# digit_entry_buffer

Fig. 1: digit_entry_buffer, congestion heat map
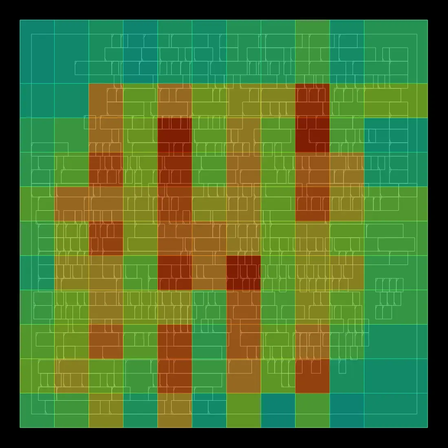
Fig. 2: digit_entry_buffer, met2 routing
Bar = 20 um.
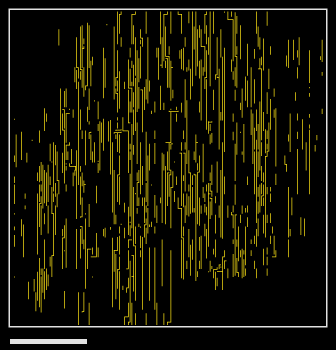
$ cat src/rtl/digit_entry_buffer_pkg.sv
// Shared key codes and FSM encoding for the keypad digit entry buffer.
package digit_entry_buffer_pkg;

    localparam logic [4:0] KEY_DIGIT_MAX = 5'd9;
    localparam logic [4:0] KEY_BKSP      = 5'd10;
    localparam logic [4:0] KEY_ENTER     = 5'd11;
    localparam logic [4:0] KEY_CANCEL    = 5'd12;
    localparam logic [4:0] KEY_BLANK     = 5'd16;

    typedef enum logic [1:0] {
        S_ENTRY = 2'd0,
        S_CONV  = 2'd1,
        S_CHECK = 2'd2
    } state_t;

endpackage

$ cat src/rtl/digit_shift_reg.sv
// N_DIGITS x 5-bit slot array with digit count; shift-up, clear and (with
// BACKSPACE_EN defined) shift-down. Slot 0 is the units digit.
module digit_shift_reg
    import digit_entry_buffer_pkg::*;
#(
    parameter  int N_DIGITS = 3,
    localparam int CNT_W    = $clog2(N_DIGITS + 1)
) (
    input  logic                    clk,
    input  logic                    reset,
    input  logic                    shift_up,
    input  logic [3:0]              digit_in,
`ifdef BACKSPACE_EN
    input  logic                    shift_down,
`endif
    input  logic                    clear,
    output logic [5*N_DIGITS-1:0]   digits,
    output logic [CNT_W-1:0]        count
);

    logic [4:0] slots [N_DIGITS];

    // Callers guarantee shift_up only when not full and shift_down only when non-empty.
    always_ff @(posedge clk) begin
        if (reset || clear) begin
            for (int i = 0; i < N_DIGITS; i++) slots[i] <= KEY_BLANK;
            count <= '0;
        end else if (shift_up) begin
            for (int i = N_DIGITS - 1; i > 0; i--) slots[i] <= slots[i-1];
            slots[0] <= {1'b0, digit_in};
            count    <= count + CNT_W'(1);
        end
`ifdef BACKSPACE_EN
        else if (shift_down) begin
            for (int i = 0; i < N_DIGITS - 1; i++) slots[i] <= slots[i+1];
            slots[N_DIGITS-1] <= KEY_BLANK;
            count             <= count - CNT_W'(1);
        end
`endif
    end

    for (genvar g = 0; g < N_DIGITS; g++) begin : g_flat
        assign digits[5*g +: 5] = slots[g];
    end

endmodule

$ cat src/rtl/digit_entry_buffer.sv
// Keypad entry buffer: collects decimal digits, converts on Enter, range-checks
// and commits to a round-robin colour channel. Optional macro: BACKSPACE_EN.
module digit_entry_buffer
    import digit_entry_buffer_pkg::*;
#(
    parameter  int N_DIGITS   = 3,
    parameter  int N_CHANNELS = 3,
    parameter  int MAX_VALUE  = 255,
    localparam int CNT_W      = $clog2(N_DIGITS + 1),
    localparam int IDX_W      = (N_DIGITS > 1) ? $clog2(N_DIGITS) : 1,
    localparam int SEL_W      = (N_CHANNELS > 1) ? $clog2(N_CHANNELS) : 1,
    localparam int VAL_W      = $clog2(MAX_VALUE + 1),
    localparam int ACC_W      = $clog2(10 ** N_DIGITS)
) (
    input  logic                        clk,
    input  logic                        reset,
    input  logic [4:0]                  digito,
    input  logic                        cambio_digito,
    output logic [5*N_DIGITS-1:0]       entry_digits,
    output logic [CNT_W-1:0]            entry_count,
    output logic                        entry_full,
    output logic [SEL_W-1:0]            chan_sel,
    output logic [VAL_W*N_CHANNELS-1:0] chan_values,
    output logic [N_CHANNELS-1:0]       chan_valid,
    output logic                        all_valid,
    output logic                        busy,
    output logic                        commit_pulse,
    output logic                        err_pulse
);

    // cambio_digito is a one-cycle strobe with no back-pressure: the key is
    // consumed only in S_ENTRY; strobes arriving while busy are dropped.
    state_t           state_q, state_d;
    logic [ACC_W-1:0] acc_q;
    logic [IDX_W-1:0] idx_q;
    logic [IDX_W-1:0] idx_load;
    logic [3:0]       cur_digit;
    logic             do_push, do_cancel, start_conv, clear_entry;
`ifdef BACKSPACE_EN
    logic             do_bksp;
`endif

    digit_shift_reg #(.N_DIGITS(N_DIGITS)) u_shift (
        .clk        (clk),
        .reset      (reset),
        .shift_up   (do_push),
        .digit_in   (digito[3:0]),
`ifdef BACKSPACE_EN
        .shift_down (do_bksp),
`endif
        .clear      (clear_entry),
        .digits     (entry_digits),
        .count      (entry_count)
    );

    assign entry_full  = (entry_count == CNT_W'(N_DIGITS));
    assign busy        = (state_q != S_ENTRY);
    assign all_valid   = &chan_valid;
    assign clear_entry = do_cancel || (state_q == S_CHECK);
    assign idx_load    = IDX_W'(entry_count - CNT_W'(1));

    always_comb begin
        cur_digit = '0;
        for (int i = 0; i < N_DIGITS; i++) begin
            if (idx_q == IDX_W'(i)) cur_digit = entry_digits[5*i +: 4];
        end
    end

    always_ff @(posedge clk) begin
        if (reset) state_q <= S_ENTRY;
        else       state_q <= state_d;
    end

    always_comb begin
        state_d    = state_q;
        do_push    = 1'b0;
        do_cancel  = 1'b0;
        start_conv = 1'b0;
`ifdef BACKSPACE_EN
        do_bksp    = 1'b0;
`endif
        case (state_q)
            S_ENTRY: begin
                if (cambio_digito) begin
                    if (digito <= KEY_DIGIT_MAX) begin
                        do_push = !entry_full;
                    end else if (digito == KEY_CANCEL) begin
                        do_cancel = 1'b1;
                    end else if (digito == KEY_ENTER && entry_count != '0) begin
                        start_conv = 1'b1;
                        state_d    = S_CONV;
                    end
`ifdef BACKSPACE_EN
                    else if (digito == KEY_BKSP && entry_count != '0) begin
                        do_bksp = 1'b1;
                    end
`endif
                end
            end
            S_CONV:  if (idx_q == '0) state_d = S_CHECK;
            S_CHECK: state_d = S_ENTRY;
            default: state_d = S_ENTRY;
        endcase
    end

    // Converter and channel bank; pulses are registered on the S_CHECK edge.
    always_ff @(posedge clk) begin
        if (reset) begin
            acc_q        <= '0;
            idx_q        <= '0;
            chan_sel     <= '0;
            chan_values  <= '0;
            chan_valid   <= '0;
            commit_pulse <= 1'b0;
            err_pulse    <= 1'b0;
        end else begin
            commit_pulse <= 1'b0;
            err_pulse    <= 1'b0;
            case (state_q)
                S_ENTRY: begin
                    if (start_conv) begin
                        acc_q <= '0;
                        idx_q <= idx_load;
                    end
                end
                S_CONV: begin
                    acc_q <= acc_q * ACC_W'(10) + ACC_W'(cur_digit);
                    idx_q <= idx_q - IDX_W'(1);
                end
                S_CHECK: begin
                    if (acc_q <= ACC_W'(MAX_VALUE)) begin
                        for (int k = 0; k < N_CHANNELS; k++) begin
                            if (chan_sel == SEL_W'(k)) begin
                                chan_values[VAL_W*k +: VAL_W] <= acc_q[VAL_W-1:0];
                                chan_valid[k]                 <= 1'b1;
                            end
                        end
                        if (chan_sel == SEL_W'(N_CHANNELS - 1)) chan_sel <= '0;
                        else                                    chan_sel <= chan_sel + SEL_W'(1);
                        commit_pulse <= 1'b1;
                    end else begin
                        err_pulse <= 1'b1;
                    end
                end
                default: ;
            endcase
        end
    end

endmodule

$ cat config.mk
export PLATFORM = sky130hd
export DESIGN_NAME = digit_entry_buffer
export DESIGN_NICKNAME = d
export VERILOG_FILES = /design/src/rtl/digit_entry_buffer_pkg.sv /design/src/rtl/digit_shift_reg.sv /design/src/rtl/digit_entry_buffer.sv
export SDC_FILE = /design/constraint.sdc
export NUM_CORES = 1
export LEC_CHECK = 0
export ABC_AREA = 1
export CORE_MARGIN = 2
export CORE_UTILIZATION = 52
export CTS_CLUSTER_DIAMETER = 100
export DETAILED_ROUTE_END_ITERATION = 7
export PLACE_DENSITY = 0.8
export RECOVER_POWER = 100
export REMOVE_ABC_BUFFERS = 1
export SLEW_MARGIN = 10
export SYNTH_ARGS = -nofsm -noshare
export SYNTH_HDL_FRONTEND = slang
export SYNTH_HIERARCHICAL = 1
export SYNTH_SLANG_ARGS = --single-unit
$ cat constraint.sdc
create_clock -name clk -period 4.5 [get_ports clk]
set_input_delay 0.675 -clock clk [delete_from_list [all_inputs] [get_ports clk]]
set_output_delay 0.675 -clock clk [all_outputs]
set_load 0.03 [all_outputs]
==> results.txt <==
Entry: Yosys synthesis followed by OpenROAD place and route.

Outcome:
- The flow ran to the end, and the final reports show no timing, DRC or antenna violations.

Synth:
- The run gives the proportion of register bits with asynchronous set or reset after synthesis as 0%.
- The run gives the mean post-synth cell area as 7.93 sq um.
- Counting flops with a built-in enable in the synthesized netlist gives 15.
- The run gives the register area share after synthesis as between 40% and 50%.
- The cell type that accounts for the most area after synthesis is sky130_fd_sc_hd__dfxtp_1.
- Once synthesis finished, the tally of register bits stood at slightly above 60.
- The run puts the yosys-reported design area after synthesis at ~3100 sq um.
- The run gives the fraction of the mapped netlist area in adder cells as under 10%.
- In the synthesized netlist the dominant register cell turns out to be sky130_fd_sc_hd__dfxtp_1.
- The synthesized netlist devotes around 14% of its cell area to compound gates.
- In the synthesized netlist, the number of instances is about 400.
- In this run, the synthesized area fraction spent on xor and xnor cells is recorded as 0.279%.

Finish:
- The layout has 502 filler cells.
- The run puts the logic share of the area at 34.7%.
- The run puts the combined area of the multi-input logic cells at between 1000 and 1500 sq um.
- The run puts the flip-flop and latch area at 1390 sq um.
- Compared with the post-synthesis result, the final layout area differs by 25.3%.
- Among logic cells in the layout, the one with the most instances is sky130_fd_sc_hd__inv_1.
- The largest register by flop count is chan_values.
- The run puts the sequential portion of the cell area at 35.4%.
- There are 62 flip-flops and latches.
- Ranking logic cells in the layout by count gives the top entries 77 x sky130_fd_sc_hd__inv_1, 65 x sky130_fd_sc_hd__nand2_1, 53 x sky130_fd_sc_hd__dlygate4sd3_1.
- The run gives the number of nets in the layout as just under 500.

Global routing:
- The run gives the global routing met3 resource utilization as under 10%.
- The run gives the initial antenna violation count as 0.
- The run gives the wire length of the first global-routing pass as 10400 um.
- met1 track demand over resource after global routing is between 20% and 30%.
- The run gives the number of global-route vias before repair as roughly 2400.

Critical path:
- Max fanout on the critical path was recorded as 5.
- The run gives the capture point of the worst reg-to-reg path as acc_q[9]$_SDFFE_PP0P_.
- The required time at the worst endpoint is listed as roughly 4.7 ns.
- The run puts the largest stage delay on the critical path at 0.37 ns.
- The run gives the kind of critical path as reg2reg.
- The run gives the startpoint of the worst-slack reg-to-reg timing path as idx_q[1]$_SDFFE_PP0P_.

Place:
- The run puts the number of port buffers at 58.
- Logged for this run, the post-placement worst setup slack is roughly 1.7 ns.
- The run puts the global placer's final weighted congestion at roughly 0.85.

Run:
- The run gives the max-cap check violation count as 0.

Floorplanning:
- The run puts the effective utilization at floorplan at between 50 and 60%.
- The run puts the I/O pin count at between 50 and 60.
- The run puts the tap cell count at between 70 and 80.
- The run gives the horizontal die dimension as 81.7 um.

Power and ir drop:
- The run gives the switching fraction of total power as between 20% and 30%.
- Per report_power, the combinational group accounts for between 6 and 7% of the total.
- The run gives the clock share of power as roughly 44%.
- The run puts the design internal power at roughly 880 uW.
- For this design the total switching power over the nets is 282 uW.
- The run puts the total power of the final layout at around 1200 uW.
- The run puts the power of the clock network at roughly 500 uW.

Timing:
- The run puts the worst clock skew on the final layout at 0.0146 ns.
- The final critical path takes up about 60% of the cycle.

Clock tree:
- Hold repair after CTS inserted 0 buffers.
- TritonCTS built the clock tree.
- The run gives the number of clock buffers inserted by TritonCTS as 9.
- The later pin in the worst-skew pair is clocked with a latency of about 0.35 ns.
- The run puts the number of sinks driven by the clock tree at ~62.
- The run gives the deepest clock path buffer count as 2.

Hold path:
- Looking at the hold checks, the worst path lands on chan_values[21]$_SDFFE_PP0P_.

Drt:
- Dividing the detail-routed via count by the number of cells gives between 4 and 5.
- After detailed routing, no signal wire sits above met4.
## Picture notes: Fig. 1
final standard cell utilization of the core: 66.9%
global-route met2 utilization: 34.1%

## Picture notes: Fig. 2
share of all routed wire: 49%
longest straight run: 27.4 um
nets with wire on the layer: 381
main direction: vertical
total number of vias: 2643
final WL: 6410 um


# id_ex_stage

<file path="src/rtl/diablo_pkg.sv">
// Shared types and widths for the decode/execute boundary of the diablo core.
package diablo_pkg;

    localparam int XLEN      = 64;
    localparam int REG_IDX_W = 5;

    typedef enum logic [1:0] {
        ALU_ADD = 2'b00,
        ALU_SUB = 2'b01
    } alu_op_t;

    // op stays a raw 2-bit field so undefined encodings travel through untouched.
    typedef struct packed {
        logic [XLEN-1:0]      in1;
        logic [XLEN-1:0]      in2;
        logic [1:0]           op;
        logic [REG_IDX_W-1:0] rd;
        logic [REG_IDX_W-1:0] rs1_idx;
        logic [REG_IDX_W-1:0] rs2_idx;
        logic                 use_imm;
    } ex_entry_t;

endpackage

</file>
<file path="src/rtl/id_ex_fwd_mux.sv">
// Combinational operand override for one ID/EX entry from the write-back bus.
// Active only when ID_EX_FWD_EN is defined; otherwise the entry passes through.
module id_ex_fwd_mux
    import diablo_pkg::*;
(
    input  ex_entry_t            entry,
    input  logic                 fwd_valid,
    input  logic [REG_IDX_W-1:0] fwd_rd_idx,
    input  logic [XLEN-1:0]      fwd_data,
    output ex_entry_t            fwd_entry
);

`ifdef ID_EX_FWD_EN
    logic hit;

    // x0 is hard-wired zero, so a write to it must never be forwarded.
    always_comb begin
        fwd_entry = entry;
        hit       = fwd_valid && (fwd_rd_idx != '0);
        if (hit && (fwd_rd_idx == entry.rs1_idx))
            fwd_entry.in1 = fwd_data;
        if (hit && !entry.use_imm && (fwd_rd_idx == entry.rs2_idx))
            fwd_entry.in2 = fwd_data;
    end
`else
    logic unused_fwd;

    assign unused_fwd = ^{fwd_valid, fwd_rd_idx, fwd_data};
    assign fwd_entry  = entry;
`endif

endmodule

</file>
<file path="src/rtl/id_ex_stage.sv">
// ID/EX pipeline register with a 2-entry skid buffer feeding the 64-bit ALU.
// Define ID_EX_FWD_EN to enable capture-time and stall-time register forwarding.
module id_ex_stage
    import diablo_pkg::*;
(
    input  logic                 clk,
    input  logic                 rst,
    input  logic                 in_valid,
    output logic                 in_ready,
    input  logic [XLEN-1:0]      in_rs1_val,
    input  logic [XLEN-1:0]      in_rs2_val,
    input  logic [XLEN-1:0]      in_imm,
    input  logic                 in_use_imm,
    input  logic [1:0]           in_op,
    input  logic [REG_IDX_W-1:0] in_rs1_idx,
    input  logic [REG_IDX_W-1:0] in_rs2_idx,
    input  logic [REG_IDX_W-1:0] in_rd_idx,
    input  logic                 in_flush,
    input  logic                 fwd_valid,
    input  logic [REG_IDX_W-1:0] fwd_rd_idx,
    input  logic [XLEN-1:0]      fwd_data,
    output logic [XLEN-1:0]      alu_in1,
    output logic [XLEN-1:0]      alu_in2,
    output logic [1:0]           alu_signal,
    output logic [REG_IDX_W-1:0] out_rd_idx,
    output logic                 out_valid,
    input  logic                 out_ready
);

    ex_entry_t cap_p0, cap_fwd_p0;
    ex_entry_t main_p1, main_fwd, main_nxt;
    ex_entry_t skid_p1, skid_fwd, skid_nxt;
    logic      vld_p1, skid_vld_p1, rdy_p1;
    logic      vld_nxt, skid_vld_nxt;
    logic      accept, xfer;

    assign accept = in_valid & rdy_p1;
    assign xfer   = vld_p1 & out_ready;

    always_comb begin
        cap_p0         = '0;
        cap_p0.in1     = in_rs1_val;
        cap_p0.in2     = in_use_imm ? in_imm : in_rs2_val;
        cap_p0.op      = in_op;
        cap_p0.rd      = in_rd_idx;
        cap_p0.rs1_idx = in_rs1_idx;
        cap_p0.rs2_idx = in_rs2_idx;
        cap_p0.use_imm = in_use_imm;
    end

    id_ex_fwd_mux u_fwd_cap (
        .entry(cap_p0), .fwd_valid(fwd_valid), .fwd_rd_idx(fwd_rd_idx),
        .fwd_data(fwd_data), .fwd_entry(cap_fwd_p0)
    );

    id_ex_fwd_mux u_fwd_main (
        .entry(main_p1), .fwd_valid(fwd_valid), .fwd_rd_idx(fwd_rd_idx),
        .fwd_data(fwd_data), .fwd_entry(main_fwd)
    );

    id_ex_fwd_mux u_fwd_skid (
        .entry(skid_p1), .fwd_valid(fwd_valid), .fwd_rd_idx(fwd_rd_idx),
        .fwd_data(fwd_data), .fwd_entry(skid_fwd)
    );

    // Held entries always reload through their forward mux so stalls pick up write-backs.
    always_comb begin
        main_nxt     = main_fwd;
        skid_nxt     = skid_fwd;
        vld_nxt      = vld_p1;
        skid_vld_nxt = skid_vld_p1;
        if (!vld_p1) begin
            if (accept) begin
                main_nxt = cap_fwd_p0;
                vld_nxt  = 1'b1;
            end
        end else if (!skid_vld_p1) begin
            if (xfer && accept) begin
                main_nxt = cap_fwd_p0;
            end else if (xfer) begin
                vld_nxt = 1'b0;
            end else if (accept) begin
                skid_nxt     = cap_fwd_p0;
                skid_vld_nxt = 1'b1;
            end
        end else if (xfer) begin
            main_nxt     = skid_fwd;
            skid_vld_nxt = 1'b0;
        end
        if (in_flush) begin
            vld_nxt      = 1'b0;
            skid_vld_nxt = 1'b0;
        end
    end

    // p0 -> p1: control and output-facing entry
    always_ff @(posedge clk) begin
        if (rst) begin
            vld_p1      <= 1'b0;
            skid_vld_p1 <= 1'b0;
            rdy_p1      <= 1'b1;
            main_p1     <= '0;
        end else begin
            vld_p1      <= vld_nxt;
            skid_vld_p1 <= skid_vld_nxt;
            rdy_p1      <= ~skid_vld_nxt;
            main_p1     <= main_nxt;
        end
    end

    always_ff @(posedge clk) begin
        skid_p1 <= skid_nxt;
    end

    assign in_ready   = rdy_p1;
    assign out_valid  = vld_p1;
    assign alu_in1    = main_p1.in1;
    assign alu_in2    = main_p1.in2;
    assign alu_signal = main_p1.op;
    assign out_rd_idx = main_p1.rd;

endmodule
</file>
<file path="config.mk">
export PLATFORM = sky130hd
export DESIGN_NAME = id_ex_stage
export DESIGN_NICKNAME = d
export VERILOG_FILES = /design/src/rtl/diablo_pkg.sv /design/src/rtl/id_ex_fwd_mux.sv /design/src/rtl/id_ex_stage.sv
export SDC_FILE = /design/constraint.sdc
export NUM_CORES = 1
export LEC_CHECK = 0
export CAP_MARGIN = 30
export CORE_MARGIN = 2
export CORE_UTILIZATION = 45
export DETAILED_ROUTE_END_ITERATION = 6
export PLACE_DENSITY = 0.9
export SYNTH_ARGS = -nofsm -noshare
export SYNTH_HDL_FRONTEND = slang
export SYNTH_SLANG_ARGS = --single-unit
export TNS_END_PERCENT = 20
</file>
<file path="constraint.sdc">
create_clock -name clk -period 22.2 [get_ports clk]
set_input_delay 6.66 -clock clk [delete_from_list [all_inputs] [get_ports clk]]
set_output_delay 6.66 -clock clk [all_outputs]
set_load 0.01 [all_outputs]
</file>
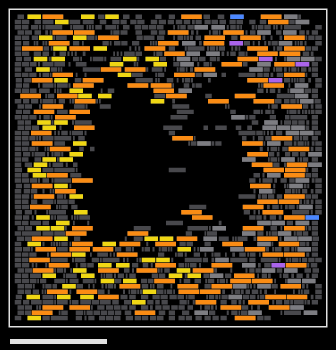
Fig. 3. Sequential cells colored by netlist name (id_ex_stage).
Bar = 50 um. Other sequential cells in the stronger gray, the rest of the logic in the fainter gray.
| color | netlist name | flops |
|---|---|---|
| orange | `skid_p1` | 135 |
| yellow | `alu_in2` | 64 |
| blue | `alu_signal` | 2 |
| purple | `out_rd_idx` | 5 |
not colored: 67
power in sequential cells: 563 uW
Flop area: 6820 sq um
sequential cell area share: 43.4%
final standard cell utilization of the core: 63.0%

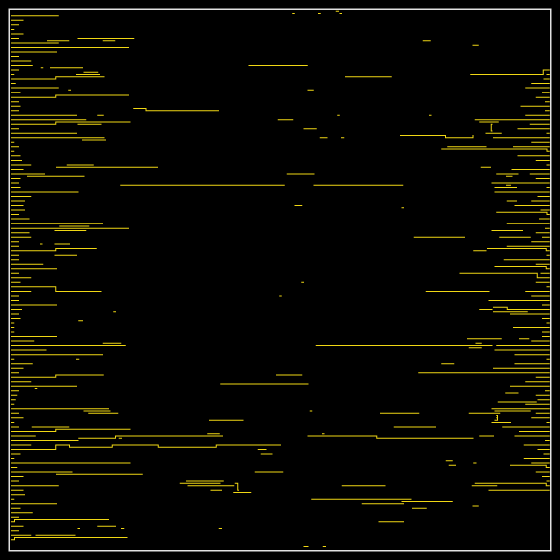
Fig. 4. Signal wires on met3 (id_ex_stage).
wire length on this layer: 2910 um
main direction: horizontal
longest straight run: 52.9 um
routing usage on met3: 6.26%
total number of vias: 9080
final WL: 31000 um

==> results.txt <==
Entry: Yosys synthesis followed by OpenROAD place and route.

Critical path:
- The run gives the number of buffer and inverter stages on the critical path as 2.
- The run puts the largest fanout on the critical path at ~75.

Power and ir drop:
- The run gives the total net switching power as around 270 uW.
- Of all power groups, the one with the highest power is sequential cells.
- The power report lists the clock group at approximately 460 uW.
- In this run the static leakage power is about 0.0055 uW.
- The run puts the total power of the final layout at approximately 1200 uW.

Outcome:
- The run finished with clean final reports.

Clock tree:
- Post-CTS repair changed the size of 0 cells.
- TritonCTS built the clock tree.
- The run gives the depth of the CTS H-tree as 1.
- The run puts the deepest clock path buffer count at 3.
- At the later pin of the worst-skew pair, clock insertion delay measures about 0.53 ns.
- The run puts the CTS clock-pin slew for the worst setup and hold paths at 0.06 ns.
- TritonCTS created 28 clock buffers.

Floorplanning:
- Across the placement rows, the number of tap cells is between 300 and 400.
- The run gives the I/O pin count as ~420.
- The run puts the die height at between 150 and 200 um.

Synth:
- The run puts the post-synthesis mux area share at under 10%.
- For this run, asynchronously set or reset flops after synthesis account for 0%.
- The run gives the fraction of the mapped netlist area in compound gates as 17.5%.
- The run gives the simple-gate share of the synthesized area as between 10% and 20%.
- The main area contributors are sky130_fd_sc_hd__edfxtp_1 36%, sky130_fd_sc_hd__dfxtp_1 24%, sky130_fd_sc_hd__o32ai_2 7.2%.
- The run puts the register area share after synthesis at between 60% and 70%.
- The run puts the xor/xnor share of the synthesized area at 0%.

Hold path:
- The run puts the cell depth of the worst min-delay path at 2.

Finish:
- Per the layout report, the design carries ~350 non-clock buffers.
- Among logic cells in the layout, the one with the most instances is sky130_fd_sc_hd__clkdlybuf4s50_1.
- The run puts the multi-input combinational cell count at 618.
- The run gives the share of post-route cells with drive strength above 1 as between 10% and 20%.
- The run gives the number of clock-tree buffers in the layout as 40.
- Per the final report, the share of cell area in clock cells is under 10%.
- The run gives the number of nets in the layout as 1561.

Drt:
- The run puts the initial DRC count at 924.
- The run gives the post-detailed-route wirelength per cell as 19.1 um.
- The run gives the post-route DRC violation count as 0.
- The run puts the detailed-route vias per instance at ~5.6.
- According to the report, the first pass of detailed routing completed in 5 iterations.

Timing:
- The run gives the number of hold violations in the final report as 0.
- The run gives the count of pins over their slew limit as 0.
- The max-slew check reports its worst relative slack as around 35%.

Place:
- The run puts the number of port buffers at ~340.

Global routing:
- The run gives the met1 global-route usage as between 20 and 30%.
- The run puts the largest net degree at the start of global routing at slightly below 80.

# pi_alu_seq

--- config.mk ---
export PLATFORM = sky130hd
export DESIGN_NAME = pi_alu_seq
export DESIGN_NICKNAME = d
export VERILOG_FILES = /design/src/rtl/pi_alu_pkg.sv /design/src/rtl/pi_alu_seqmul.sv /design/src/rtl/pi_alu_seq.sv
export SDC_FILE = /design/constraint.sdc
export NUM_CORES = 1
export LEC_CHECK = 0
export CORE_AREA = 2 2 178 180
export CTS_CLUSTER_DIAMETER = 200
export DETAILED_ROUTE_END_ITERATION = 10
export DIE_AREA = 0 0 180 182
export GPL_TIMING_DRIVEN = 0
export SLEW_MARGIN = 30
export SYNTH_ARGS = -nofsm -noshare
export SYNTH_HDL_FRONTEND = slang
export SYNTH_SLANG_ARGS = --single-unit
--- constraint.sdc ---
create_clock -name clk -period 7.22 [get_ports clk]
set_input_delay 1.444 -clock clk [delete_from_list [all_inputs] [get_ports clk]]
set_output_delay 1.444 -clock clk [all_outputs]
set_load 0.01 [all_outputs]
--- src/rtl/pi_alu_pkg.sv ---
`default_nettype none
// ============================================================================
// Module      : pi_alu_pkg
// Description : Shared types and helpers for the sequential PI-controller ALU.
//               Holds the op / state encodings and the signed clamp helper.
// Ports       : none (package)
// Revision    : 1.0 - initial release
// ============================================================================
package pi_alu_pkg;

  typedef enum logic [1:0] {
    OP_ADD = 2'd0,
    OP_SUB = 2'd1,
    OP_MUL = 2'd2,
    OP_CLR = 2'd3
  } op_t;

  typedef enum logic [1:0] {
    IDLE = 2'd0,
    EXEC = 2'd1,
    MUL  = 2'd2,
    HOLD = 2'd3
  } state_t;

  // Clamp a signed value to the range of a 'width'-bit two's complement number.
  function automatic logic signed [63:0] sat_to(input logic signed [63:0] value,
                                                input int unsigned        width);
    logic signed [63:0] hi;
    logic signed [63:0] lo;
    hi = (64'sd1 <<< (width - 1)) - 64'sd1;
    lo = -(64'sd1 <<< (width - 1));
    if (value > hi) begin
      return hi;
    end else if (value < lo) begin
      return lo;
    end
    return value;
  endfunction

endpackage
`default_nettype wire

--- src/rtl/pi_alu_seqmul.sv ---
`default_nettype none
// ============================================================================
// Module      : pi_alu_seqmul
// Description : Iterative signed multiplier. Works on operand magnitudes with
//               one shift-add partial product per clock and applies the sign
//               at the output. The first partial product is formed on the
//               start edge, so done pulses MUL_W-1 edges after start.
// Ports       : clk, rst      - clock, synchronous active-high reset
//               start_i       - load operands and begin (single-cycle pulse)
//               a_i, b_i      - MUL_W-bit signed operands
//               done_o        - one-cycle pulse, product_o valid from then on
//               product_o     - 2*MUL_W-bit signed product
// Revision    : 1.0 - initial release
// ============================================================================
module pi_alu_seqmul #(
  parameter int MUL_W = 15
) (
  input  logic                      clk,
  input  logic                      rst,
  input  logic                      start_i,
  input  logic signed [MUL_W-1:0]   a_i,
  input  logic signed [MUL_W-1:0]   b_i,
  output logic                      done_o,
  output logic signed [2*MUL_W-1:0] product_o
);

  localparam int CW = $clog2(MUL_W + 1);

  logic [MUL_W-1:0]   a_mag;
  logic [MUL_W-1:0]   b_mag;
  logic [2*MUL_W-1:0] mcand_q;
  logic [2*MUL_W-1:0] prod_q;
  logic [MUL_W-1:0]   mplier_q;
  logic [CW-1:0]      cnt_q;
  logic               busy_q;
  logic               neg_q;
  logic               done_q;

  // Magnitude of the most negative operand still fits as an unsigned MUL_W value.
  assign a_mag = a_i[MUL_W-1] ? (~a_i + 1'b1) : a_i;
  assign b_mag = b_i[MUL_W-1] ? (~b_i + 1'b1) : b_i;

  always_ff @(posedge clk) begin
    if (rst) begin
      mcand_q  <= '0;
      prod_q   <= '0;
      mplier_q <= '0;
      cnt_q    <= '0;
      busy_q   <= 1'b0;
      neg_q    <= 1'b0;
      done_q   <= 1'b0;
    end else begin
      done_q <= 1'b0;
      if (start_i) begin
        prod_q   <= b_mag[0] ? {{MUL_W{1'b0}}, a_mag} : '0;
        mcand_q  <= {{(MUL_W-1){1'b0}}, a_mag, 1'b0};
        mplier_q <= b_mag >> 1;
        cnt_q    <= CW'(1);
        busy_q   <= 1'b1;
        neg_q    <= a_i[MUL_W-1] ^ b_i[MUL_W-1];
      end else if (busy_q) begin
        if (mplier_q[0]) begin
          prod_q <= prod_q + mcand_q;
        end
        mcand_q  <= mcand_q << 1;
        mplier_q <= mplier_q >> 1;
        cnt_q    <= cnt_q + CW'(1);
        if (cnt_q == CW'(MUL_W - 1)) begin
          busy_q <= 1'b0;
          done_q <= 1'b1;
        end
      end
    end
  end

  assign done_o    = done_q;
  assign product_o = neg_q ? -$signed(prod_q) : $signed(prod_q);

endmodule
`default_nettype wire

--- src/rtl/pi_alu_seq.sv ---
`default_nettype none
// ============================================================================
// Module      : pi_alu_seq
// Description : Sequential PI-controller ALU. One command per valid/ready
//               handshake: scaled add/sub (optional clamp), fixed-point signed
//               multiply (always clamped), or accumulator clear. Result is
//               held in an output register until out_ready.
//               Optional feature macro: PI_ALU_SAT_CNT_EN adds the 8-bit
//               sticky saturation counter port sat_cnt.
// Ports       : clk, rst              - clock, synchronous active-high reset
//               in_valid/in_ready     - command handshake
//               in_op, in_scale, in_sat, in_acc_src, in_acc_wr - command
//               in_a, in_b            - DW-bit signed operands
//               out_valid/out_ready   - result handshake
//               out_data, out_sat     - result and clamp flag
//               sat_cnt               - saturation count (macro only)
//               accum                 - accumulator value
// Revision    : 1.0 - initial release
// ============================================================================
module pi_alu_seq
  import pi_alu_pkg::*;
#(
  parameter int DW        = 16,
  parameter int SAT_ADD_W = 12,
  parameter int MUL_W     = 15,
  parameter int FRAC      = 12,
  parameter int SAT_MUL_W = 15
) (
  input  logic          clk,
  input  logic          rst,
  input  logic          in_valid,
  output logic          in_ready,
  input  logic [1:0]    in_op,
  input  logic [1:0]    in_scale,
  input  logic          in_sat,
  input  logic          in_acc_src,
  input  logic          in_acc_wr,
  input  logic [DW-1:0] in_a,
  input  logic [DW-1:0] in_b,
  output logic          out_valid,
  input  logic          out_ready,
  output logic [DW-1:0] out_data,
  output logic          out_sat,
`ifdef PI_ALU_SAT_CNT_EN
  output logic [7:0]    sat_cnt,
`endif
  output logic [DW-1:0] accum
);

  localparam int XW = DW + 4;
  localparam int PW = 2 * MUL_W;

  state_t        state_q, state_d;
  op_t           op_q;
  logic [1:0]    scale_q;
  logic          sat_en_q;
  logic          acc_wr_q;
  logic [DW-1:0] a_q;
  logic [DW-1:0] src1_q;
  logic [DW-1:0] accum_q;
  logic [DW-1:0] out_data_q;
  logic          out_sat_q;

  logic          accept;
  logic          hold_load;
  logic [DW-1:0] src1_in;
  logic          mul_start;
  logic          mul_done;

  logic signed [XW-1:0] add_a_ext;
  logic signed [XW-1:0] add_src_ext;
  logic signed [XW-1:0] add_sum;
  logic signed [63:0]   add_ext;
  logic signed [63:0]   add_clamped;
  logic signed [PW-1:0] mul_prod;
  logic signed [PW-1:0] mul_shift;
  logic signed [63:0]   mul_ext;
  logic signed [63:0]   mul_clamped;
  logic [DW-1:0]        res_d;
  logic                 res_sat_d;

  assign accept    = in_valid && in_ready;
  assign src1_in   = in_acc_src ? accum_q : in_b;
  assign mul_start = accept && (op_t'(in_op) == OP_MUL);

  // Multiplier takes operands straight from the accept-cycle mux so its
  // first partial product lands on the accept edge itself.
  pi_alu_seqmul #(
    .MUL_W (MUL_W)
  ) u_mul (
    .clk       (clk),
    .rst       (rst),
    .start_i   (mul_start),
    .a_i       (in_a[MUL_W-1:0]),
    .b_i       (src1_in[MUL_W-1:0]),
    .done_o    (mul_done),
    .product_o (mul_prod)
  );

  // Add/sub path: four guard bits cover the x8 shift plus the carry.
  always_comb begin
    add_a_ext   = {{4{a_q[DW-1]}}, a_q} <<< scale_q;
    add_src_ext = {{4{src1_q[DW-1]}}, src1_q};
    add_sum     = (op_q == OP_SUB) ? (add_src_ext - add_a_ext) : (add_src_ext + add_a_ext);
    add_ext     = {{(64-XW){add_sum[XW-1]}}, add_sum};
    add_clamped = sat_to(add_ext, SAT_ADD_W);
  end

  // Multiply path: drop the fraction bits, then always clamp.
  always_comb begin
    mul_shift   = mul_prod >>> FRAC;
    mul_ext     = {{(64-PW){mul_shift[PW-1]}}, mul_shift};
    mul_clamped = sat_to(mul_ext, SAT_MUL_W);
  end

  // Result selection for the edge that enters HOLD.
  always_comb begin
    res_d     = '0;
    res_sat_d = 1'b0;
    if (state_q == MUL) begin
      res_d     = mul_clamped[DW-1:0];
      res_sat_d = (mul_clamped != mul_ext);
    end else if (op_q != OP_CLR) begin
      if (sat_en_q) begin
        res_d     = add_clamped[DW-1:0];
        res_sat_d = (add_clamped != add_ext);
      end else begin
        res_d     = add_sum[DW-1:0];
        res_sat_d = 1'b0;
      end
    end
  end

  // FSM next-state and handshake outputs.
  always_comb begin
    state_d   = state_q;
    in_ready  = 1'b0;
    hold_load = 1'b0;
    case (state_q)
      IDLE: begin
        in_ready = 1'b1;
        if (in_valid) begin
          state_d = (op_t'(in_op) == OP_MUL) ? MUL : EXEC;
        end
      end
      EXEC: begin
        state_d   = HOLD;
        hold_load = 1'b1;
      end
      MUL: begin
        if (mul_done) begin
          state_d   = HOLD;
          hold_load = 1'b1;
        end
      end
      HOLD: begin
        if (out_ready) begin
          state_d = IDLE;
        end
      end
      default: state_d = IDLE;
    endcase
  end

  always_ff @(posedge clk) begin
    if (rst) begin
      state_q    <= IDLE;
      op_q       <= OP_ADD;
      scale_q    <= '0;
      sat_en_q   <= 1'b0;
      acc_wr_q   <= 1'b0;
      a_q        <= '0;
      src1_q     <= '0;
      accum_q    <= '0;
      out_data_q <= '0;
      out_sat_q  <= 1'b0;
    end else begin
      state_q <= state_d;
      if (accept) begin
        op_q     <= op_t'(in_op);
        scale_q  <= in_scale;
        sat_en_q <= in_sat;
        acc_wr_q <= in_acc_wr;
        a_q      <= in_a;
        src1_q   <= src1_in;
      end
      if (hold_load) begin
        out_data_q <= res_d;
        out_sat_q  <= res_sat_d;
        if (op_q == OP_CLR) begin
          accum_q <= '0;
        end else if (acc_wr_q) begin
          accum_q <= res_d;
        end
      end
    end
  end

`ifdef PI_ALU_SAT_CNT_EN
  logic [7:0] sat_cnt_q;

  always_ff @(posedge clk) begin
    if (rst) begin
      sat_cnt_q <= '0;
    end else if (hold_load) begin
      if (op_q == OP_CLR) begin
        sat_cnt_q <= '0;
      end else if (res_sat_d && (sat_cnt_q != 8'hFF)) begin
        sat_cnt_q <= sat_cnt_q + 8'd1;
      end
    end
  end

  assign sat_cnt = sat_cnt_q;
`endif

  assign out_valid = (state_q == HOLD);
  assign out_data  = out_data_q;
  assign out_sat   = out_sat_q;
  assign accum     = accum_q;

endmodule
`default_nettype wire

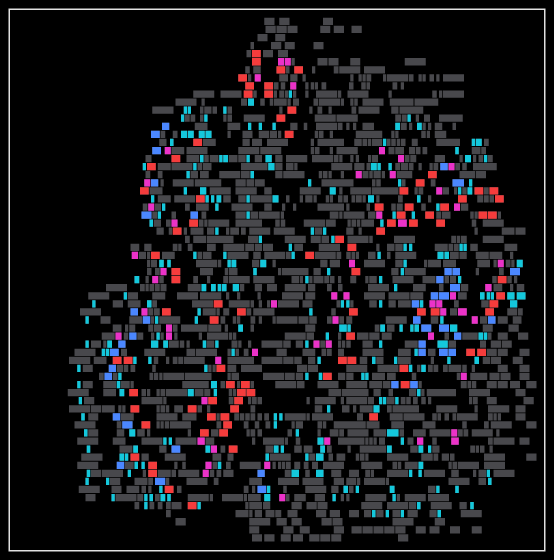
Fig. 5. Gate-type map (pi_alu_seq).
| color | family | cells | most used |
|---|---|---|---|
| red | XOR/XNOR gates | 89 | xnor2_1 |
| cyan | NOR gates | 234 | nor2_1 |
| blue | AND-OR and OR-AND gates | 41 | a21o_1 |
| magenta | AND and OR gates | 54 | or3_1 |
Layout Cells excl Fill: 1865
combinational share of cell area: 57.1%
most used logic cell in the final layout: sky130_fd_sc_hd__nor2_1

==> results.txt <==
Entry: Yosys synthesis followed by OpenROAD place and route.

Outcome:
- The run finished with clean final reports.

Critical path:
- The run puts the largest stage delay on the critical path at about 0.48 ns.
- Broken down by cell family, the worst path's largest delay share belongs to AND-OR/OR-AND gates.
- The run gives the capture point of the worst reg-to-reg path as accum[8]$_SDFFE_PP0P_.
- The run gives the critical path arrival as between 6 and 7 ns.

Run:
- The run gives the max-cap check violation count as 0.

Clock tree:
- CTS placed an instance of sky130_fd_sc_hd__clkbuf_16 at the clock tree root.
- The run puts the count of hold buffers inserted by post-cts repair at 0.

Synth:
- The run puts the yosys-reported design area after synthesis at approximately 11000 sq um.
- Of the post-synthesis cell area, the part taken by muxes is around 7.3%.
- The run puts the register area share after synthesis at slightly below 30%.
- After Yosys synthesis, AND-OR and OR-AND compound gates account for a little under a quarter of the synthesized area.
- Counting flops and latches in the post-synthesis netlist gives ~150.
- The run puts the area of the mapped netlist at ~11000 sq um.
- The run gives the cell type with the largest total area as sky130_fd_sc_hd__dfxtp_1.

Drt:
- The run puts the post-detailed-route wirelength per cell at approximately 18 um.

Floorplanning:
- The run gives the floorplan die area as 32800 sq um.
- The run gives the core footprint as ~31000 sq um.

Timing:
- The run gives the worst clock skew on the final layout as 0.0146 ns.
- The run gives the clock period minus final worst setup slack as ~5.8 ns.

Global routing:
- The run puts the initial antenna violation count at 0.

Finish:
- The run gives the number of nets in the layout as between 1500 and 2000.
- The run puts the antenna diode instance count at 0.
- The run puts the flip-flop count of the largest register after layout at 30.
- Ranked by flip-flop count, first place goes to u_mul.prod_q.
- Measured on the finished design, the core utilization comes to roughly two fifths.
- The plain and repair buffers instantiated in the layout total approximately 150.
- In the layout the commonest cells are 165 x sky130_fd_sc_hd__nor2_1, 153 x sky130_fd_sc_hd__dfxtp_1, 152 x sky130_fd_sc_hd__nand2_1.

Place:
- For this run the detailed placement stage logged an HPWL of between 20000 and 30000 um.

Power and ir drop:
- The run gives the sequential logic power as a little over 1000 uW.
- The run gives the total power density per cell area as 326 nW/um^2.
- The run puts the combinational cell fraction of total power at about half.
- The run gives the peak ir drop on the vdd network as between 150 and 200 uV.

# hazard_fwd_unit

==> config.mk <==
export PLATFORM = sky130hd
export DESIGN_NAME = hazard_fwd_unit
export DESIGN_NICKNAME = d
export VERILOG_FILES = /design/src/rtl/core_pkg.sv /design/src/rtl/fwd_mux.sv /design/src/rtl/hazard_fwd_unit.sv
export SDC_FILE = /design/constraint.sdc
export NUM_CORES = 1
export LEC_CHECK = 0
export CAP_MARGIN = 10
export CELL_PAD_IN_SITES_DETAIL_PLACEMENT = 1
export CELL_PAD_IN_SITES_GLOBAL_PLACEMENT = 1
export CORE_MARGIN = 2
export CORE_UTILIZATION = 26
export CTS_BUF_LIST = sky130_fd_sc_hd__clkbuf_8
export CTS_CLUSTER_SIZE = 25
export DETAILED_ROUTE_END_ITERATION = 12
export GPL_ROUTABILITY_DRIVEN = 0
export GPL_TIMING_DRIVEN = 0
export PLACE_DENSITY = 0.95
export SYNTH_ARGS = -nofsm -noshare
export SYNTH_HDL_FRONTEND = slang
export SYNTH_SLANG_ARGS = --single-unit
==> constraint.sdc <==
create_clock -name clk -period 2.5 [get_ports clk]
set_input_delay 0.25 -clock clk [delete_from_list [all_inputs] [get_ports clk]]
set_output_delay 0.25 -clock clk [all_outputs]
set_load 0.01 [all_outputs]
==> src/rtl/core_pkg.sv <==
// Shared hazard/forwarding definitions: FSM states, forwarding select codes,
// opcode constants and the producer-match helper.
package core_pkg;

    localparam int unsigned REG_IDX_W = 5;
    localparam int unsigned FWD_SEL_W = 3;
    localparam int unsigned CNT_W     = 2;

    localparam logic [FWD_SEL_W-1:0] FWD_REGFILE = 3'd0;
    localparam logic [FWD_SEL_W-1:0] FWD_MEM     = 3'd1;
    localparam logic [FWD_SEL_W-1:0] FWD_WB      = 3'd2;
    localparam logic [FWD_SEL_W-1:0] FWD_HIST0   = 3'd3;

    localparam logic [6:0] OPC_LOAD   = 7'b0000011;
    localparam logic [6:0] OPC_STORE  = 7'b0100011;
    localparam logic [6:0] OPC_BRANCH = 7'b1100011;
    localparam logic [6:0] OPC_OP     = 7'b0110011;

    typedef enum logic [1:0] {
        ST_RUN,
        ST_STALL,
        ST_FLUSH
    } hz_state_e;

    // x0 is hardwired zero, so a producer targeting it never forwards.
    function automatic logic prod_match(input logic                 wr_en,
                                        input logic [REG_IDX_W-1:0] rd,
                                        input logic [REG_IDX_W-1:0] rs);
        return wr_en && (rd == rs) && (rd != '0);
    endfunction

endpackage

==> src/rtl/fwd_mux.sv <==
// Priority forwarding select for a single EX operand:
// MEM > WB > history[0..HIST_DEPTH-1] > register-file value.
module fwd_mux
    import core_pkg::*;
#(
    parameter int unsigned XLEN       = 32,
    parameter int unsigned HIST_DEPTH = 1,
    parameter int unsigned HD         = 1
) (
    input  logic [REG_IDX_W-1:0]          rs_i,
    input  logic [XLEN-1:0]               rdata_i,
    input  logic                          mem_wr_en_i,
    input  logic [REG_IDX_W-1:0]          mem_rd_i,
    input  logic [XLEN-1:0]               mem_data_i,
    input  logic                          wb_wr_en_i,
    input  logic [REG_IDX_W-1:0]          wb_rd_i,
    input  logic [XLEN-1:0]               wb_data_i,
    input  logic [HD-1:0]                 hist_en_i,
    input  logic [HD-1:0][REG_IDX_W-1:0]  hist_rd_i,
    input  logic [HD-1:0][XLEN-1:0]       hist_data_i,
    output logic [XLEN-1:0]               opnd_o,
    output logic [FWD_SEL_W-1:0]          sel_o
);

    logic found;

    always_comb begin
        opnd_o = rdata_i;
        sel_o  = FWD_REGFILE;
        found  = 1'b0;
        if (prod_match(mem_wr_en_i, mem_rd_i, rs_i)) begin
            opnd_o = mem_data_i;
            sel_o  = FWD_MEM;
            found  = 1'b1;
        end else if (prod_match(wb_wr_en_i, wb_rd_i, rs_i)) begin
            opnd_o = wb_data_i;
            sel_o  = FWD_WB;
            found  = 1'b1;
        end
        for (int unsigned i = 0; i < HIST_DEPTH; i++) begin
            if (!found && prod_match(hist_en_i[i], hist_rd_i[i], rs_i)) begin
                opnd_o = hist_data_i[i];
                sel_o  = FWD_HIST0 + FWD_SEL_W'(i);
                found  = 1'b1;
            end
        end
    end

endmodule

==> src/rtl/hazard_fwd_unit.sv <==
// Operand forwarding, load-use stall and branch flush control.
// HAZARD_PERF_CNT_EN enables saturating stall/flush cycle counters.
module hazard_fwd_unit
    import core_pkg::*;
#(
    parameter int unsigned XLEN         = 32,
    parameter int unsigned NSRC         = 2,
    parameter int unsigned HIST_DEPTH   = 1,
    parameter int unsigned LOAD_LAT     = 1,
    parameter int unsigned FLUSH_CYCLES = 2
) (
    input  logic                      clk,
    input  logic                      rst_n,
    input  logic [NSRC*REG_IDX_W-1:0] id_rs_i,
    input  logic [NSRC-1:0]           id_rs_used_i,
    input  logic [NSRC*REG_IDX_W-1:0] ex_rs_i,
    input  logic [NSRC*XLEN-1:0]      ex_rdata_i,
    input  logic [REG_IDX_W-1:0]      ex_rd_i,
    input  logic                      ex_wr_en_i,
    input  logic                      ex_is_load_i,
    input  logic [REG_IDX_W-1:0]      mem_rd_i,
    input  logic                      mem_wr_en_i,
    input  logic [XLEN-1:0]           mem_data_i,
    input  logic [REG_IDX_W-1:0]      wb_rd_i,
    input  logic                      wb_wr_en_i,
    input  logic [XLEN-1:0]           wb_data_i,
    input  logic                      branch_taken_i,
    output logic [NSRC*XLEN-1:0]      ex_opnd_o,
    output logic [NSRC*FWD_SEL_W-1:0] fwd_sel_o,
    output logic                      stall_o,
    output logic                      bubble_o,
    output logic                      flush_o,
    output logic [31:0]               stall_cnt_o,
    output logic [31:0]               flush_cnt_o
);

    localparam int unsigned HD        = (HIST_DEPTH > 0) ? HIST_DEPTH : 1;
    localparam logic [CNT_W-1:0] LOAD_CNT  = CNT_W'(LOAD_LAT - 1);
    localparam logic [CNT_W-1:0] FLUSH_CNT = CNT_W'(FLUSH_CYCLES - 1);

    logic [HD-1:0]                hist_en_q;
    logic [HD-1:0][REG_IDX_W-1:0] hist_rd_q;
    logic [HD-1:0][XLEN-1:0]      hist_data_q;

    if (HIST_DEPTH > 0) begin : g_hist
        always_ff @(posedge clk) begin
            if (rst_n) begin
                hist_en_q   <= '0;
                hist_rd_q   <= '0;
                hist_data_q <= '0;
            end else begin
                hist_en_q[0]   <= wb_wr_en_i;
                hist_rd_q[0]   <= wb_rd_i;
                hist_data_q[0] <= wb_data_i;
                for (int unsigned k = 1; k < HIST_DEPTH; k++) begin
                    hist_en_q[k]   <= hist_en_q[k-1];
                    hist_rd_q[k]   <= hist_rd_q[k-1];
                    hist_data_q[k] <= hist_data_q[k-1];
                end
            end
        end
    end else begin : g_nohist
        assign hist_en_q   = '0;
        assign hist_rd_q   = '0;
        assign hist_data_q = '0;
    end

    for (genvar j = 0; j < NSRC; j++) begin : g_fwd
        fwd_mux #(
            .XLEN       (XLEN),
            .HIST_DEPTH (HIST_DEPTH),
            .HD         (HD)
        ) u_fwd_mux (
            .rs_i        (ex_rs_i[j*REG_IDX_W +: REG_IDX_W]),
            .rdata_i     (ex_rdata_i[j*XLEN +: XLEN]),
            .mem_wr_en_i (mem_wr_en_i),
            .mem_rd_i    (mem_rd_i),
            .mem_data_i  (mem_data_i),
            .wb_wr_en_i  (wb_wr_en_i),
            .wb_rd_i     (wb_rd_i),
            .wb_data_i   (wb_data_i),
            .hist_en_i   (hist_en_q),
            .hist_rd_i   (hist_rd_q),
            .hist_data_i (hist_data_q),
            .opnd_o      (ex_opnd_o[j*XLEN +: XLEN]),
            .sel_o       (fwd_sel_o[j*FWD_SEL_W +: FWD_SEL_W])
        );
    end

    logic load_use;

    always_comb begin
        load_use = 1'b0;
        for (int unsigned j = 0; j < NSRC; j++) begin
            if (id_rs_used_i[j] &&
                prod_match(ex_wr_en_i, ex_rd_i, id_rs_i[j*REG_IDX_W +: REG_IDX_W]))
                load_use = 1'b1;
        end
        load_use = load_use & ex_is_load_i;
    end

    hz_state_e        state_q, state_d;
    logic [CNT_W-1:0] cnt_q, cnt_d;
    logic             stall, bubble, flush;

    // cnt_q counts the STALL/FLUSH cycles still owed, including the current one;
    // the RUN-state detecting cycle is the first of the total.
    always_comb begin
        state_d = state_q;
        cnt_d   = cnt_q;
        stall   = 1'b0;
        bubble  = 1'b0;
        flush   = 1'b0;
        if (branch_taken_i) begin
            flush  = 1'b1;
            bubble = 1'b1;
            if (FLUSH_CYCLES > 1) begin
                state_d = ST_FLUSH;
                cnt_d   = FLUSH_CNT;
            end else begin
                state_d = ST_RUN;
                cnt_d   = '0;
            end
        end else begin
            case (state_q)
                ST_RUN: begin
                    if (load_use) begin
                        stall  = 1'b1;
                        bubble = 1'b1;
                        if (LOAD_LAT > 1) begin
                            state_d = ST_STALL;
                            cnt_d   = LOAD_CNT;
                        end
                    end
                end
                ST_STALL, ST_FLUSH: begin
                    stall  = (state_q == ST_STALL);
                    flush  = (state_q == ST_FLUSH);
                    bubble = 1'b1;
                    if (cnt_q <= CNT_W'(1)) begin
                        state_d = ST_RUN;
                        cnt_d   = '0;
                    end else begin
                        cnt_d = cnt_q - 1'b1;
                    end
                end
                default: begin
                    state_d = ST_RUN;
                    cnt_d   = '0;
                end
            endcase
        end
    end

    always_ff @(posedge clk) begin
        if (rst_n) begin
            state_q <= ST_RUN;
            cnt_q   <= '0;
        end else begin
            state_q <= state_d;
            cnt_q   <= cnt_d;
        end
    end

    assign stall_o  = stall  & ~rst_n;
    assign bubble_o = bubble & ~rst_n;
    assign flush_o  = flush  & ~rst_n;

`ifdef HAZARD_PERF_CNT_EN
    logic [31:0] stall_cnt_q, flush_cnt_q;

    always_ff @(posedge clk) begin
        if (rst_n) begin
            stall_cnt_q <= '0;
            flush_cnt_q <= '0;
        end else begin
            if (stall_o && (stall_cnt_q != '1))
                stall_cnt_q <= stall_cnt_q + 32'd1;
            if (flush_o && (flush_cnt_q != '1))
                flush_cnt_q <= flush_cnt_q + 32'd1;
        end
    end

    assign stall_cnt_o = stall_cnt_q;
    assign flush_cnt_o = flush_cnt_q;
`else
    assign stall_cnt_o = '0;
    assign flush_cnt_o = '0;
`endif

endmodule

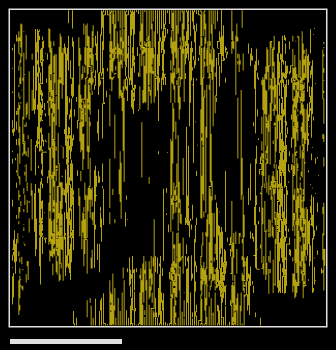
Fig. 6. Met2 routing (hazard_fwd_unit).
Bar = 50 um.
longest straight run: 51.0 um
wire length on this layer: 12100 um
global-route met2 utilization: 41.7%
final WL: 23300 um
total number of vias: 5592

==> results.txt <==
Entry: Yosys synthesis followed by OpenROAD place and route.

Finish:
- The final report gives the core utilization as 46.4%.
- The run gives the number of clock-tree buffers in the layout as 5.
- For the completed layout, the total cell area is recorded as 8410 sq um.
- Ranked by flip-flop count, first place goes to hist_data_q.
- The run puts the logic share of the area at roughly 45%.
- The run gives the flip-flop and latch area as a little over 800 sq um.
- The largest registers in the layout are hist_data_q x32, hist_rd_q x5, cnt_q x2.
- Fill cells in the final layout number about 2200.
- By area, the class that comes first in the final layout consists of multi-input combinational cells.
- The repair_antennas step left the layout with diodes totalling 0.
- The run gives the post-route non-filler standard cell count as between 1000 and 1500.
- The run gives the share of post-route cells with drive strength above 1 as between 30% and 40%.
- The register with the most flip-flops in the layout has 32 of them.
- The run gives the combined area of the multi-input logic cells as between 3000 and 4000 sq um.

Drt:
- Per the detail_route log, met3 wirelength is about 1500 um.
- The run puts the post-detailed-route wirelength per cell at roughly 20 um.
- The run puts the antenna violation net count after detailed routing at 0.
- The run gives the detailed-router iteration count before antenna repair as 4.
- The routed layout reports a DRC error count of 0.

Hold path:
- The run gives the cell depth of the worst min-delay path as 2.

Timing:
- The run gives the setup-violating endpoint count in the final report as 61.
- Subtracting the final worst setup slack from the clock period gives around 2.6 ns.
- The run puts the slew at the pin closest to its max-slew limit at approximately 0.73 ns.
- The run gives the max-slew headroom at the worst pin as approximately half.
- The run gives the worst-case setup margin in the final layout as -0.137 ns.
- In the final timing run, aggregate negative setup slack is -4.58 ns.

Clock tree:
- Clock latency on the worst-skew pair, taken at its later pin, is around 0.32 ns.
- Counting along the longest clock path gives a buffer depth of 2.
- The run gives the number of clock buffers inserted by TritonCTS as 5.
- Buffers inserted to repair hold after CTS numbered 0.

Power and ir drop:
- The run gives the clock share of power as roughly a fifth.
- The leakage power in the latest report is 0.00342 uW.
- The run puts the sequential logic power at between 700 and 800 uW.
- The run puts the design internal power at approximately 1500 uW.
- The run gives the combinational cell fraction of total power as between 40% and 50%.

Critical path:
- The run gives the largest fanout on the critical path as 8.
- The worst register-to-register path begins at state_q[1]$_SDFFE_PP0P_.
- The run gives the launch point of the worst path as hist_rd_q[1]$_SDFF_PP0_.
- The run gives the reg2reg setup slack as 1.61 ns.
- The run gives the instance count on the critical path as 7.
- According to the timing report, the arrival time at the worst endpoint equals between 2 and 2.5 ns.
- The worst setup path is launched from a flop.

Run:
- The stage logs contain a warning count of 28.
- The report counts max-capacitance violations totalling 0.

Place:
- The run puts the setup slack after placement at -1.49 ns.
- The run puts the number of port buffers at approximately 240.

Synth:
- Dividing the synthesized area by the synthesized cell count gives roughly 8.4 sq um.
- The run puts the fraction of the mapped netlist area in compound gates at 35.5%.
- The run puts the number of enable-type register cells in the synthesized netlist at 0.
- The run gives the yosys stat cell total as around 580.
- By area the synthesized netlist is led by sky130_fd_sc_hd__a221oi_2 19%, sky130_fd_sc_hd__dfxtp_1 17%, sky130_fd_sc_hd__buf_4 11%.
- For this run, the leading register cell type out of synthesis is sky130_fd_sc_hd__dfxtp_1.
- The run gives the top cell type by instance count after synthesis as sky130_fd_sc_hd__nand2_1.
- For this run, asynchronously set or reset flops after synthesis account for 0%.

Floorplanning:
- The run gives the row count as 49.
- According to the floorplan report, the die height is between 100 and 150 um.
- The run gives the tap cell count as 229.
- The run puts the floorplan die area at 19800 sq um.

Global routing:
- The first global-routing pass estimated between 30000 and 40000 um of wire.
- Entering global routing, the biggest net connects 13 pins.
- The run gives the leftover overflow at the end of global routing as 0.
- The run gives the initial antenna violation count as 1.

Outcome:
- The flow ran to the end, but the final reports show violations.
- The checks that failed: setup timing.
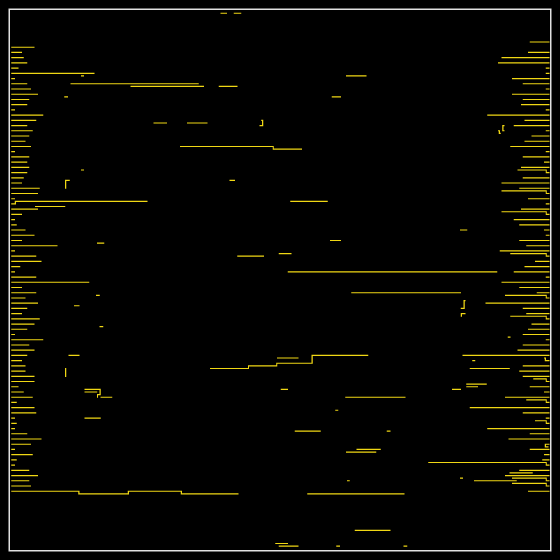
Fig. 7. Signal wires on met3 (hazard_fwd_unit).
nets with wire on the layer: 211
wire length on this layer: 1520 um
longest straight run: 54.3 um
routing usage on met3: 4.69%


# opcode_sequencer

Fig. 8: opcode_sequencer, met2 routing
Bar = 50 um.
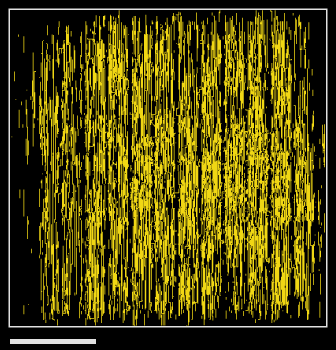
Fig. 9: opcode_sequencer, congestion heat map
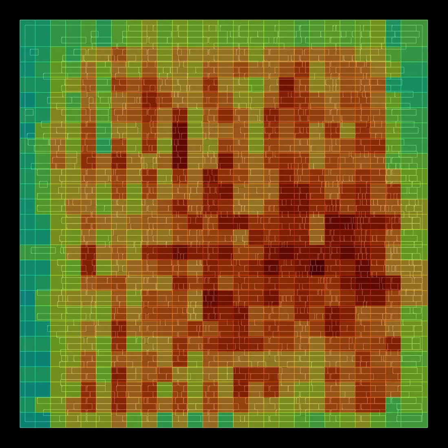
$ cat src/rtl/opcode_sequencer.sv
// ---------------------------------------------------------------------------
// opcode_sequencer
//
// Purpose:
//   Instruction issuer for the GPU core array. Holds a small program of
//   16-bit opcodes and steps through it. Each data-path opcode is broadcast
//   on the shared opcode/execute bus, at most one per cycle. The control
//   opcodes SETLOOP (0xD), LOOP (0xE) and HALT (0xF) are consumed locally
//   and are never issued.
//
// Ports:
//   clk        clock
//   reset      asynchronous, active-high reset
//   load_en    program write strobe (honoured only while idle)
//   load_addr  program write address
//   load_data  program write data
//   start      begin execution at address 0 (honoured only while idle)
//   stop       abort execution and return to idle
//   hold       stall: freeze pc and loop counter, issue nothing
//   opcode     opcode broadcast to the cores (registered)
//   execute    opcode valid for the cores this cycle (registered)
//   busy       1 while running
//   done       one-cycle pulse when HALT is reached
//   pc         current program counter
// ---------------------------------------------------------------------------
module opcode_sequencer #(
  parameter int PROG_DEPTH = 32,
  localparam int ADDR_W = $clog2(PROG_DEPTH)
) (
  input  logic              clk,
  input  logic              reset,
  input  logic              load_en,
  input  logic [ADDR_W-1:0] load_addr,
  input  logic [15:0]       load_data,
  input  logic              start,
  input  logic              stop,
  input  logic              hold,
  output logic [15:0]       opcode,
  output logic              execute,
  output logic              busy,
  output logic              done,
  output logic [ADDR_W-1:0] pc
);

  typedef enum logic {
    IDLE = 1'b0,
    RUN  = 1'b1
  } state_t;

  state_t            state_q, state_d;
  logic [ADDR_W-1:0] pc_q, pc_d;
  logic [7:0]        loop_cnt_q, loop_cnt_d;
  logic [15:0]       opcode_q, opcode_d;
  logic              execute_q, execute_d;
  logic              done_q, done_d;

  // Program store. Asynchronous read so the instruction at pc is decoded in
  // the same cycle; the resulting issue is registered, giving one cycle of
  // latency from pc to opcode/execute.
  logic [15:0] prog_mem [PROG_DEPTH];
  logic [15:0] instr;

  assign instr = prog_mem[pc_q];

  // Writes are only accepted while idle so a running program never changes
  // underneath the sequencer. Contents are deliberately not reset.
  always_ff @(posedge clk) begin
    if (state_q == IDLE && load_en) begin
      prog_mem[load_addr] <= load_data;
    end
  end

  always_comb begin
    state_d    = state_q;
    pc_d       = pc_q;
    loop_cnt_d = loop_cnt_q;
    opcode_d   = opcode_q;     // opcode keeps the last issued value
    execute_d  = 1'b0;
    done_d     = 1'b0;

    case (state_q)
      IDLE: begin
        if (start && !stop) begin
          pc_d    = '0;
          state_d = RUN;
        end
      end

      RUN: begin
        if (stop) begin
          state_d = IDLE;
        end else if (!hold) begin
          case (instr[15:12])
            4'hD: begin  // SETLOOP
              loop_cnt_d = instr[7:0];
              pc_d       = pc_q + ADDR_W'(1);
            end
            4'hE: begin  // LOOP: branch back while the counter is non-zero
              if (loop_cnt_q != 8'd0) begin
                loop_cnt_d = loop_cnt_q - 8'd1;
                pc_d       = instr[ADDR_W-1:0];
              end else begin
                pc_d = pc_q + ADDR_W'(1);
              end
            end
            4'hF: begin  // HALT: pc left pointing at the HALT
              state_d = IDLE;
              done_d  = 1'b1;
            end
            default: begin  // every other encoding, including 0xC, is issued
              opcode_d  = instr;
              execute_d = 1'b1;
              pc_d      = pc_q + ADDR_W'(1);
            end
          endcase
        end
      end

      default: state_d = IDLE;
    endcase
  end

  always_ff @(posedge clk or posedge reset) begin
    if (reset) begin
      state_q    <= IDLE;
      pc_q       <= '0;
      loop_cnt_q <= 8'd0;
      opcode_q   <= 16'd0;
      execute_q  <= 1'b0;
      done_q     <= 1'b0;
    end else begin
      state_q    <= state_d;
      pc_q       <= pc_d;
      loop_cnt_q <= loop_cnt_d;
      opcode_q   <= opcode_d;
      execute_q  <= execute_d;
      done_q     <= done_d;
    end
  end

  assign opcode  = opcode_q;
  assign execute = execute_q;
  assign busy    = (state_q == RUN);
  assign done    = done_q;
  assign pc      = pc_q;

endmodule

$ cat config.mk
export PLATFORM = sky130hd
export DESIGN_NAME = opcode_sequencer
export DESIGN_NICKNAME = d
export VERILOG_FILES = /design/src/rtl/opcode_sequencer.sv
export SDC_FILE = /design/constraint.sdc
export NUM_CORES = 1
export LEC_CHECK = 0
export CAP_MARGIN = 20
export CORE_MARGIN = 2
export CORE_UTILIZATION = 65
export CTS_CLUSTER_DIAMETER = 30
export DETAILED_ROUTE_END_ITERATION = 10
export PLACE_DENSITY = 0.83
export SYNTH_ARGS = -nofsm -noshare
export SYNTH_HDL_FRONTEND = slang
export SYNTH_SLANG_ARGS = --single-unit
$ cat constraint.sdc
create_clock -name clk -period 8 [get_ports clk]
set_input_delay 1.6 -clock clk [delete_from_list [all_inputs] [get_ports clk]]
set_output_delay 1.6 -clock clk [all_outputs]
set_load 0.01 [all_outputs]
==> results.txt <==
Entry: Yosys synthesis followed by OpenROAD place and route.

Synth:
- The run puts the top cell type's share of synthesized area at 72.5%.
- The run puts the yosys-reported design area after synthesis at about 21000 sq um.
- The run gives the simple-gate share of the synthesized area as around 2.7%.

Power and ir drop:
- The run puts the combinational logic power at between 1000 and 1500 uW.
- The share of total power dissipated in the clock network is between 40% and 50%.
- The run gives the design internal power as between 6000 and 7000 uW.

Critical path:
- In this run the critical register-to-register path is launched from pc[0]$_DFFE_PP0P_.
- The run gives the cell count of the worst reg-to-reg path as 8.
- The run gives the launch point of the worst path as pc[0]$_DFFE_PP0P_.

Outcome:
- The run finished with clean final reports.

Drt:
- TritonRoute reported its final design rule violation total as 0.

Floorplanning:
- The run puts the row count at about 66.

Finish:
- The layout report lists the combined flip-flop and latch area as 16200 sq um.
- At the end of the flow, the number of nets in the layout was around 1200.
- The run gives the post-route non-filler standard cell count as 1670.

Timing:
- After layout, the worst path uses about 60% of the clock period.

Global routing:
- The run puts the initial antenna violation count at 2.
## Picture notes: Fig. 8
share of all routed wire: 49%
main direction: vertical
nets with wire on the layer: 1134
wire length on this layer: 28.5 mm
longest straight run: 95.7 um
global-route met2 utilization: 53.9%
total number of vias: 12190
final WL: 58600 um

## Picture notes: Fig. 9
total global-route track usage: 34.8%
GRT busiest layer: met2


# fetch_unit

Fig. 10: fetch_unit, signal wires on met3
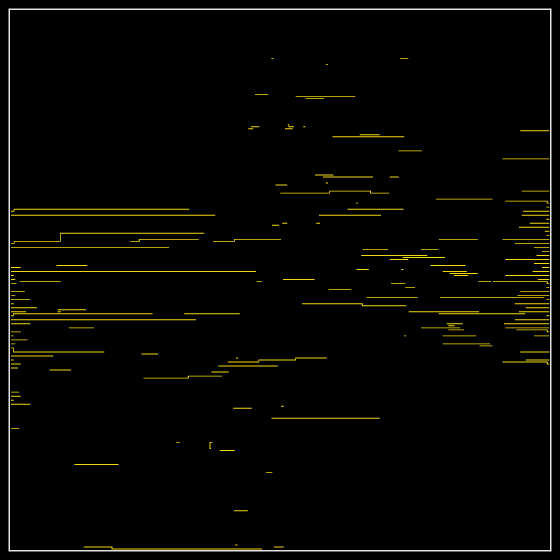
Fig. 11: fetch_unit, congestion heat map
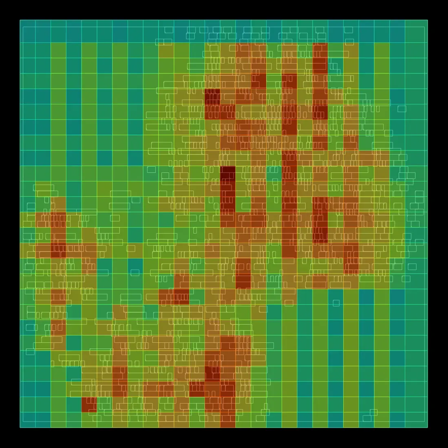
[src/rtl/fetch_pkg.sv]
// fetch_pkg
// Shared definitions for the instruction fetch stage: FSM state encoding,
// the {instr, pc_plus_one} entry carried to IF/ID, and the PC increment
// helper. Imported by fetch_unit and fetch_skid_buf.
package fetch_pkg;

  localparam int PC_W = 32;

  // Bubble presented to IF/ID whenever no real instruction is available.
  localparam logic [PC_W-1:0] NOP_INSTR = 32'h0;

  typedef enum logic [2:0] {
    S_IDLE,
    S_FETCH,
    S_WAIT,
    S_STALL,
    S_DRAIN
  } fetch_state_e;

  typedef struct packed {
    logic [PC_W-1:0] instr;
    logic [PC_W-1:0] pc_plus_one;
  } fetch_entry_t;

  // Word-address increment; wraps modulo 2^PC_W.
  function automatic logic [PC_W-1:0] pc_inc(input logic [PC_W-1:0] pc);
    return pc + PC_W'(1);
  endfunction

endpackage

[src/rtl/fetch_skid_buf.sv]
// fetch_skid_buf
// One-entry holding buffer for a fetched {instr, pc_plus_one} that came back
// from memory while the IF/ID output register was full and stalled.
// Ports:
//   clk, rst  - clock and asynchronous active-high reset
//   push      - capture din (ignored when flush is asserted)
//   pop       - release the held entry
//   flush     - discard any held entry; wins over push
//   din       - entry to capture
//   dout      - held entry (meaningful while full=1)
//   full      - an entry is held
module fetch_skid_buf
  import fetch_pkg::*;
(
  input  logic         clk,
  input  logic         rst,
  input  logic         push,
  input  logic         pop,
  input  logic         flush,
  input  fetch_entry_t din,
  output fetch_entry_t dout,
  output logic         full
);

  logic         full_q, full_d;
  fetch_entry_t data_q, data_d;

  // Next-state for the single entry. A wrong-path flush beats everything;
  // push and pop never coincide because a push only happens while the
  // output register is stalled and a pop only while it is draining.
  always_comb begin
    full_d = full_q;
    data_d = data_q;
    if (flush) begin
      full_d = 1'b0;
    end else if (push) begin
      full_d = 1'b1;
      data_d = din;
    end else if (pop) begin
      full_d = 1'b0;
    end
  end

  // Entry storage and occupancy flag.
  always_ff @(posedge clk or posedge rst) begin
    if (rst) begin
      full_q <= 1'b0;
      data_q <= '0;
    end else begin
      full_q <= full_d;
      data_q <= data_d;
    end
  end

  assign dout = data_q;
  assign full = full_q;

endmodule

[src/rtl/fetch_unit.sv]
// fetch_unit
// Instruction fetch stage feeding the IF/ID register. Owns the word PC,
// issues one instruction-memory request at a time, presents
// {instr, pc_plus_one} to IF/ID under the shared hold stall, and squashes
// wrong-path fetches on redirect.
// Optional feature macro: FETCH_BUBBLE_CNT_EN adds a 32-bit bubble_cnt
// output counting cycles where IF/ID advances while if_valid=0.
// Ports:
//   clk, rst             - clock and asynchronous active-high reset
//   hold                 - IF/ID stall
//   redirect             - taken branch/jump pulse
//   redirect_target      - new word PC, sampled with redirect
//   imem_req, imem_addr  - memory request strobe and word address
//   imem_rvalid, imem_rdata - memory response strobe and data
//   instr, pc_plus_one   - to IF/ID instrIn / PCPlusOne
//   if_valid             - instr holds a real instruction
//   bubble_cnt           - (FETCH_BUBBLE_CNT_EN only) bubble counter
module fetch_unit
  import fetch_pkg::*;
#(
  parameter logic [PC_W-1:0] RESET_PC = 32'h0000_0000
) (
  input  logic            clk,
  input  logic            rst,
  input  logic            hold,
  input  logic            redirect,
  input  logic [PC_W-1:0] redirect_target,
  output logic            imem_req,
  output logic [PC_W-1:0] imem_addr,
  input  logic            imem_rvalid,
  input  logic [PC_W-1:0] imem_rdata,
  output logic [PC_W-1:0] instr,
  output logic [PC_W-1:0] pc_plus_one,
  output logic            if_valid
`ifdef FETCH_BUBBLE_CNT_EN
  ,
  output logic [31:0]     bubble_cnt
`endif
);

  fetch_state_e    state_q, state_d;
  logic [PC_W-1:0] pc_q, pc_d;
  logic            req_q, req_d;
  logic            out_valid_q, out_valid_d;
  fetch_entry_t    out_q, out_d;

  logic            resp;
  fetch_entry_t    resp_entry;
  logic            skid_push, skid_pop, skid_flush, skid_full;
  fetch_entry_t    skid_dout;

  // Only a response that arrives while waiting belongs to the current PC;
  // responses seen in S_DRAIN are wrong-path and never reach this entry.
  assign resp       = imem_rvalid && (state_q == S_WAIT);
  assign resp_entry = '{instr: imem_rdata, pc_plus_one: pc_inc(pc_q)};

  fetch_skid_buf u_skid (
    .clk  (clk),
    .rst  (rst),
    .push (skid_push),
    .pop  (skid_pop),
    .flush(skid_flush),
    .din  (resp_entry),
    .dout (skid_dout),
    .full (skid_full)
  );

  // Next-state logic. The output register advances whenever it is empty or
  // IF/ID is not stalled, refilling from the skid buffer first so order is
  // kept. A response that cannot be accepted goes to the skid buffer, and
  // the FSM parks in S_STALL until that entry moves on. Redirect is applied
  // last so it overrides hold and any same-cycle response.
  always_comb begin
    state_d     = state_q;
    pc_d        = pc_q;
    out_valid_d = out_valid_q;
    out_d       = out_q;
    skid_push   = 1'b0;
    skid_pop    = 1'b0;
    skid_flush  = 1'b0;

    if (!out_valid_q || !hold) begin
      if (skid_full) begin
        out_d       = skid_dout;
        out_valid_d = 1'b1;
        skid_pop    = 1'b1;
      end else if (resp) begin
        out_d       = resp_entry;
        out_valid_d = 1'b1;
      end else begin
        out_valid_d = 1'b0;
        out_d.instr = NOP_INSTR;
      end
    end else if (resp) begin
      skid_push = 1'b1;
    end

    case (state_q)
      S_IDLE:  state_d = S_FETCH;
      S_FETCH: state_d = S_WAIT;
      S_WAIT: begin
        if (resp) begin
          pc_d    = pc_inc(pc_q);
          state_d = skid_push ? S_STALL : S_FETCH;
        end
      end
      S_STALL: if (skid_pop) state_d = S_FETCH;
      S_DRAIN: if (imem_rvalid) state_d = S_FETCH;
      default: state_d = S_IDLE;
    endcase

    if (redirect) begin
      pc_d        = redirect_target;
      out_valid_d = 1'b0;
      out_d       = out_q;
      out_d.instr = NOP_INSTR;
      skid_push   = 1'b0;
      skid_pop    = 1'b0;
      skid_flush  = 1'b1;
      case (state_q)
        // The request driven this cycle is still outstanding.
        S_FETCH: state_d = S_DRAIN;
        S_WAIT:  state_d = imem_rvalid ? S_FETCH : S_DRAIN;
        S_STALL: state_d = S_FETCH;
        default: ;
      endcase
    end

    req_d = (state_d == S_FETCH);
  end

  // All fetch-stage state, including the registered request strobe.
  always_ff @(posedge clk or posedge rst) begin
    if (rst) begin
      state_q     <= S_IDLE;
      pc_q        <= RESET_PC;
      req_q       <= 1'b0;
      out_valid_q <= 1'b0;
      out_q       <= '{instr: NOP_INSTR, pc_plus_one: '0};
    end else begin
      state_q     <= state_d;
      pc_q        <= pc_d;
      req_q       <= req_d;
      out_valid_q <= out_valid_d;
      out_q       <= out_d;
    end
  end

  assign imem_req    = req_q;
  assign imem_addr   = pc_q;
  assign instr       = out_q.instr;
  assign pc_plus_one = out_q.pc_plus_one;
  assign if_valid    = out_valid_q;

`ifdef FETCH_BUBBLE_CNT_EN
  logic [31:0] bubble_cnt_q, bubble_cnt_d;

  // A bubble is a cycle where IF/ID advances but receives no instruction.
  always_comb begin
    bubble_cnt_d = bubble_cnt_q;
    if (!hold && !out_valid_q) bubble_cnt_d = bubble_cnt_q + 32'd1;
  end

  // Bubble counter register.
  always_ff @(posedge clk or posedge rst) begin
    if (rst) bubble_cnt_q <= 32'd0;
    else     bubble_cnt_q <= bubble_cnt_d;
  end

  assign bubble_cnt = bubble_cnt_q;
`endif

endmodule
[config.mk]
export PLATFORM = sky130hd
export DESIGN_NAME = fetch_unit
export DESIGN_NICKNAME = d
export VERILOG_FILES = /design/src/rtl/fetch_pkg.sv /design/src/rtl/fetch_skid_buf.sv /design/src/rtl/fetch_unit.sv
export SDC_FILE = /design/constraint.sdc
export NUM_CORES = 1
export LEC_CHECK = 0
export ABC_AREA = 1
export CAP_MARGIN = 20
export CORE_UTILIZATION = 25
export CTS_CLUSTER_SIZE = 20
export DETAILED_ROUTE_END_ITERATION = 8
export SLEW_MARGIN = 10
export SYNTH_ARGS = -nofsm -noshare
export SYNTH_HDL_FRONTEND = slang
export SYNTH_SLANG_ARGS = --single-unit
[constraint.sdc]
create_clock -name clk -period 12.3 [get_ports clk]
set_clock_uncertainty 0.15 [all_clocks]
set_input_delay 1.23 -clock clk [delete_from_list [all_inputs] [get_ports clk]]
set_output_delay 1.23 -clock clk [all_outputs]
set_load 0.01 [all_outputs]
==> results.txt <==
Entry: Yosys synthesis followed by OpenROAD place and route.

Finish:
- The run gives the sequential portion of the cell area as about two fifths.
- The run puts the area growth from synthesis to layout at 32.0%.
- The run puts the portion of the layout cell area used by clock cells at 5.47%.
- The run gives the multi-input combinational cell count as approximately 740.
- The post-route utilization of the core is recorded as between 30% and 40%.
- The run puts the logic share of the area at between 30% and 40%.
- The layout summary lists the proportion of cells stronger than drive strength 1 as 5.67%.
- The run puts the flip-flop count of the largest register after layout at approximately 64.
- The run puts the combined area of the multi-input logic cells at around 3400 sq um.

Synth:
- The run puts the fraction of the mapped netlist area in adder cells at less than 1%.
- The cell type that accounts for the most area after synthesis is sky130_fd_sc_hd__dfrtp_1.
- Per the synth stats, the flop cell with the highest instance count is sky130_fd_sc_hd__dfrtp_1.
- The run gives the post-synth net total as 1120.
- The main area contributors are sky130_fd_sc_hd__dfrtp_1 51%, sky130_fd_sc_hd__nand2_1 15%, sky130_fd_sc_hd__nand3_1 5.2%.
- Of the total synthesized cell area, the portion taken by AND-OR and OR-AND cells is about 12%.
- The run puts the register area share after synthesis at 50.9%.
- The synthesized design contains 0 enable-type register cells.
- During synthesis, Yosys emitted a total of 0 warnings.
- The run puts the top cell type's share of synthesized area at 50.9%.
- The run gives the number of storage elements in the synthesis netlist as 166.
- The run puts the simple-gate share of the synthesized area at between 20 and 30%.
- Before any placement, the netlist area is recorded as 8160 sq um.
- The run puts the yosys stat cell total at about 1100.
- By area, the combinational part of the netlist is dominated by simple AND/OR/NAND/NOR gates.
- The run gives the post-synthesis mux area share as less than 1%.
- Ranked by instance count, the synthesized netlist is headed by 333 x sky130_fd_sc_hd__nand2_1, 166 x sky130_fd_sc_hd__dfrtp_1, 88 x sky130_fd_sc_hd__inv_1, 85 x sky130_fd_sc_hd__nand3_1, 69 x sky130_fd_sc_hd__a21oi_1.

Place:
- In this run the tool buffered the top-level ports with roughly 170 buffer cells.
- The run puts the placement-stage cell area at 10100 sq um.
- The run gives the setup slack after placement as roughly 7.6 ns.
- In this run, placement finished with an instance count of 1602.

Hold path:
- The worst hold path begins at u_skid.dout[61]$_DFFE_PP0P_.
- Hold analysis shows the worst path with a depth of 2.
- The run gives the sink of the worst hold path as u_skid.dout[61]$_DFFE_PP0P_.

Clock tree:
- TritonCTS built the clock tree.
- The run puts the post-CTS setup repair buffer count at 0.
- Per the post-CTS timing run, clock transition at the registers of the reported paths is around 0.080 ns.
- The run puts the number of clock buffers inserted by TritonCTS at 17.
- In this run, post-CTS hold repair placed 0 buffers.

Run:
- The run gives the max-cap check violation count as 0.
- The run puts the count of tool warnings at 28.

Timing:
- The run gives the setup-violating endpoint count in the final report as 0.
- The run gives the top achievable clock speed as around 0.24 GHz.
- The run puts the max-slew headroom at the worst pin at roughly 31%.
- The run puts the worst-case setup margin in the final layout at around 8.1 ns.

Critical path:
- The run gives the critical path's slowest cell as sky130_fd_sc_hd__nand2_2.
- The startpoint identified for the worst register-to-register timing path is if_valid$_DFFE_PP0P_.
- The run puts the largest stage delay on the critical path at roughly 0.75 ns.
- The report puts the cell count of the worst reg-to-reg path at 9.
- The run puts the number of buffer and inverter stages on the critical path at 6.
- STA classifies the critical path endpoint as a flop.
- For the worst reg-to-reg path, the endpoint reported by OpenROAD is u_skid.dout[59]$_DFFE_PP0P_.
- The run puts the instance count on the critical path at 11.

Power and ir drop:
- The run puts the relative contribution of sequential cells to total power at between 40 and 50%.
- Per report_power, the clock group accounts for between 30% and 40% of the total.
- The run puts the combinational logic power at 406 uW.
- The run gives the peak ir drop on the vdd network as a little over 90 uV.

Global routing:
- The run gives the largest net degree at the start of global routing as between 100 and 150.
- After global routing the overflow that remains totals 0.
- The run puts the initial antenna violation count at 1.

Drt:
- The run puts the detailed-route vias per instance at 4.57.
- The run gives the total length of routed met3 wires as 1780 um.

Outcome:
- The run finished with clean final reports.

Floorplanning:
- The run puts the core footprint at about 32000 sq um.
- The design received a total of 435 well taps at floorplan.
Notes on Fig. 10 above:
nets with wire on the layer: 129
longest straight run: 82.6 um
routing usage on met3: 4.29%
total number of vias: 7473

Notes on Fig. 11 above:
global-route met2 utilization: 24.0%
total global-route track usage: 15.5%
post-DR wirelength/cell: 15.3 um
GR Layer Usage met1: 21.0%


# dmem_sram_responder_flat

## src/rtl/dmem_sram_responder_if.sv

```systemverilog
// rtl/dmem_sram_responder_if.sv - LSU-side word memory bus between load/store unit and data memory responder
interface dmem_sram_responder_if;
    logic [31:0] mem_addr;
    logic [31:0] mem_wdata;
    logic [3:0]  mem_be;
    logic        mem_we;
    logic        mem_re;
    logic [31:0] mem_rdata;
    logic        mem_stall;
    logic        mem_err;

    modport master (
        output mem_addr,
        output mem_wdata,
        output mem_be,
        output mem_we,
        output mem_re,
        input  mem_rdata,
        input  mem_stall,
        input  mem_err
    );

    modport slave (
        input  mem_addr,
        input  mem_wdata,
        input  mem_be,
        input  mem_we,
        input  mem_re,
        output mem_rdata,
        output mem_stall,
        output mem_err
    );
endinterface

```

## src/rtl/dmem_sram_responder.sv

```systemverilog
// rtl/dmem_sram_responder.sv - serves LSU word accesses from a single-port SRAM with fixed read latency and stalls
module dmem_sram_responder #(
    parameter int          ADDR_WIDTH   = 10,
    parameter logic [31:0] BASE_ADDR    = 32'h1000_0000,
    parameter int          READ_LATENCY = 1,
    parameter int          WAIT_STATES  = 0
) (
    input  logic                  clk,
    input  logic                  rst,
    dmem_sram_responder_if.slave  mem,
    output logic                  sram_csb,
    output logic                  sram_web,
    output logic [3:0]            sram_wmask,
    output logic [ADDR_WIDTH-1:0] sram_addr,
    output logic [31:0]           sram_din,
    input  logic [31:0]           sram_dout
);

    localparam logic [32:0] WIN_SIZE = 33'(4) << ADDR_WIDTH;
    localparam int          RD_LAST  = READ_LATENCY + WAIT_STATES;
    localparam int          WR_LAST  = (WAIT_STATES > 1) ? WAIT_STATES - 1 : 1;
    localparam int          CW       = $clog2(RD_LAST + 2);

    typedef enum logic [1:0] {
        IDLE = 2'd0,
        WAIT = 2'd1,
        DONE = 2'd2
    } state_t;

    state_t          state;
    logic [CW-1:0]   cnt;
    logic            is_read;
    logic [31:0]     rdata_q;

    logic [31:0]     offset;
    logic            in_win;
    logic            has_req;
    logic            err_c;
    logic            rd_go;
    logic            wr_go;

    assign offset  = mem.mem_addr - BASE_ADDR;
    assign in_win  = (mem.mem_addr >= BASE_ADDR) && ({1'b0, offset} < WIN_SIZE);
    assign has_req = mem.mem_re | mem.mem_we;
    assign err_c   = (state == IDLE) && has_req && (!in_win || (mem.mem_re && mem.mem_we));
    assign rd_go   = (state == IDLE) && mem.mem_re && !mem.mem_we && in_win;
    assign wr_go   = (state == IDLE) && mem.mem_we && !mem.mem_re && in_win && (mem.mem_be != 4'b0000);

    // The SRAM is commanded only from IDLE so each access touches it exactly once;
    // reset forces idle values immediately so a held request cannot leak through.
    always_comb begin
        sram_csb   = 1'b1;
        sram_web   = 1'b1;
        sram_wmask = 4'b0000;
        sram_addr  = '0;
        sram_din   = '0;
        mem.mem_stall = 1'b0;
        mem.mem_err   = 1'b0;
        if (!rst) begin
            if (rd_go) begin
                sram_csb  = 1'b0;
                sram_addr = offset[ADDR_WIDTH+1:2];
            end
            if (wr_go) begin
                sram_csb   = 1'b0;
                sram_web   = 1'b0;
                sram_wmask = mem.mem_be;
                sram_din   = mem.mem_wdata;
                sram_addr  = offset[ADDR_WIDTH+1:2];
            end
            mem.mem_stall = rd_go || (wr_go && (WAIT_STATES > 0)) || (state == WAIT);
            mem.mem_err   = err_c;
        end
    end

    assign mem.mem_rdata = (rst || err_c) ? 32'h0 : rdata_q;

    // cnt holds the number of cycles elapsed since the SRAM command cycle.
    always_ff @(posedge clk) begin
        if (rst) begin
            state   <= IDLE;
            cnt     <= '0;
            is_read <= 1'b0;
            rdata_q <= '0;
        end else begin
            case (state)
                IDLE: begin
                    cnt <= '0;
                    if (rd_go) begin
                        state   <= WAIT;
                        cnt     <= CW'(1);
                        is_read <= 1'b1;
                    end else if (wr_go && (WAIT_STATES > 0)) begin
                        is_read <= 1'b0;
                        cnt     <= CW'(1);
                        if (WAIT_STATES == 1) begin
                            state <= DONE;
                        end else begin
                            state <= WAIT;
                        end
                    end
                end
                WAIT: begin
                    if (is_read && (cnt == CW'(READ_LATENCY))) begin
                        rdata_q <= sram_dout;
                    end
                    if (is_read ? (cnt == CW'(RD_LAST)) : (cnt == CW'(WR_LAST))) begin
                        state <= DONE;
                        cnt   <= '0;
                    end else begin
                        cnt <= cnt + CW'(1);
                    end
                end
                DONE: begin
                    state <= IDLE;
                    cnt   <= '0;
                end
                default: begin
                    state <= IDLE;
                    cnt   <= '0;
                end
            endcase
        end
    end

endmodule

```

## src/flat_wrapper.sv

```systemverilog
// flat-port wrapper written by rule: the top's interface ports become plain ports
module dmem_sram_responder_flat 
#(
    parameter int          ADDR_WIDTH   = 10,
    parameter logic [31:0] BASE_ADDR    = 32'h1000_0000,
    parameter int          READ_LATENCY = 1,
    parameter int          WAIT_STATES  = 0
)
  (clk, rst, sram_csb, sram_web, sram_wmask, sram_addr, sram_din, sram_dout, mem_mem_addr, mem_mem_wdata, mem_mem_be, mem_mem_we, mem_mem_re, mem_mem_rdata, mem_mem_stall, mem_mem_err);
  dmem_sram_responder_if mem_i ();
  input  logic clk;
  input  logic rst;
  output logic sram_csb;
  output logic sram_web;
  output logic [3:0] sram_wmask;
  output logic [ADDR_WIDTH-1:0] sram_addr;
  output logic [31:0] sram_din;
  input  logic [31:0] sram_dout;
  input wire logic [$bits(mem_i.mem_addr)-1:0] mem_mem_addr;
  input wire logic [$bits(mem_i.mem_wdata)-1:0] mem_mem_wdata;
  input wire logic [$bits(mem_i.mem_be)-1:0] mem_mem_be;
  input wire logic [$bits(mem_i.mem_we)-1:0] mem_mem_we;
  input wire logic [$bits(mem_i.mem_re)-1:0] mem_mem_re;
  output wire logic [$bits(mem_i.mem_rdata)-1:0] mem_mem_rdata;
  output wire logic [$bits(mem_i.mem_stall)-1:0] mem_mem_stall;
  output wire logic [$bits(mem_i.mem_err)-1:0] mem_mem_err;
  assign mem_i.mem_addr = mem_mem_addr;
  assign mem_i.mem_wdata = mem_mem_wdata;
  assign mem_i.mem_be = mem_mem_be;
  assign mem_i.mem_we = mem_mem_we;
  assign mem_i.mem_re = mem_mem_re;
  assign mem_mem_rdata = mem_i.mem_rdata;
  assign mem_mem_stall = mem_i.mem_stall;
  assign mem_mem_err = mem_i.mem_err;
  dmem_sram_responder #(.ADDR_WIDTH(ADDR_WIDTH), .BASE_ADDR(BASE_ADDR), .READ_LATENCY(READ_LATENCY), .WAIT_STATES(WAIT_STATES)) u_core (.clk(clk), .rst(rst), .mem(mem_i), .sram_csb(sram_csb), .sram_web(sram_web), .sram_wmask(sram_wmask), .sram_addr(sram_addr), .sram_din(sram_din), .sram_dout(sram_dout));
endmodule
```

## config.mk

```make
export PLATFORM = sky130hd
export DESIGN_NAME = dmem_sram_responder_flat
export DESIGN_NICKNAME = d
export VERILOG_FILES = /design/src/rtl/dmem_sram_responder_if.sv /design/src/rtl/dmem_sram_responder.sv /design/src/flat_wrapper.sv
export SDC_FILE = /design/constraint.sdc
export NUM_CORES = 1
export LEC_CHECK = 0
export CORE_MARGIN = 2
export CORE_UTILIZATION = 30
export DETAILED_ROUTE_END_ITERATION = 10
export PLACE_DENSITY_LB_ADDON = 0.3
export SYNTH_ARGS = -nofsm -noshare
export SYNTH_HDL_FRONTEND = slang
export SYNTH_SLANG_ARGS = --single-unit
```

## constraint.sdc

```tcl
create_clock -name clk -period 5.3 [get_ports clk]
set_clock_uncertainty 0.2 [all_clocks]
set_input_delay 1.06 -clock clk [delete_from_list [all_inputs] [get_ports clk]]
set_output_delay 1.06 -clock clk [all_outputs]
set_load 0.02 [all_outputs]
```

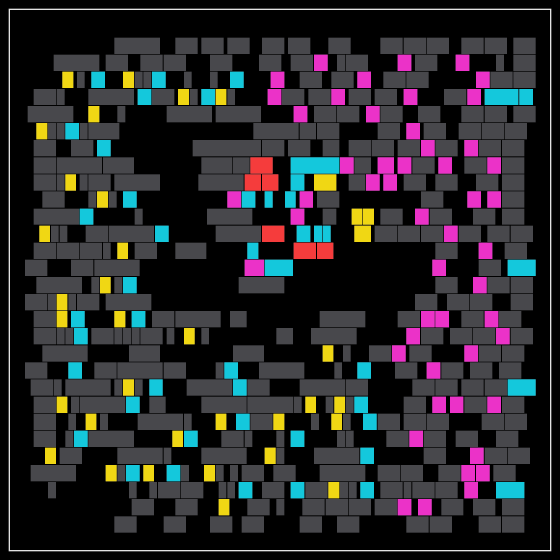
Fig. 12. Gate-type map (dmem_sram_responder_flat).
| color | family | cells | most used |
|---|---|---|---|
| yellow | inverting AOI/OAI gates | 36 | a21oi_1 |
| cyan | NOR gates | 47 | nor2b_1 |
| magenta | AND and OR gates | 51 | and2_1 |
| red | AND-OR and OR-AND gates | 6 | o21a_1 |
most used logic cell in the final layout: sky130_fd_sc_hd__clkdlybuf4s50_1
Layout Cells excl Fill: 522

==> results.txt <==
Entry: Yosys synthesis followed by OpenROAD place and route.

Finish:
- The run gives the register with the most flip-flops as u_core.rdata_q.
- The run gives the share of post-route cells with drive strength above 1 as 5.17%.
- The run gives the number of clock-tree buffers in the layout as 7.
- The most common logic cells in the final layout are 183 x sky130_fd_sc_hd__clkdlybuf4s50_1, 65 x sky130_fd_sc_hd__nand2_1, 46 x sky130_fd_sc_hd__and2_1.
- The run gives the portion of the layout cell area used by clock cells as around 2.9%.
- The run gives the area growth from synthesis to layout as 99.1%.

Synth:
- Looking at the cell usage after synthesis, the top flip-flop cell is sky130_fd_sc_hd__dfxtp_1.
- The run puts the mean post-synth cell area at 7.57 sq um.
- The run puts the top cell type's share of synthesized area at a little under two fifths.
- The run puts the fraction of the mapped netlist area in compound gates at between 10% and 20%.
- The run puts the proportion of register bits with asynchronous set or reset after synthesis at 0%.
- The run puts the cell count after synthesis at 266.
- The post-synth count of flops with an enable pin is 0.
- Synthesis produced a netlist with a net count of around 370.

Place:
- After detailed placement, the total cell area comes to 3890 sq um.
- The run gives the number of port buffers as 183.

Drt:
- The run puts the initial DRC count at roughly 56.
- The run gives the detailed-router iteration count before antenna repair as 4.

Power and ir drop:
- The run puts the reported leakage power at roughly 0.0014 uW.
- Of the total power, the clock network draws about 40%.
- The run puts the combinational cell fraction of total power at around 15%.
- Clock network power for this build is 247 uW.

Critical path:
- The worst setup path is captured at an output pin.
- The worst setup path is of the in2out kind.
- The cell that appears most often on the critical path is sky130_fd_sc_hd__clkdlybuf4s50_1.
- For reference, the critical path is launched at mem_mem_addr[16].

Run:
- The run gives the max-cap check violation count as 0.

Outcome:
- The run finished with clean final reports.

Global routing:
- The initial antenna violation count was 0.

Clock tree:
- At the later pin of the worst-skew pair, clock insertion delay measures 0.28 ns.

# long_to_double_flat

**config.mk**
```make
export PLATFORM = sky130hd
export DESIGN_NAME = long_to_double_flat
export DESIGN_NICKNAME = d
export VERILOG_FILES = /design/src/rtl/long_to_double_if.sv /design/src/rtl/long_to_double.sv /design/src/flat_wrapper.sv
export SDC_FILE = /design/constraint.sdc
export NUM_CORES = 1
export LEC_CHECK = 0
export CORE_ASPECT_RATIO = 0.75
export CORE_MARGIN = 2
export CORE_UTILIZATION = 55
export DETAILED_ROUTE_END_ITERATION = 6
export PLACE_DENSITY_LB_ADDON = 0.15
export SYNTH_ARGS = -nofsm -noshare
export SYNTH_HDL_FRONTEND = slang
export SYNTH_SLANG_ARGS = --single-unit
```
**constraint.sdc**
```tcl
create_clock -name clk -period 10.9 [get_ports clk]
set_clock_uncertainty 0.15 [all_clocks]
set_input_delay 2.18 -clock clk [delete_from_list [all_inputs] [get_ports clk]]
set_output_delay 2.18 -clock clk [all_outputs]
set_load 0.005 [all_outputs]
```
**src/rtl/long_to_double_if.sv**
```systemverilog
// ---------------------------------------------------------------------------
// long_to_double_if
//   Handshake bundle for the long_to_double converter: the integer operand
//   channel (input_a / input_a_stb / input_a_ack) and the binary64 result
//   channel (output_z / output_z_stb / output_z_ack).
//
//   modport master : the producer/consumer side (drives the operand and the
//                    result acknowledge)
//   modport slave  : the converter side (drives the operand acknowledge and
//                    the result with its strobe)
// ---------------------------------------------------------------------------
interface long_to_double_if;
  logic [63:0] input_a;
  logic        input_a_stb;
  logic        input_a_ack;
  logic [63:0] output_z;
  logic        output_z_stb;
  logic        output_z_ack;

  modport master (
    output input_a,
    output input_a_stb,
    input  input_a_ack,
    input  output_z,
    input  output_z_stb,
    output output_z_ack
  );

  modport slave (
    input  input_a,
    input  input_a_stb,
    output input_a_ack,
    output output_z,
    output output_z_stb,
    input  output_z_ack
  );
endinterface

```
**src/rtl/long_to_double.sv**
```systemverilog
// ---------------------------------------------------------------------------
// long_to_double
//   Converts a signed 64-bit two's-complement integer into an IEEE-754
//   binary64 value, rounding to nearest with ties to even. Single-entry,
//   multi-cycle: one operand is taken, converted and handed out before the
//   next operand is accepted.
//
//   Ports
//     clk    rising-edge clock
//     rst_n  asynchronous active-low reset; discards any in-flight work
//     bus    long_to_double_if.slave
//              input_a      64-bit signed operand
//              input_a_stb  operand valid
//              input_a_ack  converter ready (transfer on stb & ack edge)
//              output_z     binary64 result
//              output_z_stb result valid
//              output_z_ack consumer accepts (transfer on stb & ack edge)
// ---------------------------------------------------------------------------
module long_to_double (
  input  logic             clk,
  input  logic             rst_n,
  long_to_double_if.slave  bus
);

  typedef enum logic [2:0] {
    GET_A,
    CONVERT,
    NORMALISE,
    ROUND,
    PACK,
    PUT_Z
  } state_t;

  state_t      state;
  state_t      next_state;

  logic [63:0] a_reg;
  logic        sign;
  logic [63:0] m;
  logic [6:0]  e;
  logic [51:0] mantissa;
  logic        ack_reg;
  logic        stb_reg;
  logic [63:0] z_reg;

  logic [63:0] magnitude;
  logic        guard_bit;
  logic        round_bit;
  logic        sticky_bit;
  logic        round_up;
  logic        mant_carry;
  logic [51:0] mant_inc;
  logic [10:0] biased_exp;

  // |a| as an unsigned value; -2^63 negates onto itself, which is exactly
  // the 0x8000_0000_0000_0000 magnitude we want.
  assign magnitude = a_reg[63] ? (~a_reg + 64'd1) : a_reg;

  // Bits below the 53-bit significand decide the rounding direction.
  assign guard_bit  = m[10];
  assign round_bit  = m[9];
  assign sticky_bit = |m[8:0];
  assign round_up   = guard_bit & (round_bit | sticky_bit | m[11]);

  // Incrementing {1,mantissa} carries out exactly when the stored 52-bit
  // fraction is all ones, in which case the fraction wraps to zero.
  assign {mant_carry, mant_inc} = {1'b0, m[62:11]} + 53'd1;

  assign biased_exp = {4'b0000, e} + 11'd1023;

  assign bus.input_a_ack  = ack_reg;
  assign bus.output_z_stb = stb_reg;
  assign bus.output_z     = z_reg;

  // State register.
  always_ff @(posedge clk or negedge rst_n) begin
    if (!rst_n) begin
      state <= GET_A;
    end else begin
      state <= next_state;
    end
  end

  // Next-state logic; NORMALISE loops until the leading one reaches bit 63.
  always_comb begin
    next_state = state;
    case (state)
      GET_A:     if (ack_reg && bus.input_a_stb) next_state = CONVERT;
      CONVERT:   next_state = (magnitude == 64'd0) ? PUT_Z : NORMALISE;
      NORMALISE: if (m[63]) next_state = ROUND;
      ROUND:     next_state = PACK;
      PACK:      next_state = PUT_Z;
      PUT_Z:     if (stb_reg && bus.output_z_ack) next_state = GET_A;
      default:   next_state = GET_A;
    endcase
  end

  // Datapath and registered handshake outputs. The result strobe is raised
  // on the edge that enters PUT_Z so the result is visible without an extra
  // idle cycle, and the operand ack is re-raised one edge after returning to
  // GET_A.
  always_ff @(posedge clk or negedge rst_n) begin
    if (!rst_n) begin
      a_reg    <= 64'd0;
      sign     <= 1'b0;
      m        <= 64'd0;
      e        <= 7'd0;
      mantissa <= 52'd0;
      ack_reg  <= 1'b0;
      stb_reg  <= 1'b0;
      z_reg    <= 64'd0;
    end else begin
      case (state)
        GET_A: begin
          if (ack_reg && bus.input_a_stb) begin
            a_reg   <= bus.input_a;
            ack_reg <= 1'b0;
          end else begin
            ack_reg <= 1'b1;
          end
        end
        CONVERT: begin
          sign <= a_reg[63];
          m    <= magnitude;
          e    <= 7'd63;
          // Zero has no leading one; emit +0.0 directly.
          if (magnitude == 64'd0) begin
            z_reg   <= 64'd0;
            stb_reg <= 1'b1;
          end
        end
        NORMALISE: begin
          if (!m[63]) begin
            m <= {m[62:0], 1'b0};
            e <= e - 7'd1;
          end
        end
        ROUND: begin
          if (round_up) begin
            mantissa <= mant_inc;
            if (mant_carry) e <= e + 7'd1;
          end else begin
            mantissa <= m[62:11];
          end
        end
        PACK: begin
          z_reg   <= {sign, biased_exp, mantissa};
          stb_reg <= 1'b1;
        end
        PUT_Z: begin
          if (stb_reg && bus.output_z_ack) stb_reg <= 1'b0;
        end
        default: begin
        end
      endcase
    end
  end

endmodule

```
**src/flat_wrapper.sv**
```systemverilog
// flat-port wrapper written by rule: the top's interface ports become plain ports
module long_to_double_flat 
  (clk, rst_n, bus_input_a, bus_input_a_stb, bus_input_a_ack, bus_output_z, bus_output_z_stb, bus_output_z_ack);
  long_to_double_if bus_i ();
  input  logic clk;
  input  logic rst_n;
  input wire logic [$bits(bus_i.input_a)-1:0] bus_input_a;
  input wire logic [$bits(bus_i.input_a_stb)-1:0] bus_input_a_stb;
  output wire logic [$bits(bus_i.input_a_ack)-1:0] bus_input_a_ack;
  output wire logic [$bits(bus_i.output_z)-1:0] bus_output_z;
  output wire logic [$bits(bus_i.output_z_stb)-1:0] bus_output_z_stb;
  input wire logic [$bits(bus_i.output_z_ack)-1:0] bus_output_z_ack;
  assign bus_i.input_a = bus_input_a;
  assign bus_i.input_a_stb = bus_input_a_stb;
  assign bus_input_a_ack = bus_i.input_a_ack;
  assign bus_output_z = bus_i.output_z;
  assign bus_output_z_stb = bus_i.output_z_stb;
  assign bus_i.output_z_ack = bus_output_z_ack;
  long_to_double u_core (.clk(clk), .rst_n(rst_n), .bus(bus_i));
endmodule
```
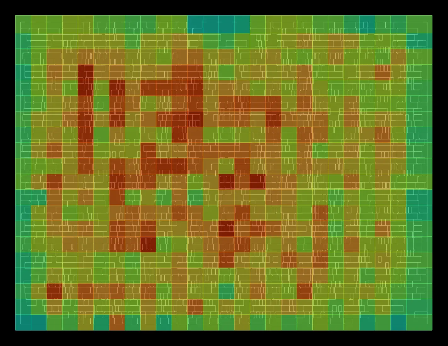
Fig. 13. Congestion heat map (long_to_double_flat).
post-DR wirelength/cell: 18.9 um
GRT busiest layer: met1
final standard cell utilization of the core: 65.2%
total global-route track usage: 27.4%

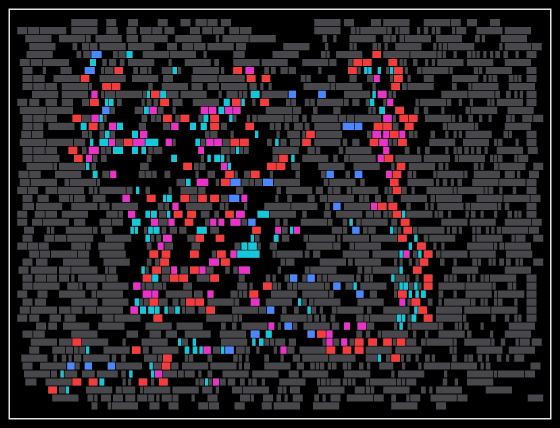
Fig. 14. Gate-type map (long_to_double_flat).
| color | family | cells | most used |
|---|---|---|---|
| magenta | AND and OR gates | 71 | or4_1 |
| red | XOR/XNOR gates | 119 | xor2_1 |
| cyan | NOR gates | 116 | nor2_1 |
| blue | AND-OR and OR-AND gates | 27 | o21a_1 |
combinational share of cell area: 41.6%
Layout Cells excl Fill: 1833

==> results.txt <==
Entry: Yosys synthesis followed by OpenROAD place and route.

Power and ir drop:
- The largest share of the power goes to sequential cells.
- Power comes to about 4700 uW.
- The run gives the sequential logic power as about 2000 uW.

Synth:
- The run puts the number of enable-type register cells in the synthesized netlist at 0.
- The run gives the simple-gate share of the synthesized area as roughly 18%.
- The run gives the unique cell type count in the Yosys netlist as 68.

Finish:
- Between the synthesized netlist and the finished layout, the area growth was recorded as 16.7%.
- The run puts the number of flip-flops and latches at between 200 and 300.
- The top cell type in the final layout, fill and taps aside, is sky130_fd_sc_hd__dfrtp_1.
- According to the finish report, the design has a final net count of ~1600.
- The run puts the multi-input combinational cell count at ~1100.
- The run puts the count of plain and timing-repair buffers in the layout at 144.

Critical path:
- The run gives the kind of critical path as reg2reg.
- The worst setup path is launched from a flop.
- The run gives the capture point of the worst path as u_core.bus.output_z[11]$_DFFE_PN0P_.

Place:
- The run gives the placed instance count as about 1800.

Floorplanning:
- The run puts the I/O pin count at 134.
- The run gives the tap cell count as ~310.

Outcome:
- The run finished with clean final reports.

Drt:
- The final route contains about 11000 vias.
- Signal nets in the final route climb as high as met4.

Clock tree:
- The run puts the deepest clock path buffer count at 3.

Global routing:
- The run gives the leftover overflow at the end of global routing as 0.

# alu_core

Fig. 15: alu_core, signal wires on met3
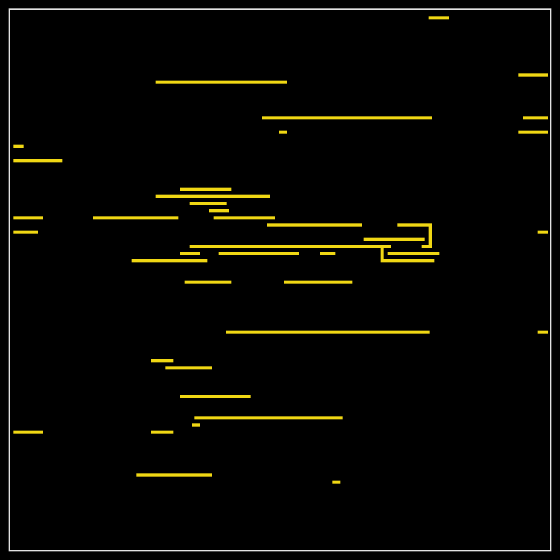
Fig. 16: alu_core, met2 routing
Bar = 20 um.
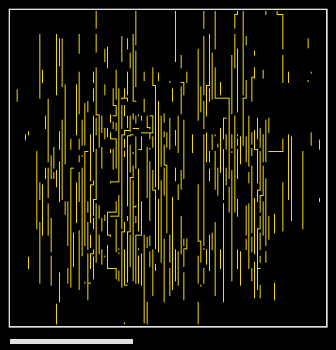
Fig. 17: alu_core, wires at chosen ports, followed through buffers
Bar = 20 um.
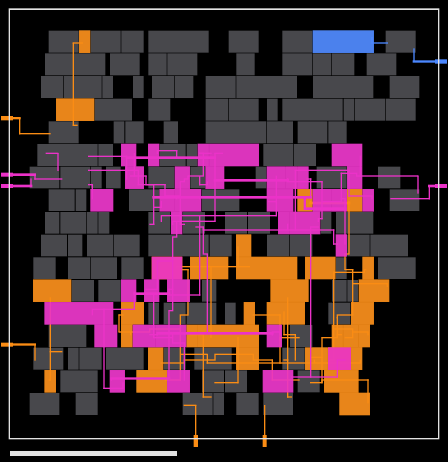
`src/rtl/alu_core.sv`:
```
// alu_core: registered integer ALU with carry/zero/negative/overflow flags
// Ports:
//   clk, rst_n (sync active-low)   in_valid, opperand_1, opperand_2, opcode
//   alu_out, out_valid             carry, zero, negative, overflow
module alu_core #(
  parameter int WIDTH = 4
) (
  input  logic             clk,
  input  logic             rst_n,
  input  logic             in_valid,
  input  logic [WIDTH-1:0] opperand_1,
  input  logic [WIDTH-1:0] opperand_2,
  input  logic [2:0]       opcode,
  output logic [WIDTH-1:0] alu_out,
  output logic             out_valid,
  output logic             carry,
  output logic             zero,
  output logic             negative,
  output logic             overflow
);
  localparam int SW = $clog2(WIDTH);
  logic [SW-1:0]    sh;
  logic [WIDTH:0]   sum, dif, shl, shr;
  logic [WIDTH-1:0] res;
  logic             c, v;
  assign sh  = opperand_2[SW-1:0];
  assign sum = {1'b0, opperand_1} + {1'b0, opperand_2};
  assign dif = {1'b0, opperand_1} - {1'b0, opperand_2};
  // One guard bit catches the last bit shifted out; it stays 0 for a zero shift.
  assign shl = {1'b0, opperand_1} << sh;
  assign shr = {opperand_1, 1'b0} >> sh;
  always_comb begin
    res = '0;
    c   = 1'b0;
    v   = 1'b0;
    case (opcode)
      3'b000: begin
        res = sum[WIDTH-1:0];
        c   = sum[WIDTH];
        v   = (opperand_1[WIDTH-1] == opperand_2[WIDTH-1]) && (res[WIDTH-1] != opperand_1[WIDTH-1]);
      end
      3'b001: begin
        res = dif[WIDTH-1:0];
        c   = dif[WIDTH];
        v   = (opperand_1[WIDTH-1] != opperand_2[WIDTH-1]) && (res[WIDTH-1] != opperand_1[WIDTH-1]);
      end
      3'b010: res = opperand_1 & opperand_2;
      3'b011: res = opperand_1 | opperand_2;
      3'b100: res = opperand_1 ^ opperand_2;
      3'b101: res = ~opperand_1;
      3'b110: begin
        res = shl[WIDTH-1:0];
        c   = shl[WIDTH];
      end
      default: begin
        res = shr[WIDTH:1];
        c   = shr[0];
      end
    endcase
  end
  always_ff @(posedge clk) begin
    if (!rst_n) begin
      alu_out   <= '0;
      out_valid <= 1'b0;
      carry     <= 1'b0;
      zero      <= 1'b1;
      negative  <= 1'b0;
      overflow  <= 1'b0;
    end else begin
      out_valid <= in_valid;
      if (in_valid) begin
        alu_out  <= res;
        carry    <= c;
        zero     <= (res == '0);
        negative <= res[WIDTH-1];
        overflow <= v;
      end
    end
  end
endmodule

```
`config.mk`:
```
export PLATFORM = sky130hd
export DESIGN_NAME = alu_core
export DESIGN_NICKNAME = d
export VERILOG_FILES = /design/src/rtl/alu_core.sv
export SDC_FILE = /design/constraint.sdc
export NUM_CORES = 1
export LEC_CHECK = 0
export CORE_MARGIN = 2
export CORE_UTILIZATION = 52
export DETAILED_ROUTE_END_ITERATION = 10
export MAX_ROUTING_LAYER = met4
export PLACE_DENSITY_LB_ADDON = 0.05
export SLEW_MARGIN = 20
export SYNTH_ARGS = -nofsm -noshare
export SYNTH_HDL_FRONTEND = slang
export SYNTH_SLANG_ARGS = --single-unit
```
`constraint.sdc`:
```
create_clock -name clk -period 2.3 [get_ports clk]
set_input_delay 0.23 -clock clk [delete_from_list [all_inputs] [get_ports clk]]
set_output_delay 0.23 -clock clk [all_outputs]
set_load 0.02 [all_outputs]
```
==> results.txt <==
Entry: Yosys synthesis followed by OpenROAD place and route.

Outcome:
- The flow ran to the end, and the final reports show no timing, DRC or antenna violations.

Clock tree:
- Looking at the clock tree report, the H-tree level count equals 1.
- The run gives the number of clock buffers inserted by TritonCTS as 3.

Place:
- The run puts the global placer's final weighted congestion at about 0.92.
- The run gives the placed instance count as roughly 210.

Synth:
- After synthesis, flip-flops and latches occupy 13.7% of the total area.
- The run gives the area of the mapped netlist as around 1200 sq um.
- The run puts the post-synthesis mux area share at roughly 9.7%.
- The synthesized design spends more area on one cell type than any other, namely sky130_fd_sc_hd__ha_1.
- Averaged over all synthesized cells, the footprint is ~7.9 sq um.
- The run gives the unique cell type count in the Yosys netlist as around 47.
- Per the synthesis report, the AND-OR/OR-AND share of the synthesized area is between 30 and 40%.
- The run puts the simple-gate share of the synthesized area at between 15 and 20%.
- Post-synth the commonest register cell is sky130_fd_sc_hd__dfxtp_1.
- Ranked by instance count, the synthesized netlist is headed by 17 x sky130_fd_sc_hd__nand2_1, 14 x sky130_fd_sc_hd__ha_1, 12 x sky130_fd_sc_hd__inv_1.

Finish:
- The flow measured a signed area growth from synthesis to layout of 34.3%.
- The run puts the final design area excluding fillers at 1570 sq um.
- The run gives the register with the most flip-flops as alu_out.
- The run gives the share of post-route cells with drive strength above 1 as between 10% and 20%.
- The run gives the sequential portion of the cell area as 10.2%.
- According to the cell report, flip-flops and latches in the layout number 8.
- After layout, the buffer instance count without clock buffers stands at between 40 and 50.
- The layout has 3 clock buffers.
- The run gives the portion of the layout cell area used by clock cells as under 10%.

Global routing:
- The run gives the met1 global-route usage as about a third.
- The run puts the number of global-route vias before repair at 1141.

Drt:
- The run puts the initial DRC count at roughly 46.
- The run gives the detailed-router iteration count before antenna repair as 4.

Floorplanning:
- The run gives the die height as a little over 50 um.
- The run puts the core footprint at between 2000 and 2500 sq um.

Critical path:
- Among all stages on the critical path, the largest delay is contributed by sky130_fd_sc_hd__clkdlybuf4s50_1.
- At the worst endpoint, the required time is ~2.5 ns.
- The run gives the number of buffer and inverter stages on the critical path as 2.
- The run gives the launch point of the worst path as opperand_2[0].

Power and ir drop:
- Summed over all sequential cells, the power is 154 uW.
- The run gives the switching fraction of total power as around 37%.
- The run puts the design internal power at 359 uW.
- The run puts the total power of the final layout at 574 uW.

Timing:
- In the final report, the number of pins over their slew limit comes to 0.
- The pin closest to its max-slew limit shows a slew of about 0.35 ns.

Run:
- Max-cap violations in this run came to 0.
## Picture notes: Fig. 15
share of all routed wire: 6.9%
nets with wire on the layer: 32
main direction: horizontal
total number of vias: 1275
routing usage on met3: 5.56%

## Picture notes: Fig. 16
main direction: vertical
share of all routed wire: 48%
nets with wire on the layer: 181
longest straight run: 19.4 um
final WL: 3140 um
global-route met2 utilization: 40.0%

## Picture notes: Fig. 17
| color | port | bits | direction | edge | end cells | buffers | wire |
|---|---|---|---|---|---|---|---|
| blue | `out_valid` | 1 | output | east | 1 | 1 | 6.60 um |
| magenta | `opcode` | 3 | input | 2 west, 1 east | 36 | 6 | 377 um |
| orange | `opperand_2` | 4 | input | 2 south, 2 west | 32 | 8 | 254 um |
number of buffer cells added on primary ports: 22
I/O pin count: 23


# fifo_sc_flags

--- src/rtl/common_pkg.sv ---
// common_pkg: shared elaboration helpers for parameter
// derivation and checking across the FIFO family.
package common_pkg;

    function automatic int clogb2_f(input int value);
        int r;
        r = 0;
        while ((1 << r) < value) r++;
        return r;
    endfunction

    function automatic bit show_ahead_legal_f(input string mode);
        return (mode == "ON") || (mode == "OFF");
    endfunction

    function automatic bit show_ahead_on_f(input string mode);
        return mode == "ON";
    endfunction

endpackage

--- src/rtl/fifo_ram_sdp.sv ---
// fifo_ram_sdp: simple dual-port RAM, one write port and one
// read port that is either asynchronous or registered.
module fifo_ram_sdp
    import common_pkg::*;
#(
    parameter int    DEPTH      = 32,
    parameter int    DW         = 32,
    parameter string SHOW_AHEAD = "OFF",
    localparam int   AW         = clogb2_f(DEPTH)
) (
    input  logic          clk_i,
    input  logic          arst_n_i,
    input  logic          we_i,
    input  logic [AW-1:0] waddr_i,
    input  logic [DW-1:0] wdata_i,
    input  logic          re_i,
    input  logic          clr_i,
    input  logic [AW-1:0] raddr_i,
    output logic [DW-1:0] rdata_o
);

    logic [DW-1:0] mem [DEPTH];

    always_ff @(posedge clk_i) begin
        if (we_i) mem[waddr_i] <= wdata_i;
    end

    if (show_ahead_on_f(SHOW_AHEAD)) begin : g_async
        logic unused_rd_ctrl;
        assign unused_rd_ctrl = ^{re_i, clr_i, arst_n_i};
        assign rdata_o = mem[raddr_i];
    end else begin : g_sync
        logic [DW-1:0] rdata_q;
        // clr_i mirrors the sync output-register reset of block RAMs
        always_ff @(posedge clk_i or negedge arst_n_i) begin
            if (!arst_n_i)  rdata_q <= '0;
            else if (clr_i) rdata_q <= '0;
            else if (re_i)  rdata_q <= mem[raddr_i];
        end
        assign rdata_o = rdata_q;
    end

endmodule

--- src/rtl/fifo_sc_flags.sv ---
// fifo_sc_flags: single-clock FIFO with almost-full/empty levels,
// sync flush and sticky overflow/underflow flags.
module fifo_sc_flags
    import common_pkg::*;
#(
    parameter int    DEPTH      = 32,
    parameter int    DW         = 32,
    parameter string SHOW_AHEAD = "OFF",
    parameter int    AFULL_LVL  = DEPTH - 2,
    parameter int    AEMPTY_LVL = 2,
    localparam int   AW         = clogb2_f(DEPTH)
) (
    input  logic          clk_i,
    input  logic          arst_n_i,
    input  logic          flush_i,
    input  logic          valid_i,
    input  logic [DW-1:0] data_i,
    input  logic          req_i,
    output logic [DW-1:0] data_o,
    output logic          valid_o,
    output logic          full_o,
    output logic          empty_o,
    output logic          afull_o,
    output logic          aempty_o,
    output logic [AW:0]   count_o,
    output logic          overflow_o,
    output logic          underflow_o
);

    localparam logic [AW:0] DEPTH_C  = (AW+1)'(DEPTH);
    localparam logic [AW:0] AFULL_C  = (AW+1)'(AFULL_LVL);
    localparam logic [AW:0] AEMPTY_C = (AW+1)'(AEMPTY_LVL);
    localparam logic [AW:0] PTR_ONE  = (AW+1)'(1);

    if (DEPTH < 2 || (DEPTH & (DEPTH - 1)) != 0) begin : g_bad_depth
        $error("fifo_sc_flags: DEPTH must be a power of 2 >= 2");
    end
    if (AFULL_LVL < 1 || AFULL_LVL > DEPTH) begin : g_bad_afull
        $error("fifo_sc_flags: AFULL_LVL out of range 1..DEPTH");
    end
    if (AEMPTY_LVL < 0 || AEMPTY_LVL > DEPTH - 1) begin : g_bad_aempty
        $error("fifo_sc_flags: AEMPTY_LVL out of range 0..DEPTH-1");
    end
    if (!show_ahead_legal_f(SHOW_AHEAD)) begin : g_bad_mode
        $error("fifo_sc_flags: SHOW_AHEAD must be ON or OFF");
    end

    logic [AW:0]   wr_ptr;
    logic [AW:0]   rd_ptr;
    logic          wr_en;
    logic          rd_en;
    logic          ovf_q;
    logic          unf_q;
    logic [DW-1:0] rdata;

    assign count_o     = wr_ptr - rd_ptr;
    assign full_o      = count_o == DEPTH_C;
    assign empty_o     = wr_ptr == rd_ptr;
    assign afull_o     = count_o >= AFULL_C;
    assign aempty_o    = count_o <= AEMPTY_C;
    assign overflow_o  = ovf_q;
    assign underflow_o = unf_q;

    // flush masks both enables so it wins over any access
    assign wr_en = valid_i & ~full_o & ~flush_i;
    assign rd_en = req_i & ~empty_o & ~flush_i;

    always_ff @(posedge clk_i or negedge arst_n_i) begin
        if (!arst_n_i) begin
            wr_ptr <= '0;
            rd_ptr <= '0;
            ovf_q  <= 1'b0;
            unf_q  <= 1'b0;
        end else if (flush_i) begin
            wr_ptr <= '0;
            rd_ptr <= '0;
            ovf_q  <= 1'b0;
            unf_q  <= 1'b0;
        end else begin
            if (wr_en) wr_ptr <= wr_ptr + PTR_ONE;
            if (rd_en) rd_ptr <= rd_ptr + PTR_ONE;
            if (valid_i & full_o) ovf_q <= 1'b1;
            if (req_i & empty_o)  unf_q <= 1'b1;
        end
    end

    fifo_ram_sdp #(
        .DEPTH      (DEPTH),
        .DW         (DW),
        .SHOW_AHEAD (SHOW_AHEAD)
    ) u_ram (
        .clk_i    (clk_i),
        .arst_n_i (arst_n_i),
        .we_i     (wr_en),
        .waddr_i  (wr_ptr[AW-1:0]),
        .wdata_i  (data_i),
        .re_i     (rd_en),
        .clr_i    (flush_i),
        .raddr_i  (rd_ptr[AW-1:0]),
        .rdata_o  (rdata)
    );

    assign data_o = rdata;

    if (show_ahead_on_f(SHOW_AHEAD)) begin : g_fwft
        assign valid_o = ~empty_o;
    end else begin : g_reg
        logic valid_q;
        always_ff @(posedge clk_i or negedge arst_n_i) begin
            if (!arst_n_i)    valid_q <= 1'b0;
            else if (flush_i) valid_q <= 1'b0;
            else              valid_q <= rd_en;
        end
        assign valid_o = valid_q;
    end

endmodule

--- config.mk ---
export PLATFORM = sky130hd
export DESIGN_NAME = fifo_sc_flags
export DESIGN_NICKNAME = d
export VERILOG_FILES = /design/src/rtl/common_pkg.sv /design/src/rtl/fifo_ram_sdp.sv /design/src/rtl/fifo_sc_flags.sv
export SDC_FILE = /design/constraint.sdc
export NUM_CORES = 1
export LEC_CHECK = 0
export CORE_MARGIN = 3
export CORE_UTILIZATION = 56
export DETAILED_ROUTE_END_ITERATION = 7
export HOLD_SLACK_MARGIN = 0.02
export PLACE_DENSITY = 0.72
export SLEW_MARGIN = 20
export SYNTH_ARGS = -nofsm -noshare
export SYNTH_HDL_FRONTEND = slang
export SYNTH_HIERARCHICAL = 1
export SYNTH_SLANG_ARGS = --single-unit
--- constraint.sdc ---
create_clock -name clk_i -period 4.5 [get_ports clk_i]
set_clock_uncertainty 0.1 [all_clocks]
set_input_delay 0.9 -clock clk_i [delete_from_list [all_inputs] [get_ports clk_i]]
set_output_delay 0.9 -clock clk_i [all_outputs]
set_load 0.03 [all_outputs]
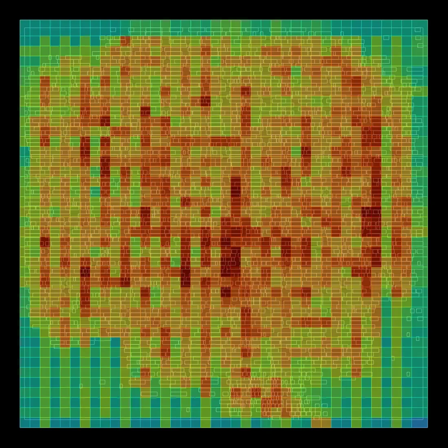
Fig. 18. Congestion heat map (fifo_sc_flags).
total global-route track usage: 25.8%
final standard cell utilization of the core: 64.4%
global-route met2 utilization: 41.6%
GRT busiest layer: met2
routing usage on met3: 4.90%

==> results.txt <==
Entry: Yosys synthesis followed by OpenROAD place and route.

Drt:
- The run puts the post-detailed-route wirelength per cell at a little over 30 um.
- In the detailed route, the total length drawn on met3 is slightly below 9000 um.
- The run puts the routed length on met1 at 39900 um.
- The run gives the uppermost signal routing layer after detailed routing as met5.
- The run puts the initial DRC count at roughly 2400.
- The run gives the detailed-route vias per instance as between 6 and 7.

Floorplanning:
- The run puts the tap cell count at around 960.

Timing:
- In this build the clock could be raised as far as ~0.23 GHz.
- The run puts the count of pins over their slew limit at 0.

Place:
- The run gives the post-detailed-placement half-perimeter wirelength as roughly 54000 um.
- The run puts the placement-stage cell area at around 44000 sq um.

Power and ir drop:
- The run gives the relative contribution of sequential cells to total power as 49.0%.
- The run gives the clock share of power as a little over a third.
- Dividing total power by cell area gives a power density of around 480 nW/um^2.

Finish:
- The run gives the share of post-route cells with drive strength above 1 as 23.7%.
- The layout contains a multi-input combinational cell count of between 900 and 1000.
- The library cell used most frequently in the layout, excluding fill and tap cells, is sky130_fd_sc_hd__edfxtp_1.
- The run gives the area growth from synthesis to layout as 12.9%.
- The top cell types in the final layout, fill and taps aside, are 1024 x sky130_fd_sc_hd__edfxtp_1, 199 x sky130_fd_sc_hd__mux2i_1, 128 x sky130_fd_sc_hd__mux4_2.

Clock tree:
- CTS placed an instance of sky130_fd_sc_hd__clkbuf_16 at the clock tree root.
- The longest clock path from root to sink contains 3 buffers.
- The run gives the CTS tree as done.

Outcome:
- The run finished with clean final reports.

Synth:
- The area fraction of the largest cell type after synthesis is between 70% and 80%.
- Counting the warning lines in the Yosys log gives 6.
- For reference, full adder, half adder and majority cells occupy less than 1% of the area reported after synthesis.
- The run puts the fraction of the mapped netlist area in compound gates at between 5 and 6%.

Critical path:
- The most critical setup path has its endpoint at afull_o.

Global routing:
- The run puts the initial antenna violation count at 3.
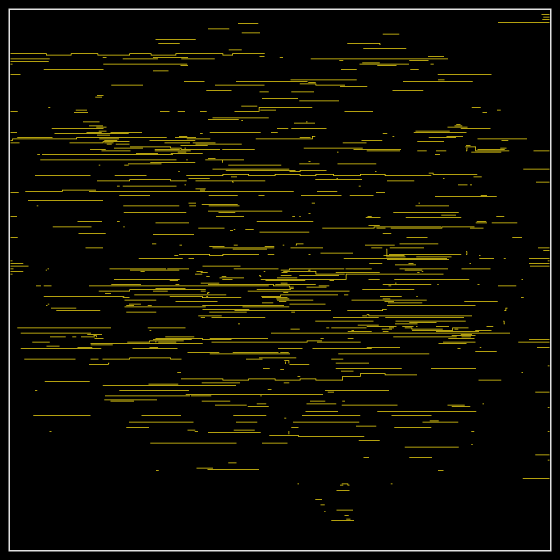
Fig. 19. Signal wires on met3 (fifo_sc_flags).
share of all routed wire: 8.6%
main direction: horizontal
wire length on this layer: 8810 um
total number of vias: 21617
final WL: 102000 um


# rotate_ctrl_flat

Fig. 20: rotate_ctrl_flat, met2 routing
Bar = 20 um.
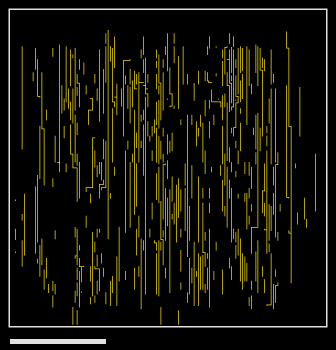
$ cat src/rtl/rotate_ctrl_if.sv
// Control/status bundle between the rotation controller and its user:
// switch/button inputs in, mux select and status out.
interface rotate_ctrl_if;
  logic       run;
  logic       step_n;
  logic       dir;
  logic [1:0] speed;
  logic [2:0] sel;
  logic       tick;
  logic       running;

  modport master (output run, step_n, dir, speed, input sel, tick, running);
  modport slave  (input run, step_n, dir, speed, output sel, tick, running);
endinterface

$ cat src/rtl/rotate_ctrl.sv
// Rotation index generator for the seven-digit rotating display: auto-advance
// at a programmable rate while running, single steps on button presses while paused.
module rotate_ctrl #(
  parameter int TICK_DIV = 50_000_000,
  parameter int NUM_POS  = 7
) (
  input  logic          CLOCK_50,
  input  logic          reset,
  rotate_ctrl_if.slave  bus
);

  localparam int         CW   = $clog2(TICK_DIV);
  localparam logic [2:0] LAST = 3'(NUM_POS - 1);

  typedef enum logic {PAUSED = 1'b0, RUNNING = 1'b1} state_t;

  state_t        state_reg, state_next;
  logic          run_meta_reg, run_s_reg;
  logic          step_meta_reg, step_s_reg, step_d_reg;
  logic [CW-1:0] cnt_reg, cnt_next;
  logic [2:0]    sel_reg, sel_next;
  logic          tick_reg, running_reg;
  logic          press, advance, terminal;
  logic [31:0]   limit;

  assign press = ~step_s_reg & step_d_reg;

  // Compare with >= so a speed-up mid-count fires on the next cycle rather than wrapping.
  assign limit    = (32'(TICK_DIV) >> bus.speed) - 32'd1;
  assign terminal = 32'(cnt_reg) >= limit;

  always_comb begin
    state_next = state_reg;
    cnt_next   = cnt_reg;
    advance    = 1'b0;
    sel_next   = sel_reg;
    if (state_reg == RUNNING) begin
      if (terminal) begin
        cnt_next = '0;
        advance  = 1'b1;
      end else begin
        cnt_next = cnt_reg + CW'(1);
      end
      if (!run_s_reg) state_next = PAUSED;
    end else begin
      cnt_next = '0;
      advance  = press;
      if (run_s_reg) state_next = RUNNING;
    end
    if (advance) begin
      if (bus.dir) sel_next = (sel_reg == 3'd0) ? LAST : sel_reg - 3'd1;
      else         sel_next = (sel_reg == LAST) ? 3'd0 : sel_reg + 3'd1;
    end
  end

  always_ff @(posedge CLOCK_50 or posedge reset) begin
    if (reset) begin
      run_meta_reg  <= 1'b0;
      run_s_reg     <= 1'b0;
      step_meta_reg <= 1'b1;
      step_s_reg    <= 1'b1;
      step_d_reg    <= 1'b1;
      state_reg     <= PAUSED;
      cnt_reg       <= '0;
      sel_reg       <= 3'd0;
      tick_reg      <= 1'b0;
      running_reg   <= 1'b0;
    end else begin
      run_meta_reg  <= bus.run;
      run_s_reg     <= run_meta_reg;
      step_meta_reg <= bus.step_n;
      step_s_reg    <= step_meta_reg;
      step_d_reg    <= step_s_reg;
      state_reg     <= state_next;
      cnt_reg       <= cnt_next;
      sel_reg       <= sel_next;
      tick_reg      <= advance;
      running_reg   <= (state_next == RUNNING);
    end
  end

  assign bus.sel     = sel_reg;
  assign bus.tick    = tick_reg;
  assign bus.running = running_reg;

endmodule

$ cat src/flat_wrapper.sv
// flat-port wrapper written by rule: the top's interface ports become plain ports
module rotate_ctrl_flat 
#(
  parameter int TICK_DIV = 50_000_000,
  parameter int NUM_POS  = 7
)
  (CLOCK_50, reset, bus_run, bus_step_n, bus_dir, bus_speed, bus_sel, bus_tick, bus_running);
  rotate_ctrl_if bus_i ();
  input  logic CLOCK_50;
  input  logic reset;
  input wire logic [$bits(bus_i.run)-1:0] bus_run;
  input wire logic [$bits(bus_i.step_n)-1:0] bus_step_n;
  input wire logic [$bits(bus_i.dir)-1:0] bus_dir;
  input wire logic [$bits(bus_i.speed)-1:0] bus_speed;
  output wire logic [$bits(bus_i.sel)-1:0] bus_sel;
  output wire logic [$bits(bus_i.tick)-1:0] bus_tick;
  output wire logic [$bits(bus_i.running)-1:0] bus_running;
  assign bus_i.run = bus_run;
  assign bus_i.step_n = bus_step_n;
  assign bus_i.dir = bus_dir;
  assign bus_i.speed = bus_speed;
  assign bus_sel = bus_i.sel;
  assign bus_tick = bus_i.tick;
  assign bus_running = bus_i.running;
  rotate_ctrl #(.TICK_DIV(TICK_DIV), .NUM_POS(NUM_POS)) u_core (.CLOCK_50(CLOCK_50), .reset(reset), .bus(bus_i));
endmodule
$ cat config.mk
export PLATFORM = sky130hd
export DESIGN_NAME = rotate_ctrl_flat
export DESIGN_NICKNAME = d
export VERILOG_FILES = /design/src/rtl/rotate_ctrl_if.sv /design/src/rtl/rotate_ctrl.sv /design/src/flat_wrapper.sv
export SDC_FILE = /design/constraint.sdc
export NUM_CORES = 1
export LEC_CHECK = 0
export ABC_CLOCK_PERIOD_IN_PS = 2960
export CAP_MARGIN = 20
export CORE_MARGIN = 2
export CORE_UTILIZATION = 60
export CTS_BUF_LIST = sky130_fd_sc_hd__clkbuf_16
export CTS_CLUSTER_DIAMETER = 80
export DETAILED_ROUTE_END_ITERATION = 12
export PLACE_DENSITY_LB_ADDON = 0.2
export SLEW_MARGIN = 20
export SYNTH_ARGS = -nofsm -noshare
export SYNTH_HDL_FRONTEND = slang
export SYNTH_SLANG_ARGS = --single-unit
$ cat constraint.sdc
create_clock -name CLOCK_50 -period 2.96 [get_ports CLOCK_50]
set_input_delay 0.592 -clock CLOCK_50 [delete_from_list [all_inputs] [get_ports CLOCK_50]]
set_output_delay 0.592 -clock CLOCK_50 [all_outputs]
set_load 0.02 [all_outputs]
==> results.txt <==
Entry: Yosys synthesis followed by OpenROAD place and route.

Outcome:
- The flow ran to the end, and the final reports show no timing, DRC or antenna violations.

Clock tree:
- The run gives the source-to-sink clock delay at the later pin of the worst-skew pair as about 0.28 ns.
- For this design, the CTS-stage hold fixing added 0 buffers.
- The run puts the depth of the CTS H-tree at 2.
- The run puts the number of clock buffers inserted by TritonCTS at 5.

Synth:
- The number of cells reported by Yosys stat comes to 228.
- The run gives the yosys-reported design area after synthesis as 2300 sq um.
- In the post-synthesis netlist, the cell with the most instances is sky130_fd_sc_hd__dfrtp_1.
- The run gives the unique cell type count in the Yosys netlist as 44.
- The run puts the mean post-synth cell area at between 10 and 15 sq um.

Finish:
- The run puts the share of post-route cells with drive strength above 1 at between 20% and 30%.
- Per the cell usage report, the commonest logic cell in the layout is sky130_fd_sc_hd__dfrtp_1.
- The design has 36 sequential cells.
- The run puts the area growth from synthesis to layout at 17.9%.
- The run puts the count of plain and timing-repair buffers in the layout at 24.
- The register with the most flip-flops in the layout has 26 of them.

Critical path:
- The run gives the kind of start point of the critical path as a primary input.
- The critical path starts at bus_speed[0].
- The run gives the largest fanout on the critical path as 3.
- For reference, the critical path cell chain is dlygate4sd2_1 > nor2_2 > inv_1 > ha_1 > ha_1 > nand4_1 > nor2_1 > a211o_1 > a2111oi_2 > buf_4 > o22ai_2 > mux2_1.
- The run gives the kind of end point of the critical path as a flop.
- In this run the critical register-to-register path is captured at u_core.bus.sel[2]$_DFFE_PP0P_.

Drt:
- The run puts the post-detailed-route wirelength per cell at around 14 um.
- The run puts the detailed-router iteration count before antenna repair at 5.
- In the final routing, the length of wire on met1 measures 2100 um.
- The run gives the uppermost signal routing layer after detailed routing as met4.
- In this run the remaining antenna-violating nets after routing total 0.

Timing:
- The run puts the number of hold violations in the final report at 0.
- The run puts the setup-violating endpoint count in the final report at 0.
- The run gives the final period utilization as roughly 94%.
- The highest clock rate this design can be run at is 0.358 GHz.
- The run gives the worst-case setup margin in the final layout as about 0.17 ns.
- The smallest clock period supported by the final layout is computed as between 2 and 3 ns.
- The run gives the slew at the pin closest to its max-slew limit as about 0.57 ns.

Power and ir drop:
- The run puts the power of the clock network at approximately 580 uW.
- The internal portion of the total power is between 1000 and 1500 uW.
- The run puts the total power density per cell area at about 520 nW/um^2.
- The run gives the total power of the final layout as 1420 uW.
- The run gives the largest power group as the clock network.
- For this design the static power due to leakage is between 0.001 and 0.0015 uW.
- The run puts the relative contribution of sequential cells to total power at roughly 40%.

Place:
- The run puts the setup slack after placement at -0.335 ns.

Floorplanning:
- The run puts the die height at 65.9 um.
- The run gives the row count as 22.
- For this floorplan the total number of well-tap instances is ~48.
- The run gives the horizontal die dimension as 65.9 um.

Run:
- The number of warnings reported in the stage logs is 30.
- Max-cap violations in this run came to 0.

Hold path:
- The launch point of the worst min-delay path is recorded as u_core.step_meta_reg$_DFF_PP1_.
- The path with the worst hold slack has its endpoint at u_core.step_s_reg$_DFF_PP1_.
- The run puts the cell depth of the worst min-delay path at 0.

Global routing:
- The run gives the leftover overflow at the end of global routing as 0.
- Per the GRT log, the top usage layer is met2.
- Global routing used under 10% of the available met3 tracks.
About Fig. 20:
share of all routed wire: 47%
wire length on this layer: 2020 um
main direction: vertical
longest straight run: 43.5 um
nets with wire on the layer: 226
final WL: 4310 um
total number of vias: 1680
global-route met2 utilization: 37.6%



==> layout pictures side by side <==
Signal wires on met3.
panel A
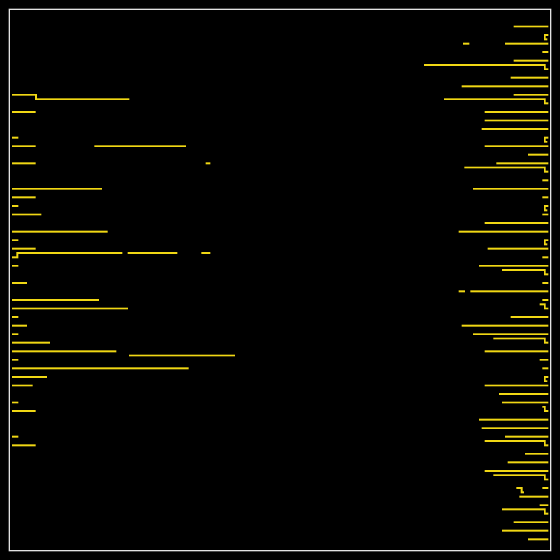
panel B
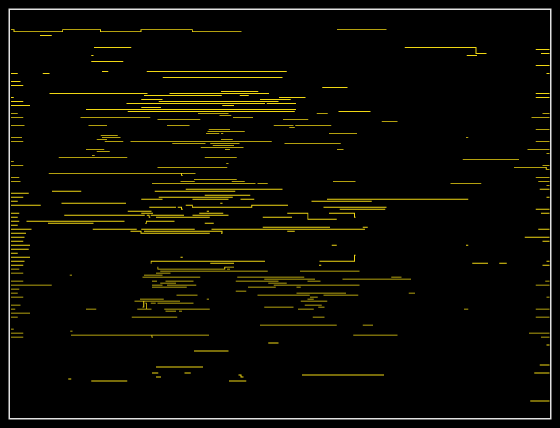
panel C
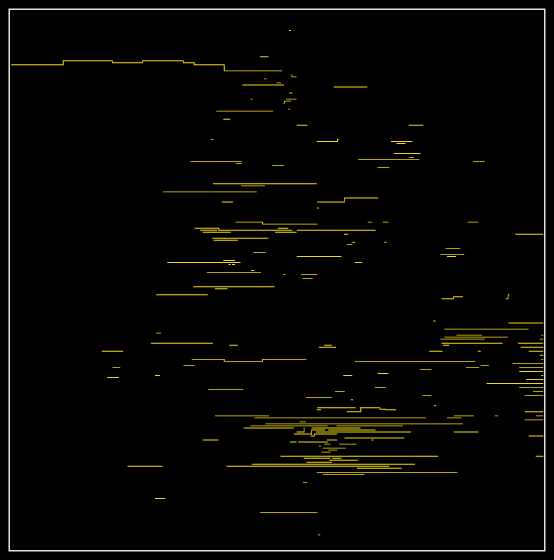
panel D
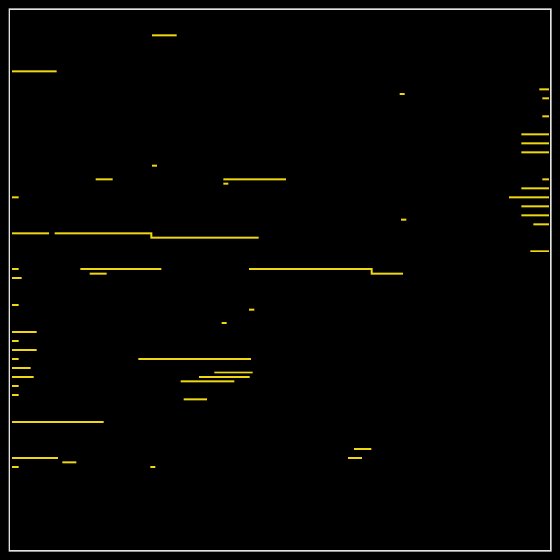
panel E
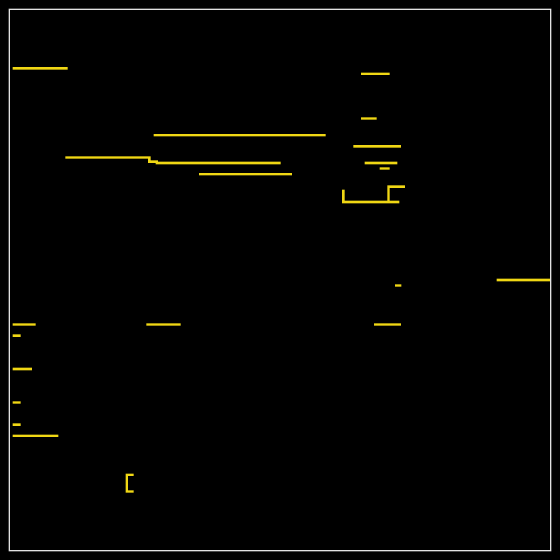
panel F
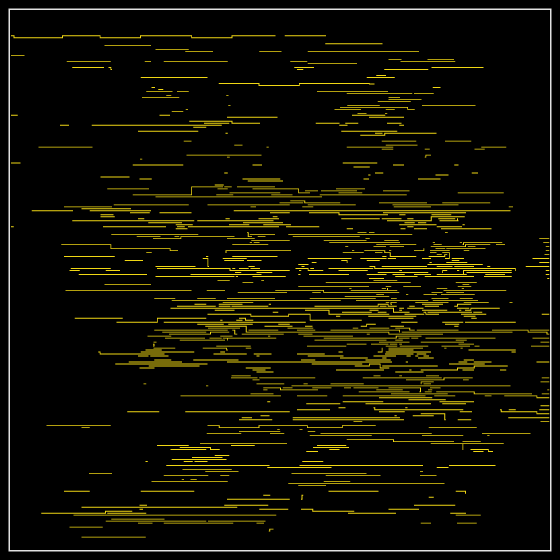
panel F: opcode_sequencer
panel E: rotate_ctrl_flat
panel C: pi_alu_seq
panel A: dmem_sram_responder_flat
panel D: digit_entry_buffer
panel B: long_to_double_flat


==> layout pictures side by side <==
Sequential cells colored by netlist name.
Plate I
Bar = 20 um. Other sequential cells in the stronger gray, the rest of the logic in the fainter gray.
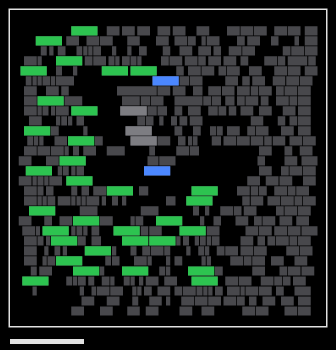
Plate II
Bar = 20 um. Other sequential cells in the stronger gray, the rest of the logic in the fainter gray.
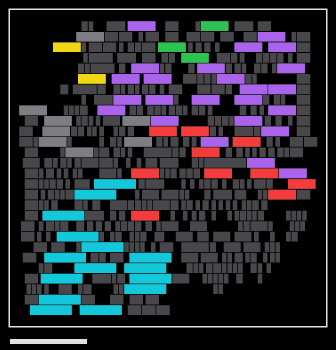
Plate III
Bar = 50 um. Other sequential cells in the stronger gray, the rest of the logic in the fainter gray.
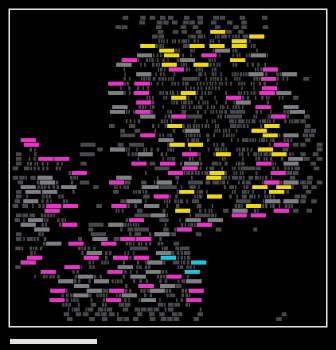
Plate IV
Bar = 50 um. Other sequential cells in the stronger gray, the rest of the logic in the fainter gray.
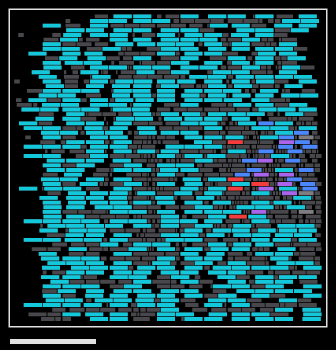
Plate V
Bar = 50 um. Other sequential cells in the stronger gray, the rest of the logic in the fainter gray.
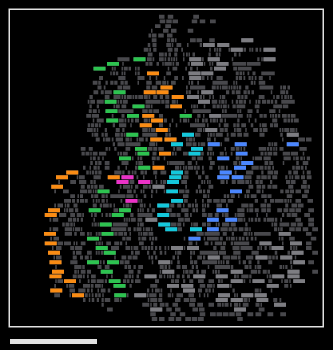
Plate VI
Bar = 100 um. Other sequential cells in the stronger gray, the rest of the logic in the fainter gray.
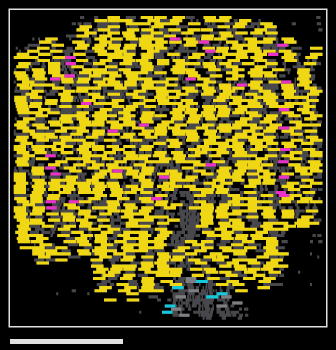
- most cells: Plate VI
- most sequential cells: Plate VI
Plate I is dmem_sram_responder_flat.
Plate V is pi_alu_seq.
Plate II is digit_entry_buffer.
Plate VI is fifo_sc_flags.
Plate III is fetch_unit.
Plate IV is opcode_sequencer.

Key to Plate VI:
| color | netlist name | flops |
|---|---|---|
| cyan | `rd_ptr` | 6 |
| magenta | `u_ram/rdata_o` | 32 |
| yellow | `u_ram/mem` | 1024 |
not colored: 9

No activity file was given, so power comes from the tool's default toggle rates.
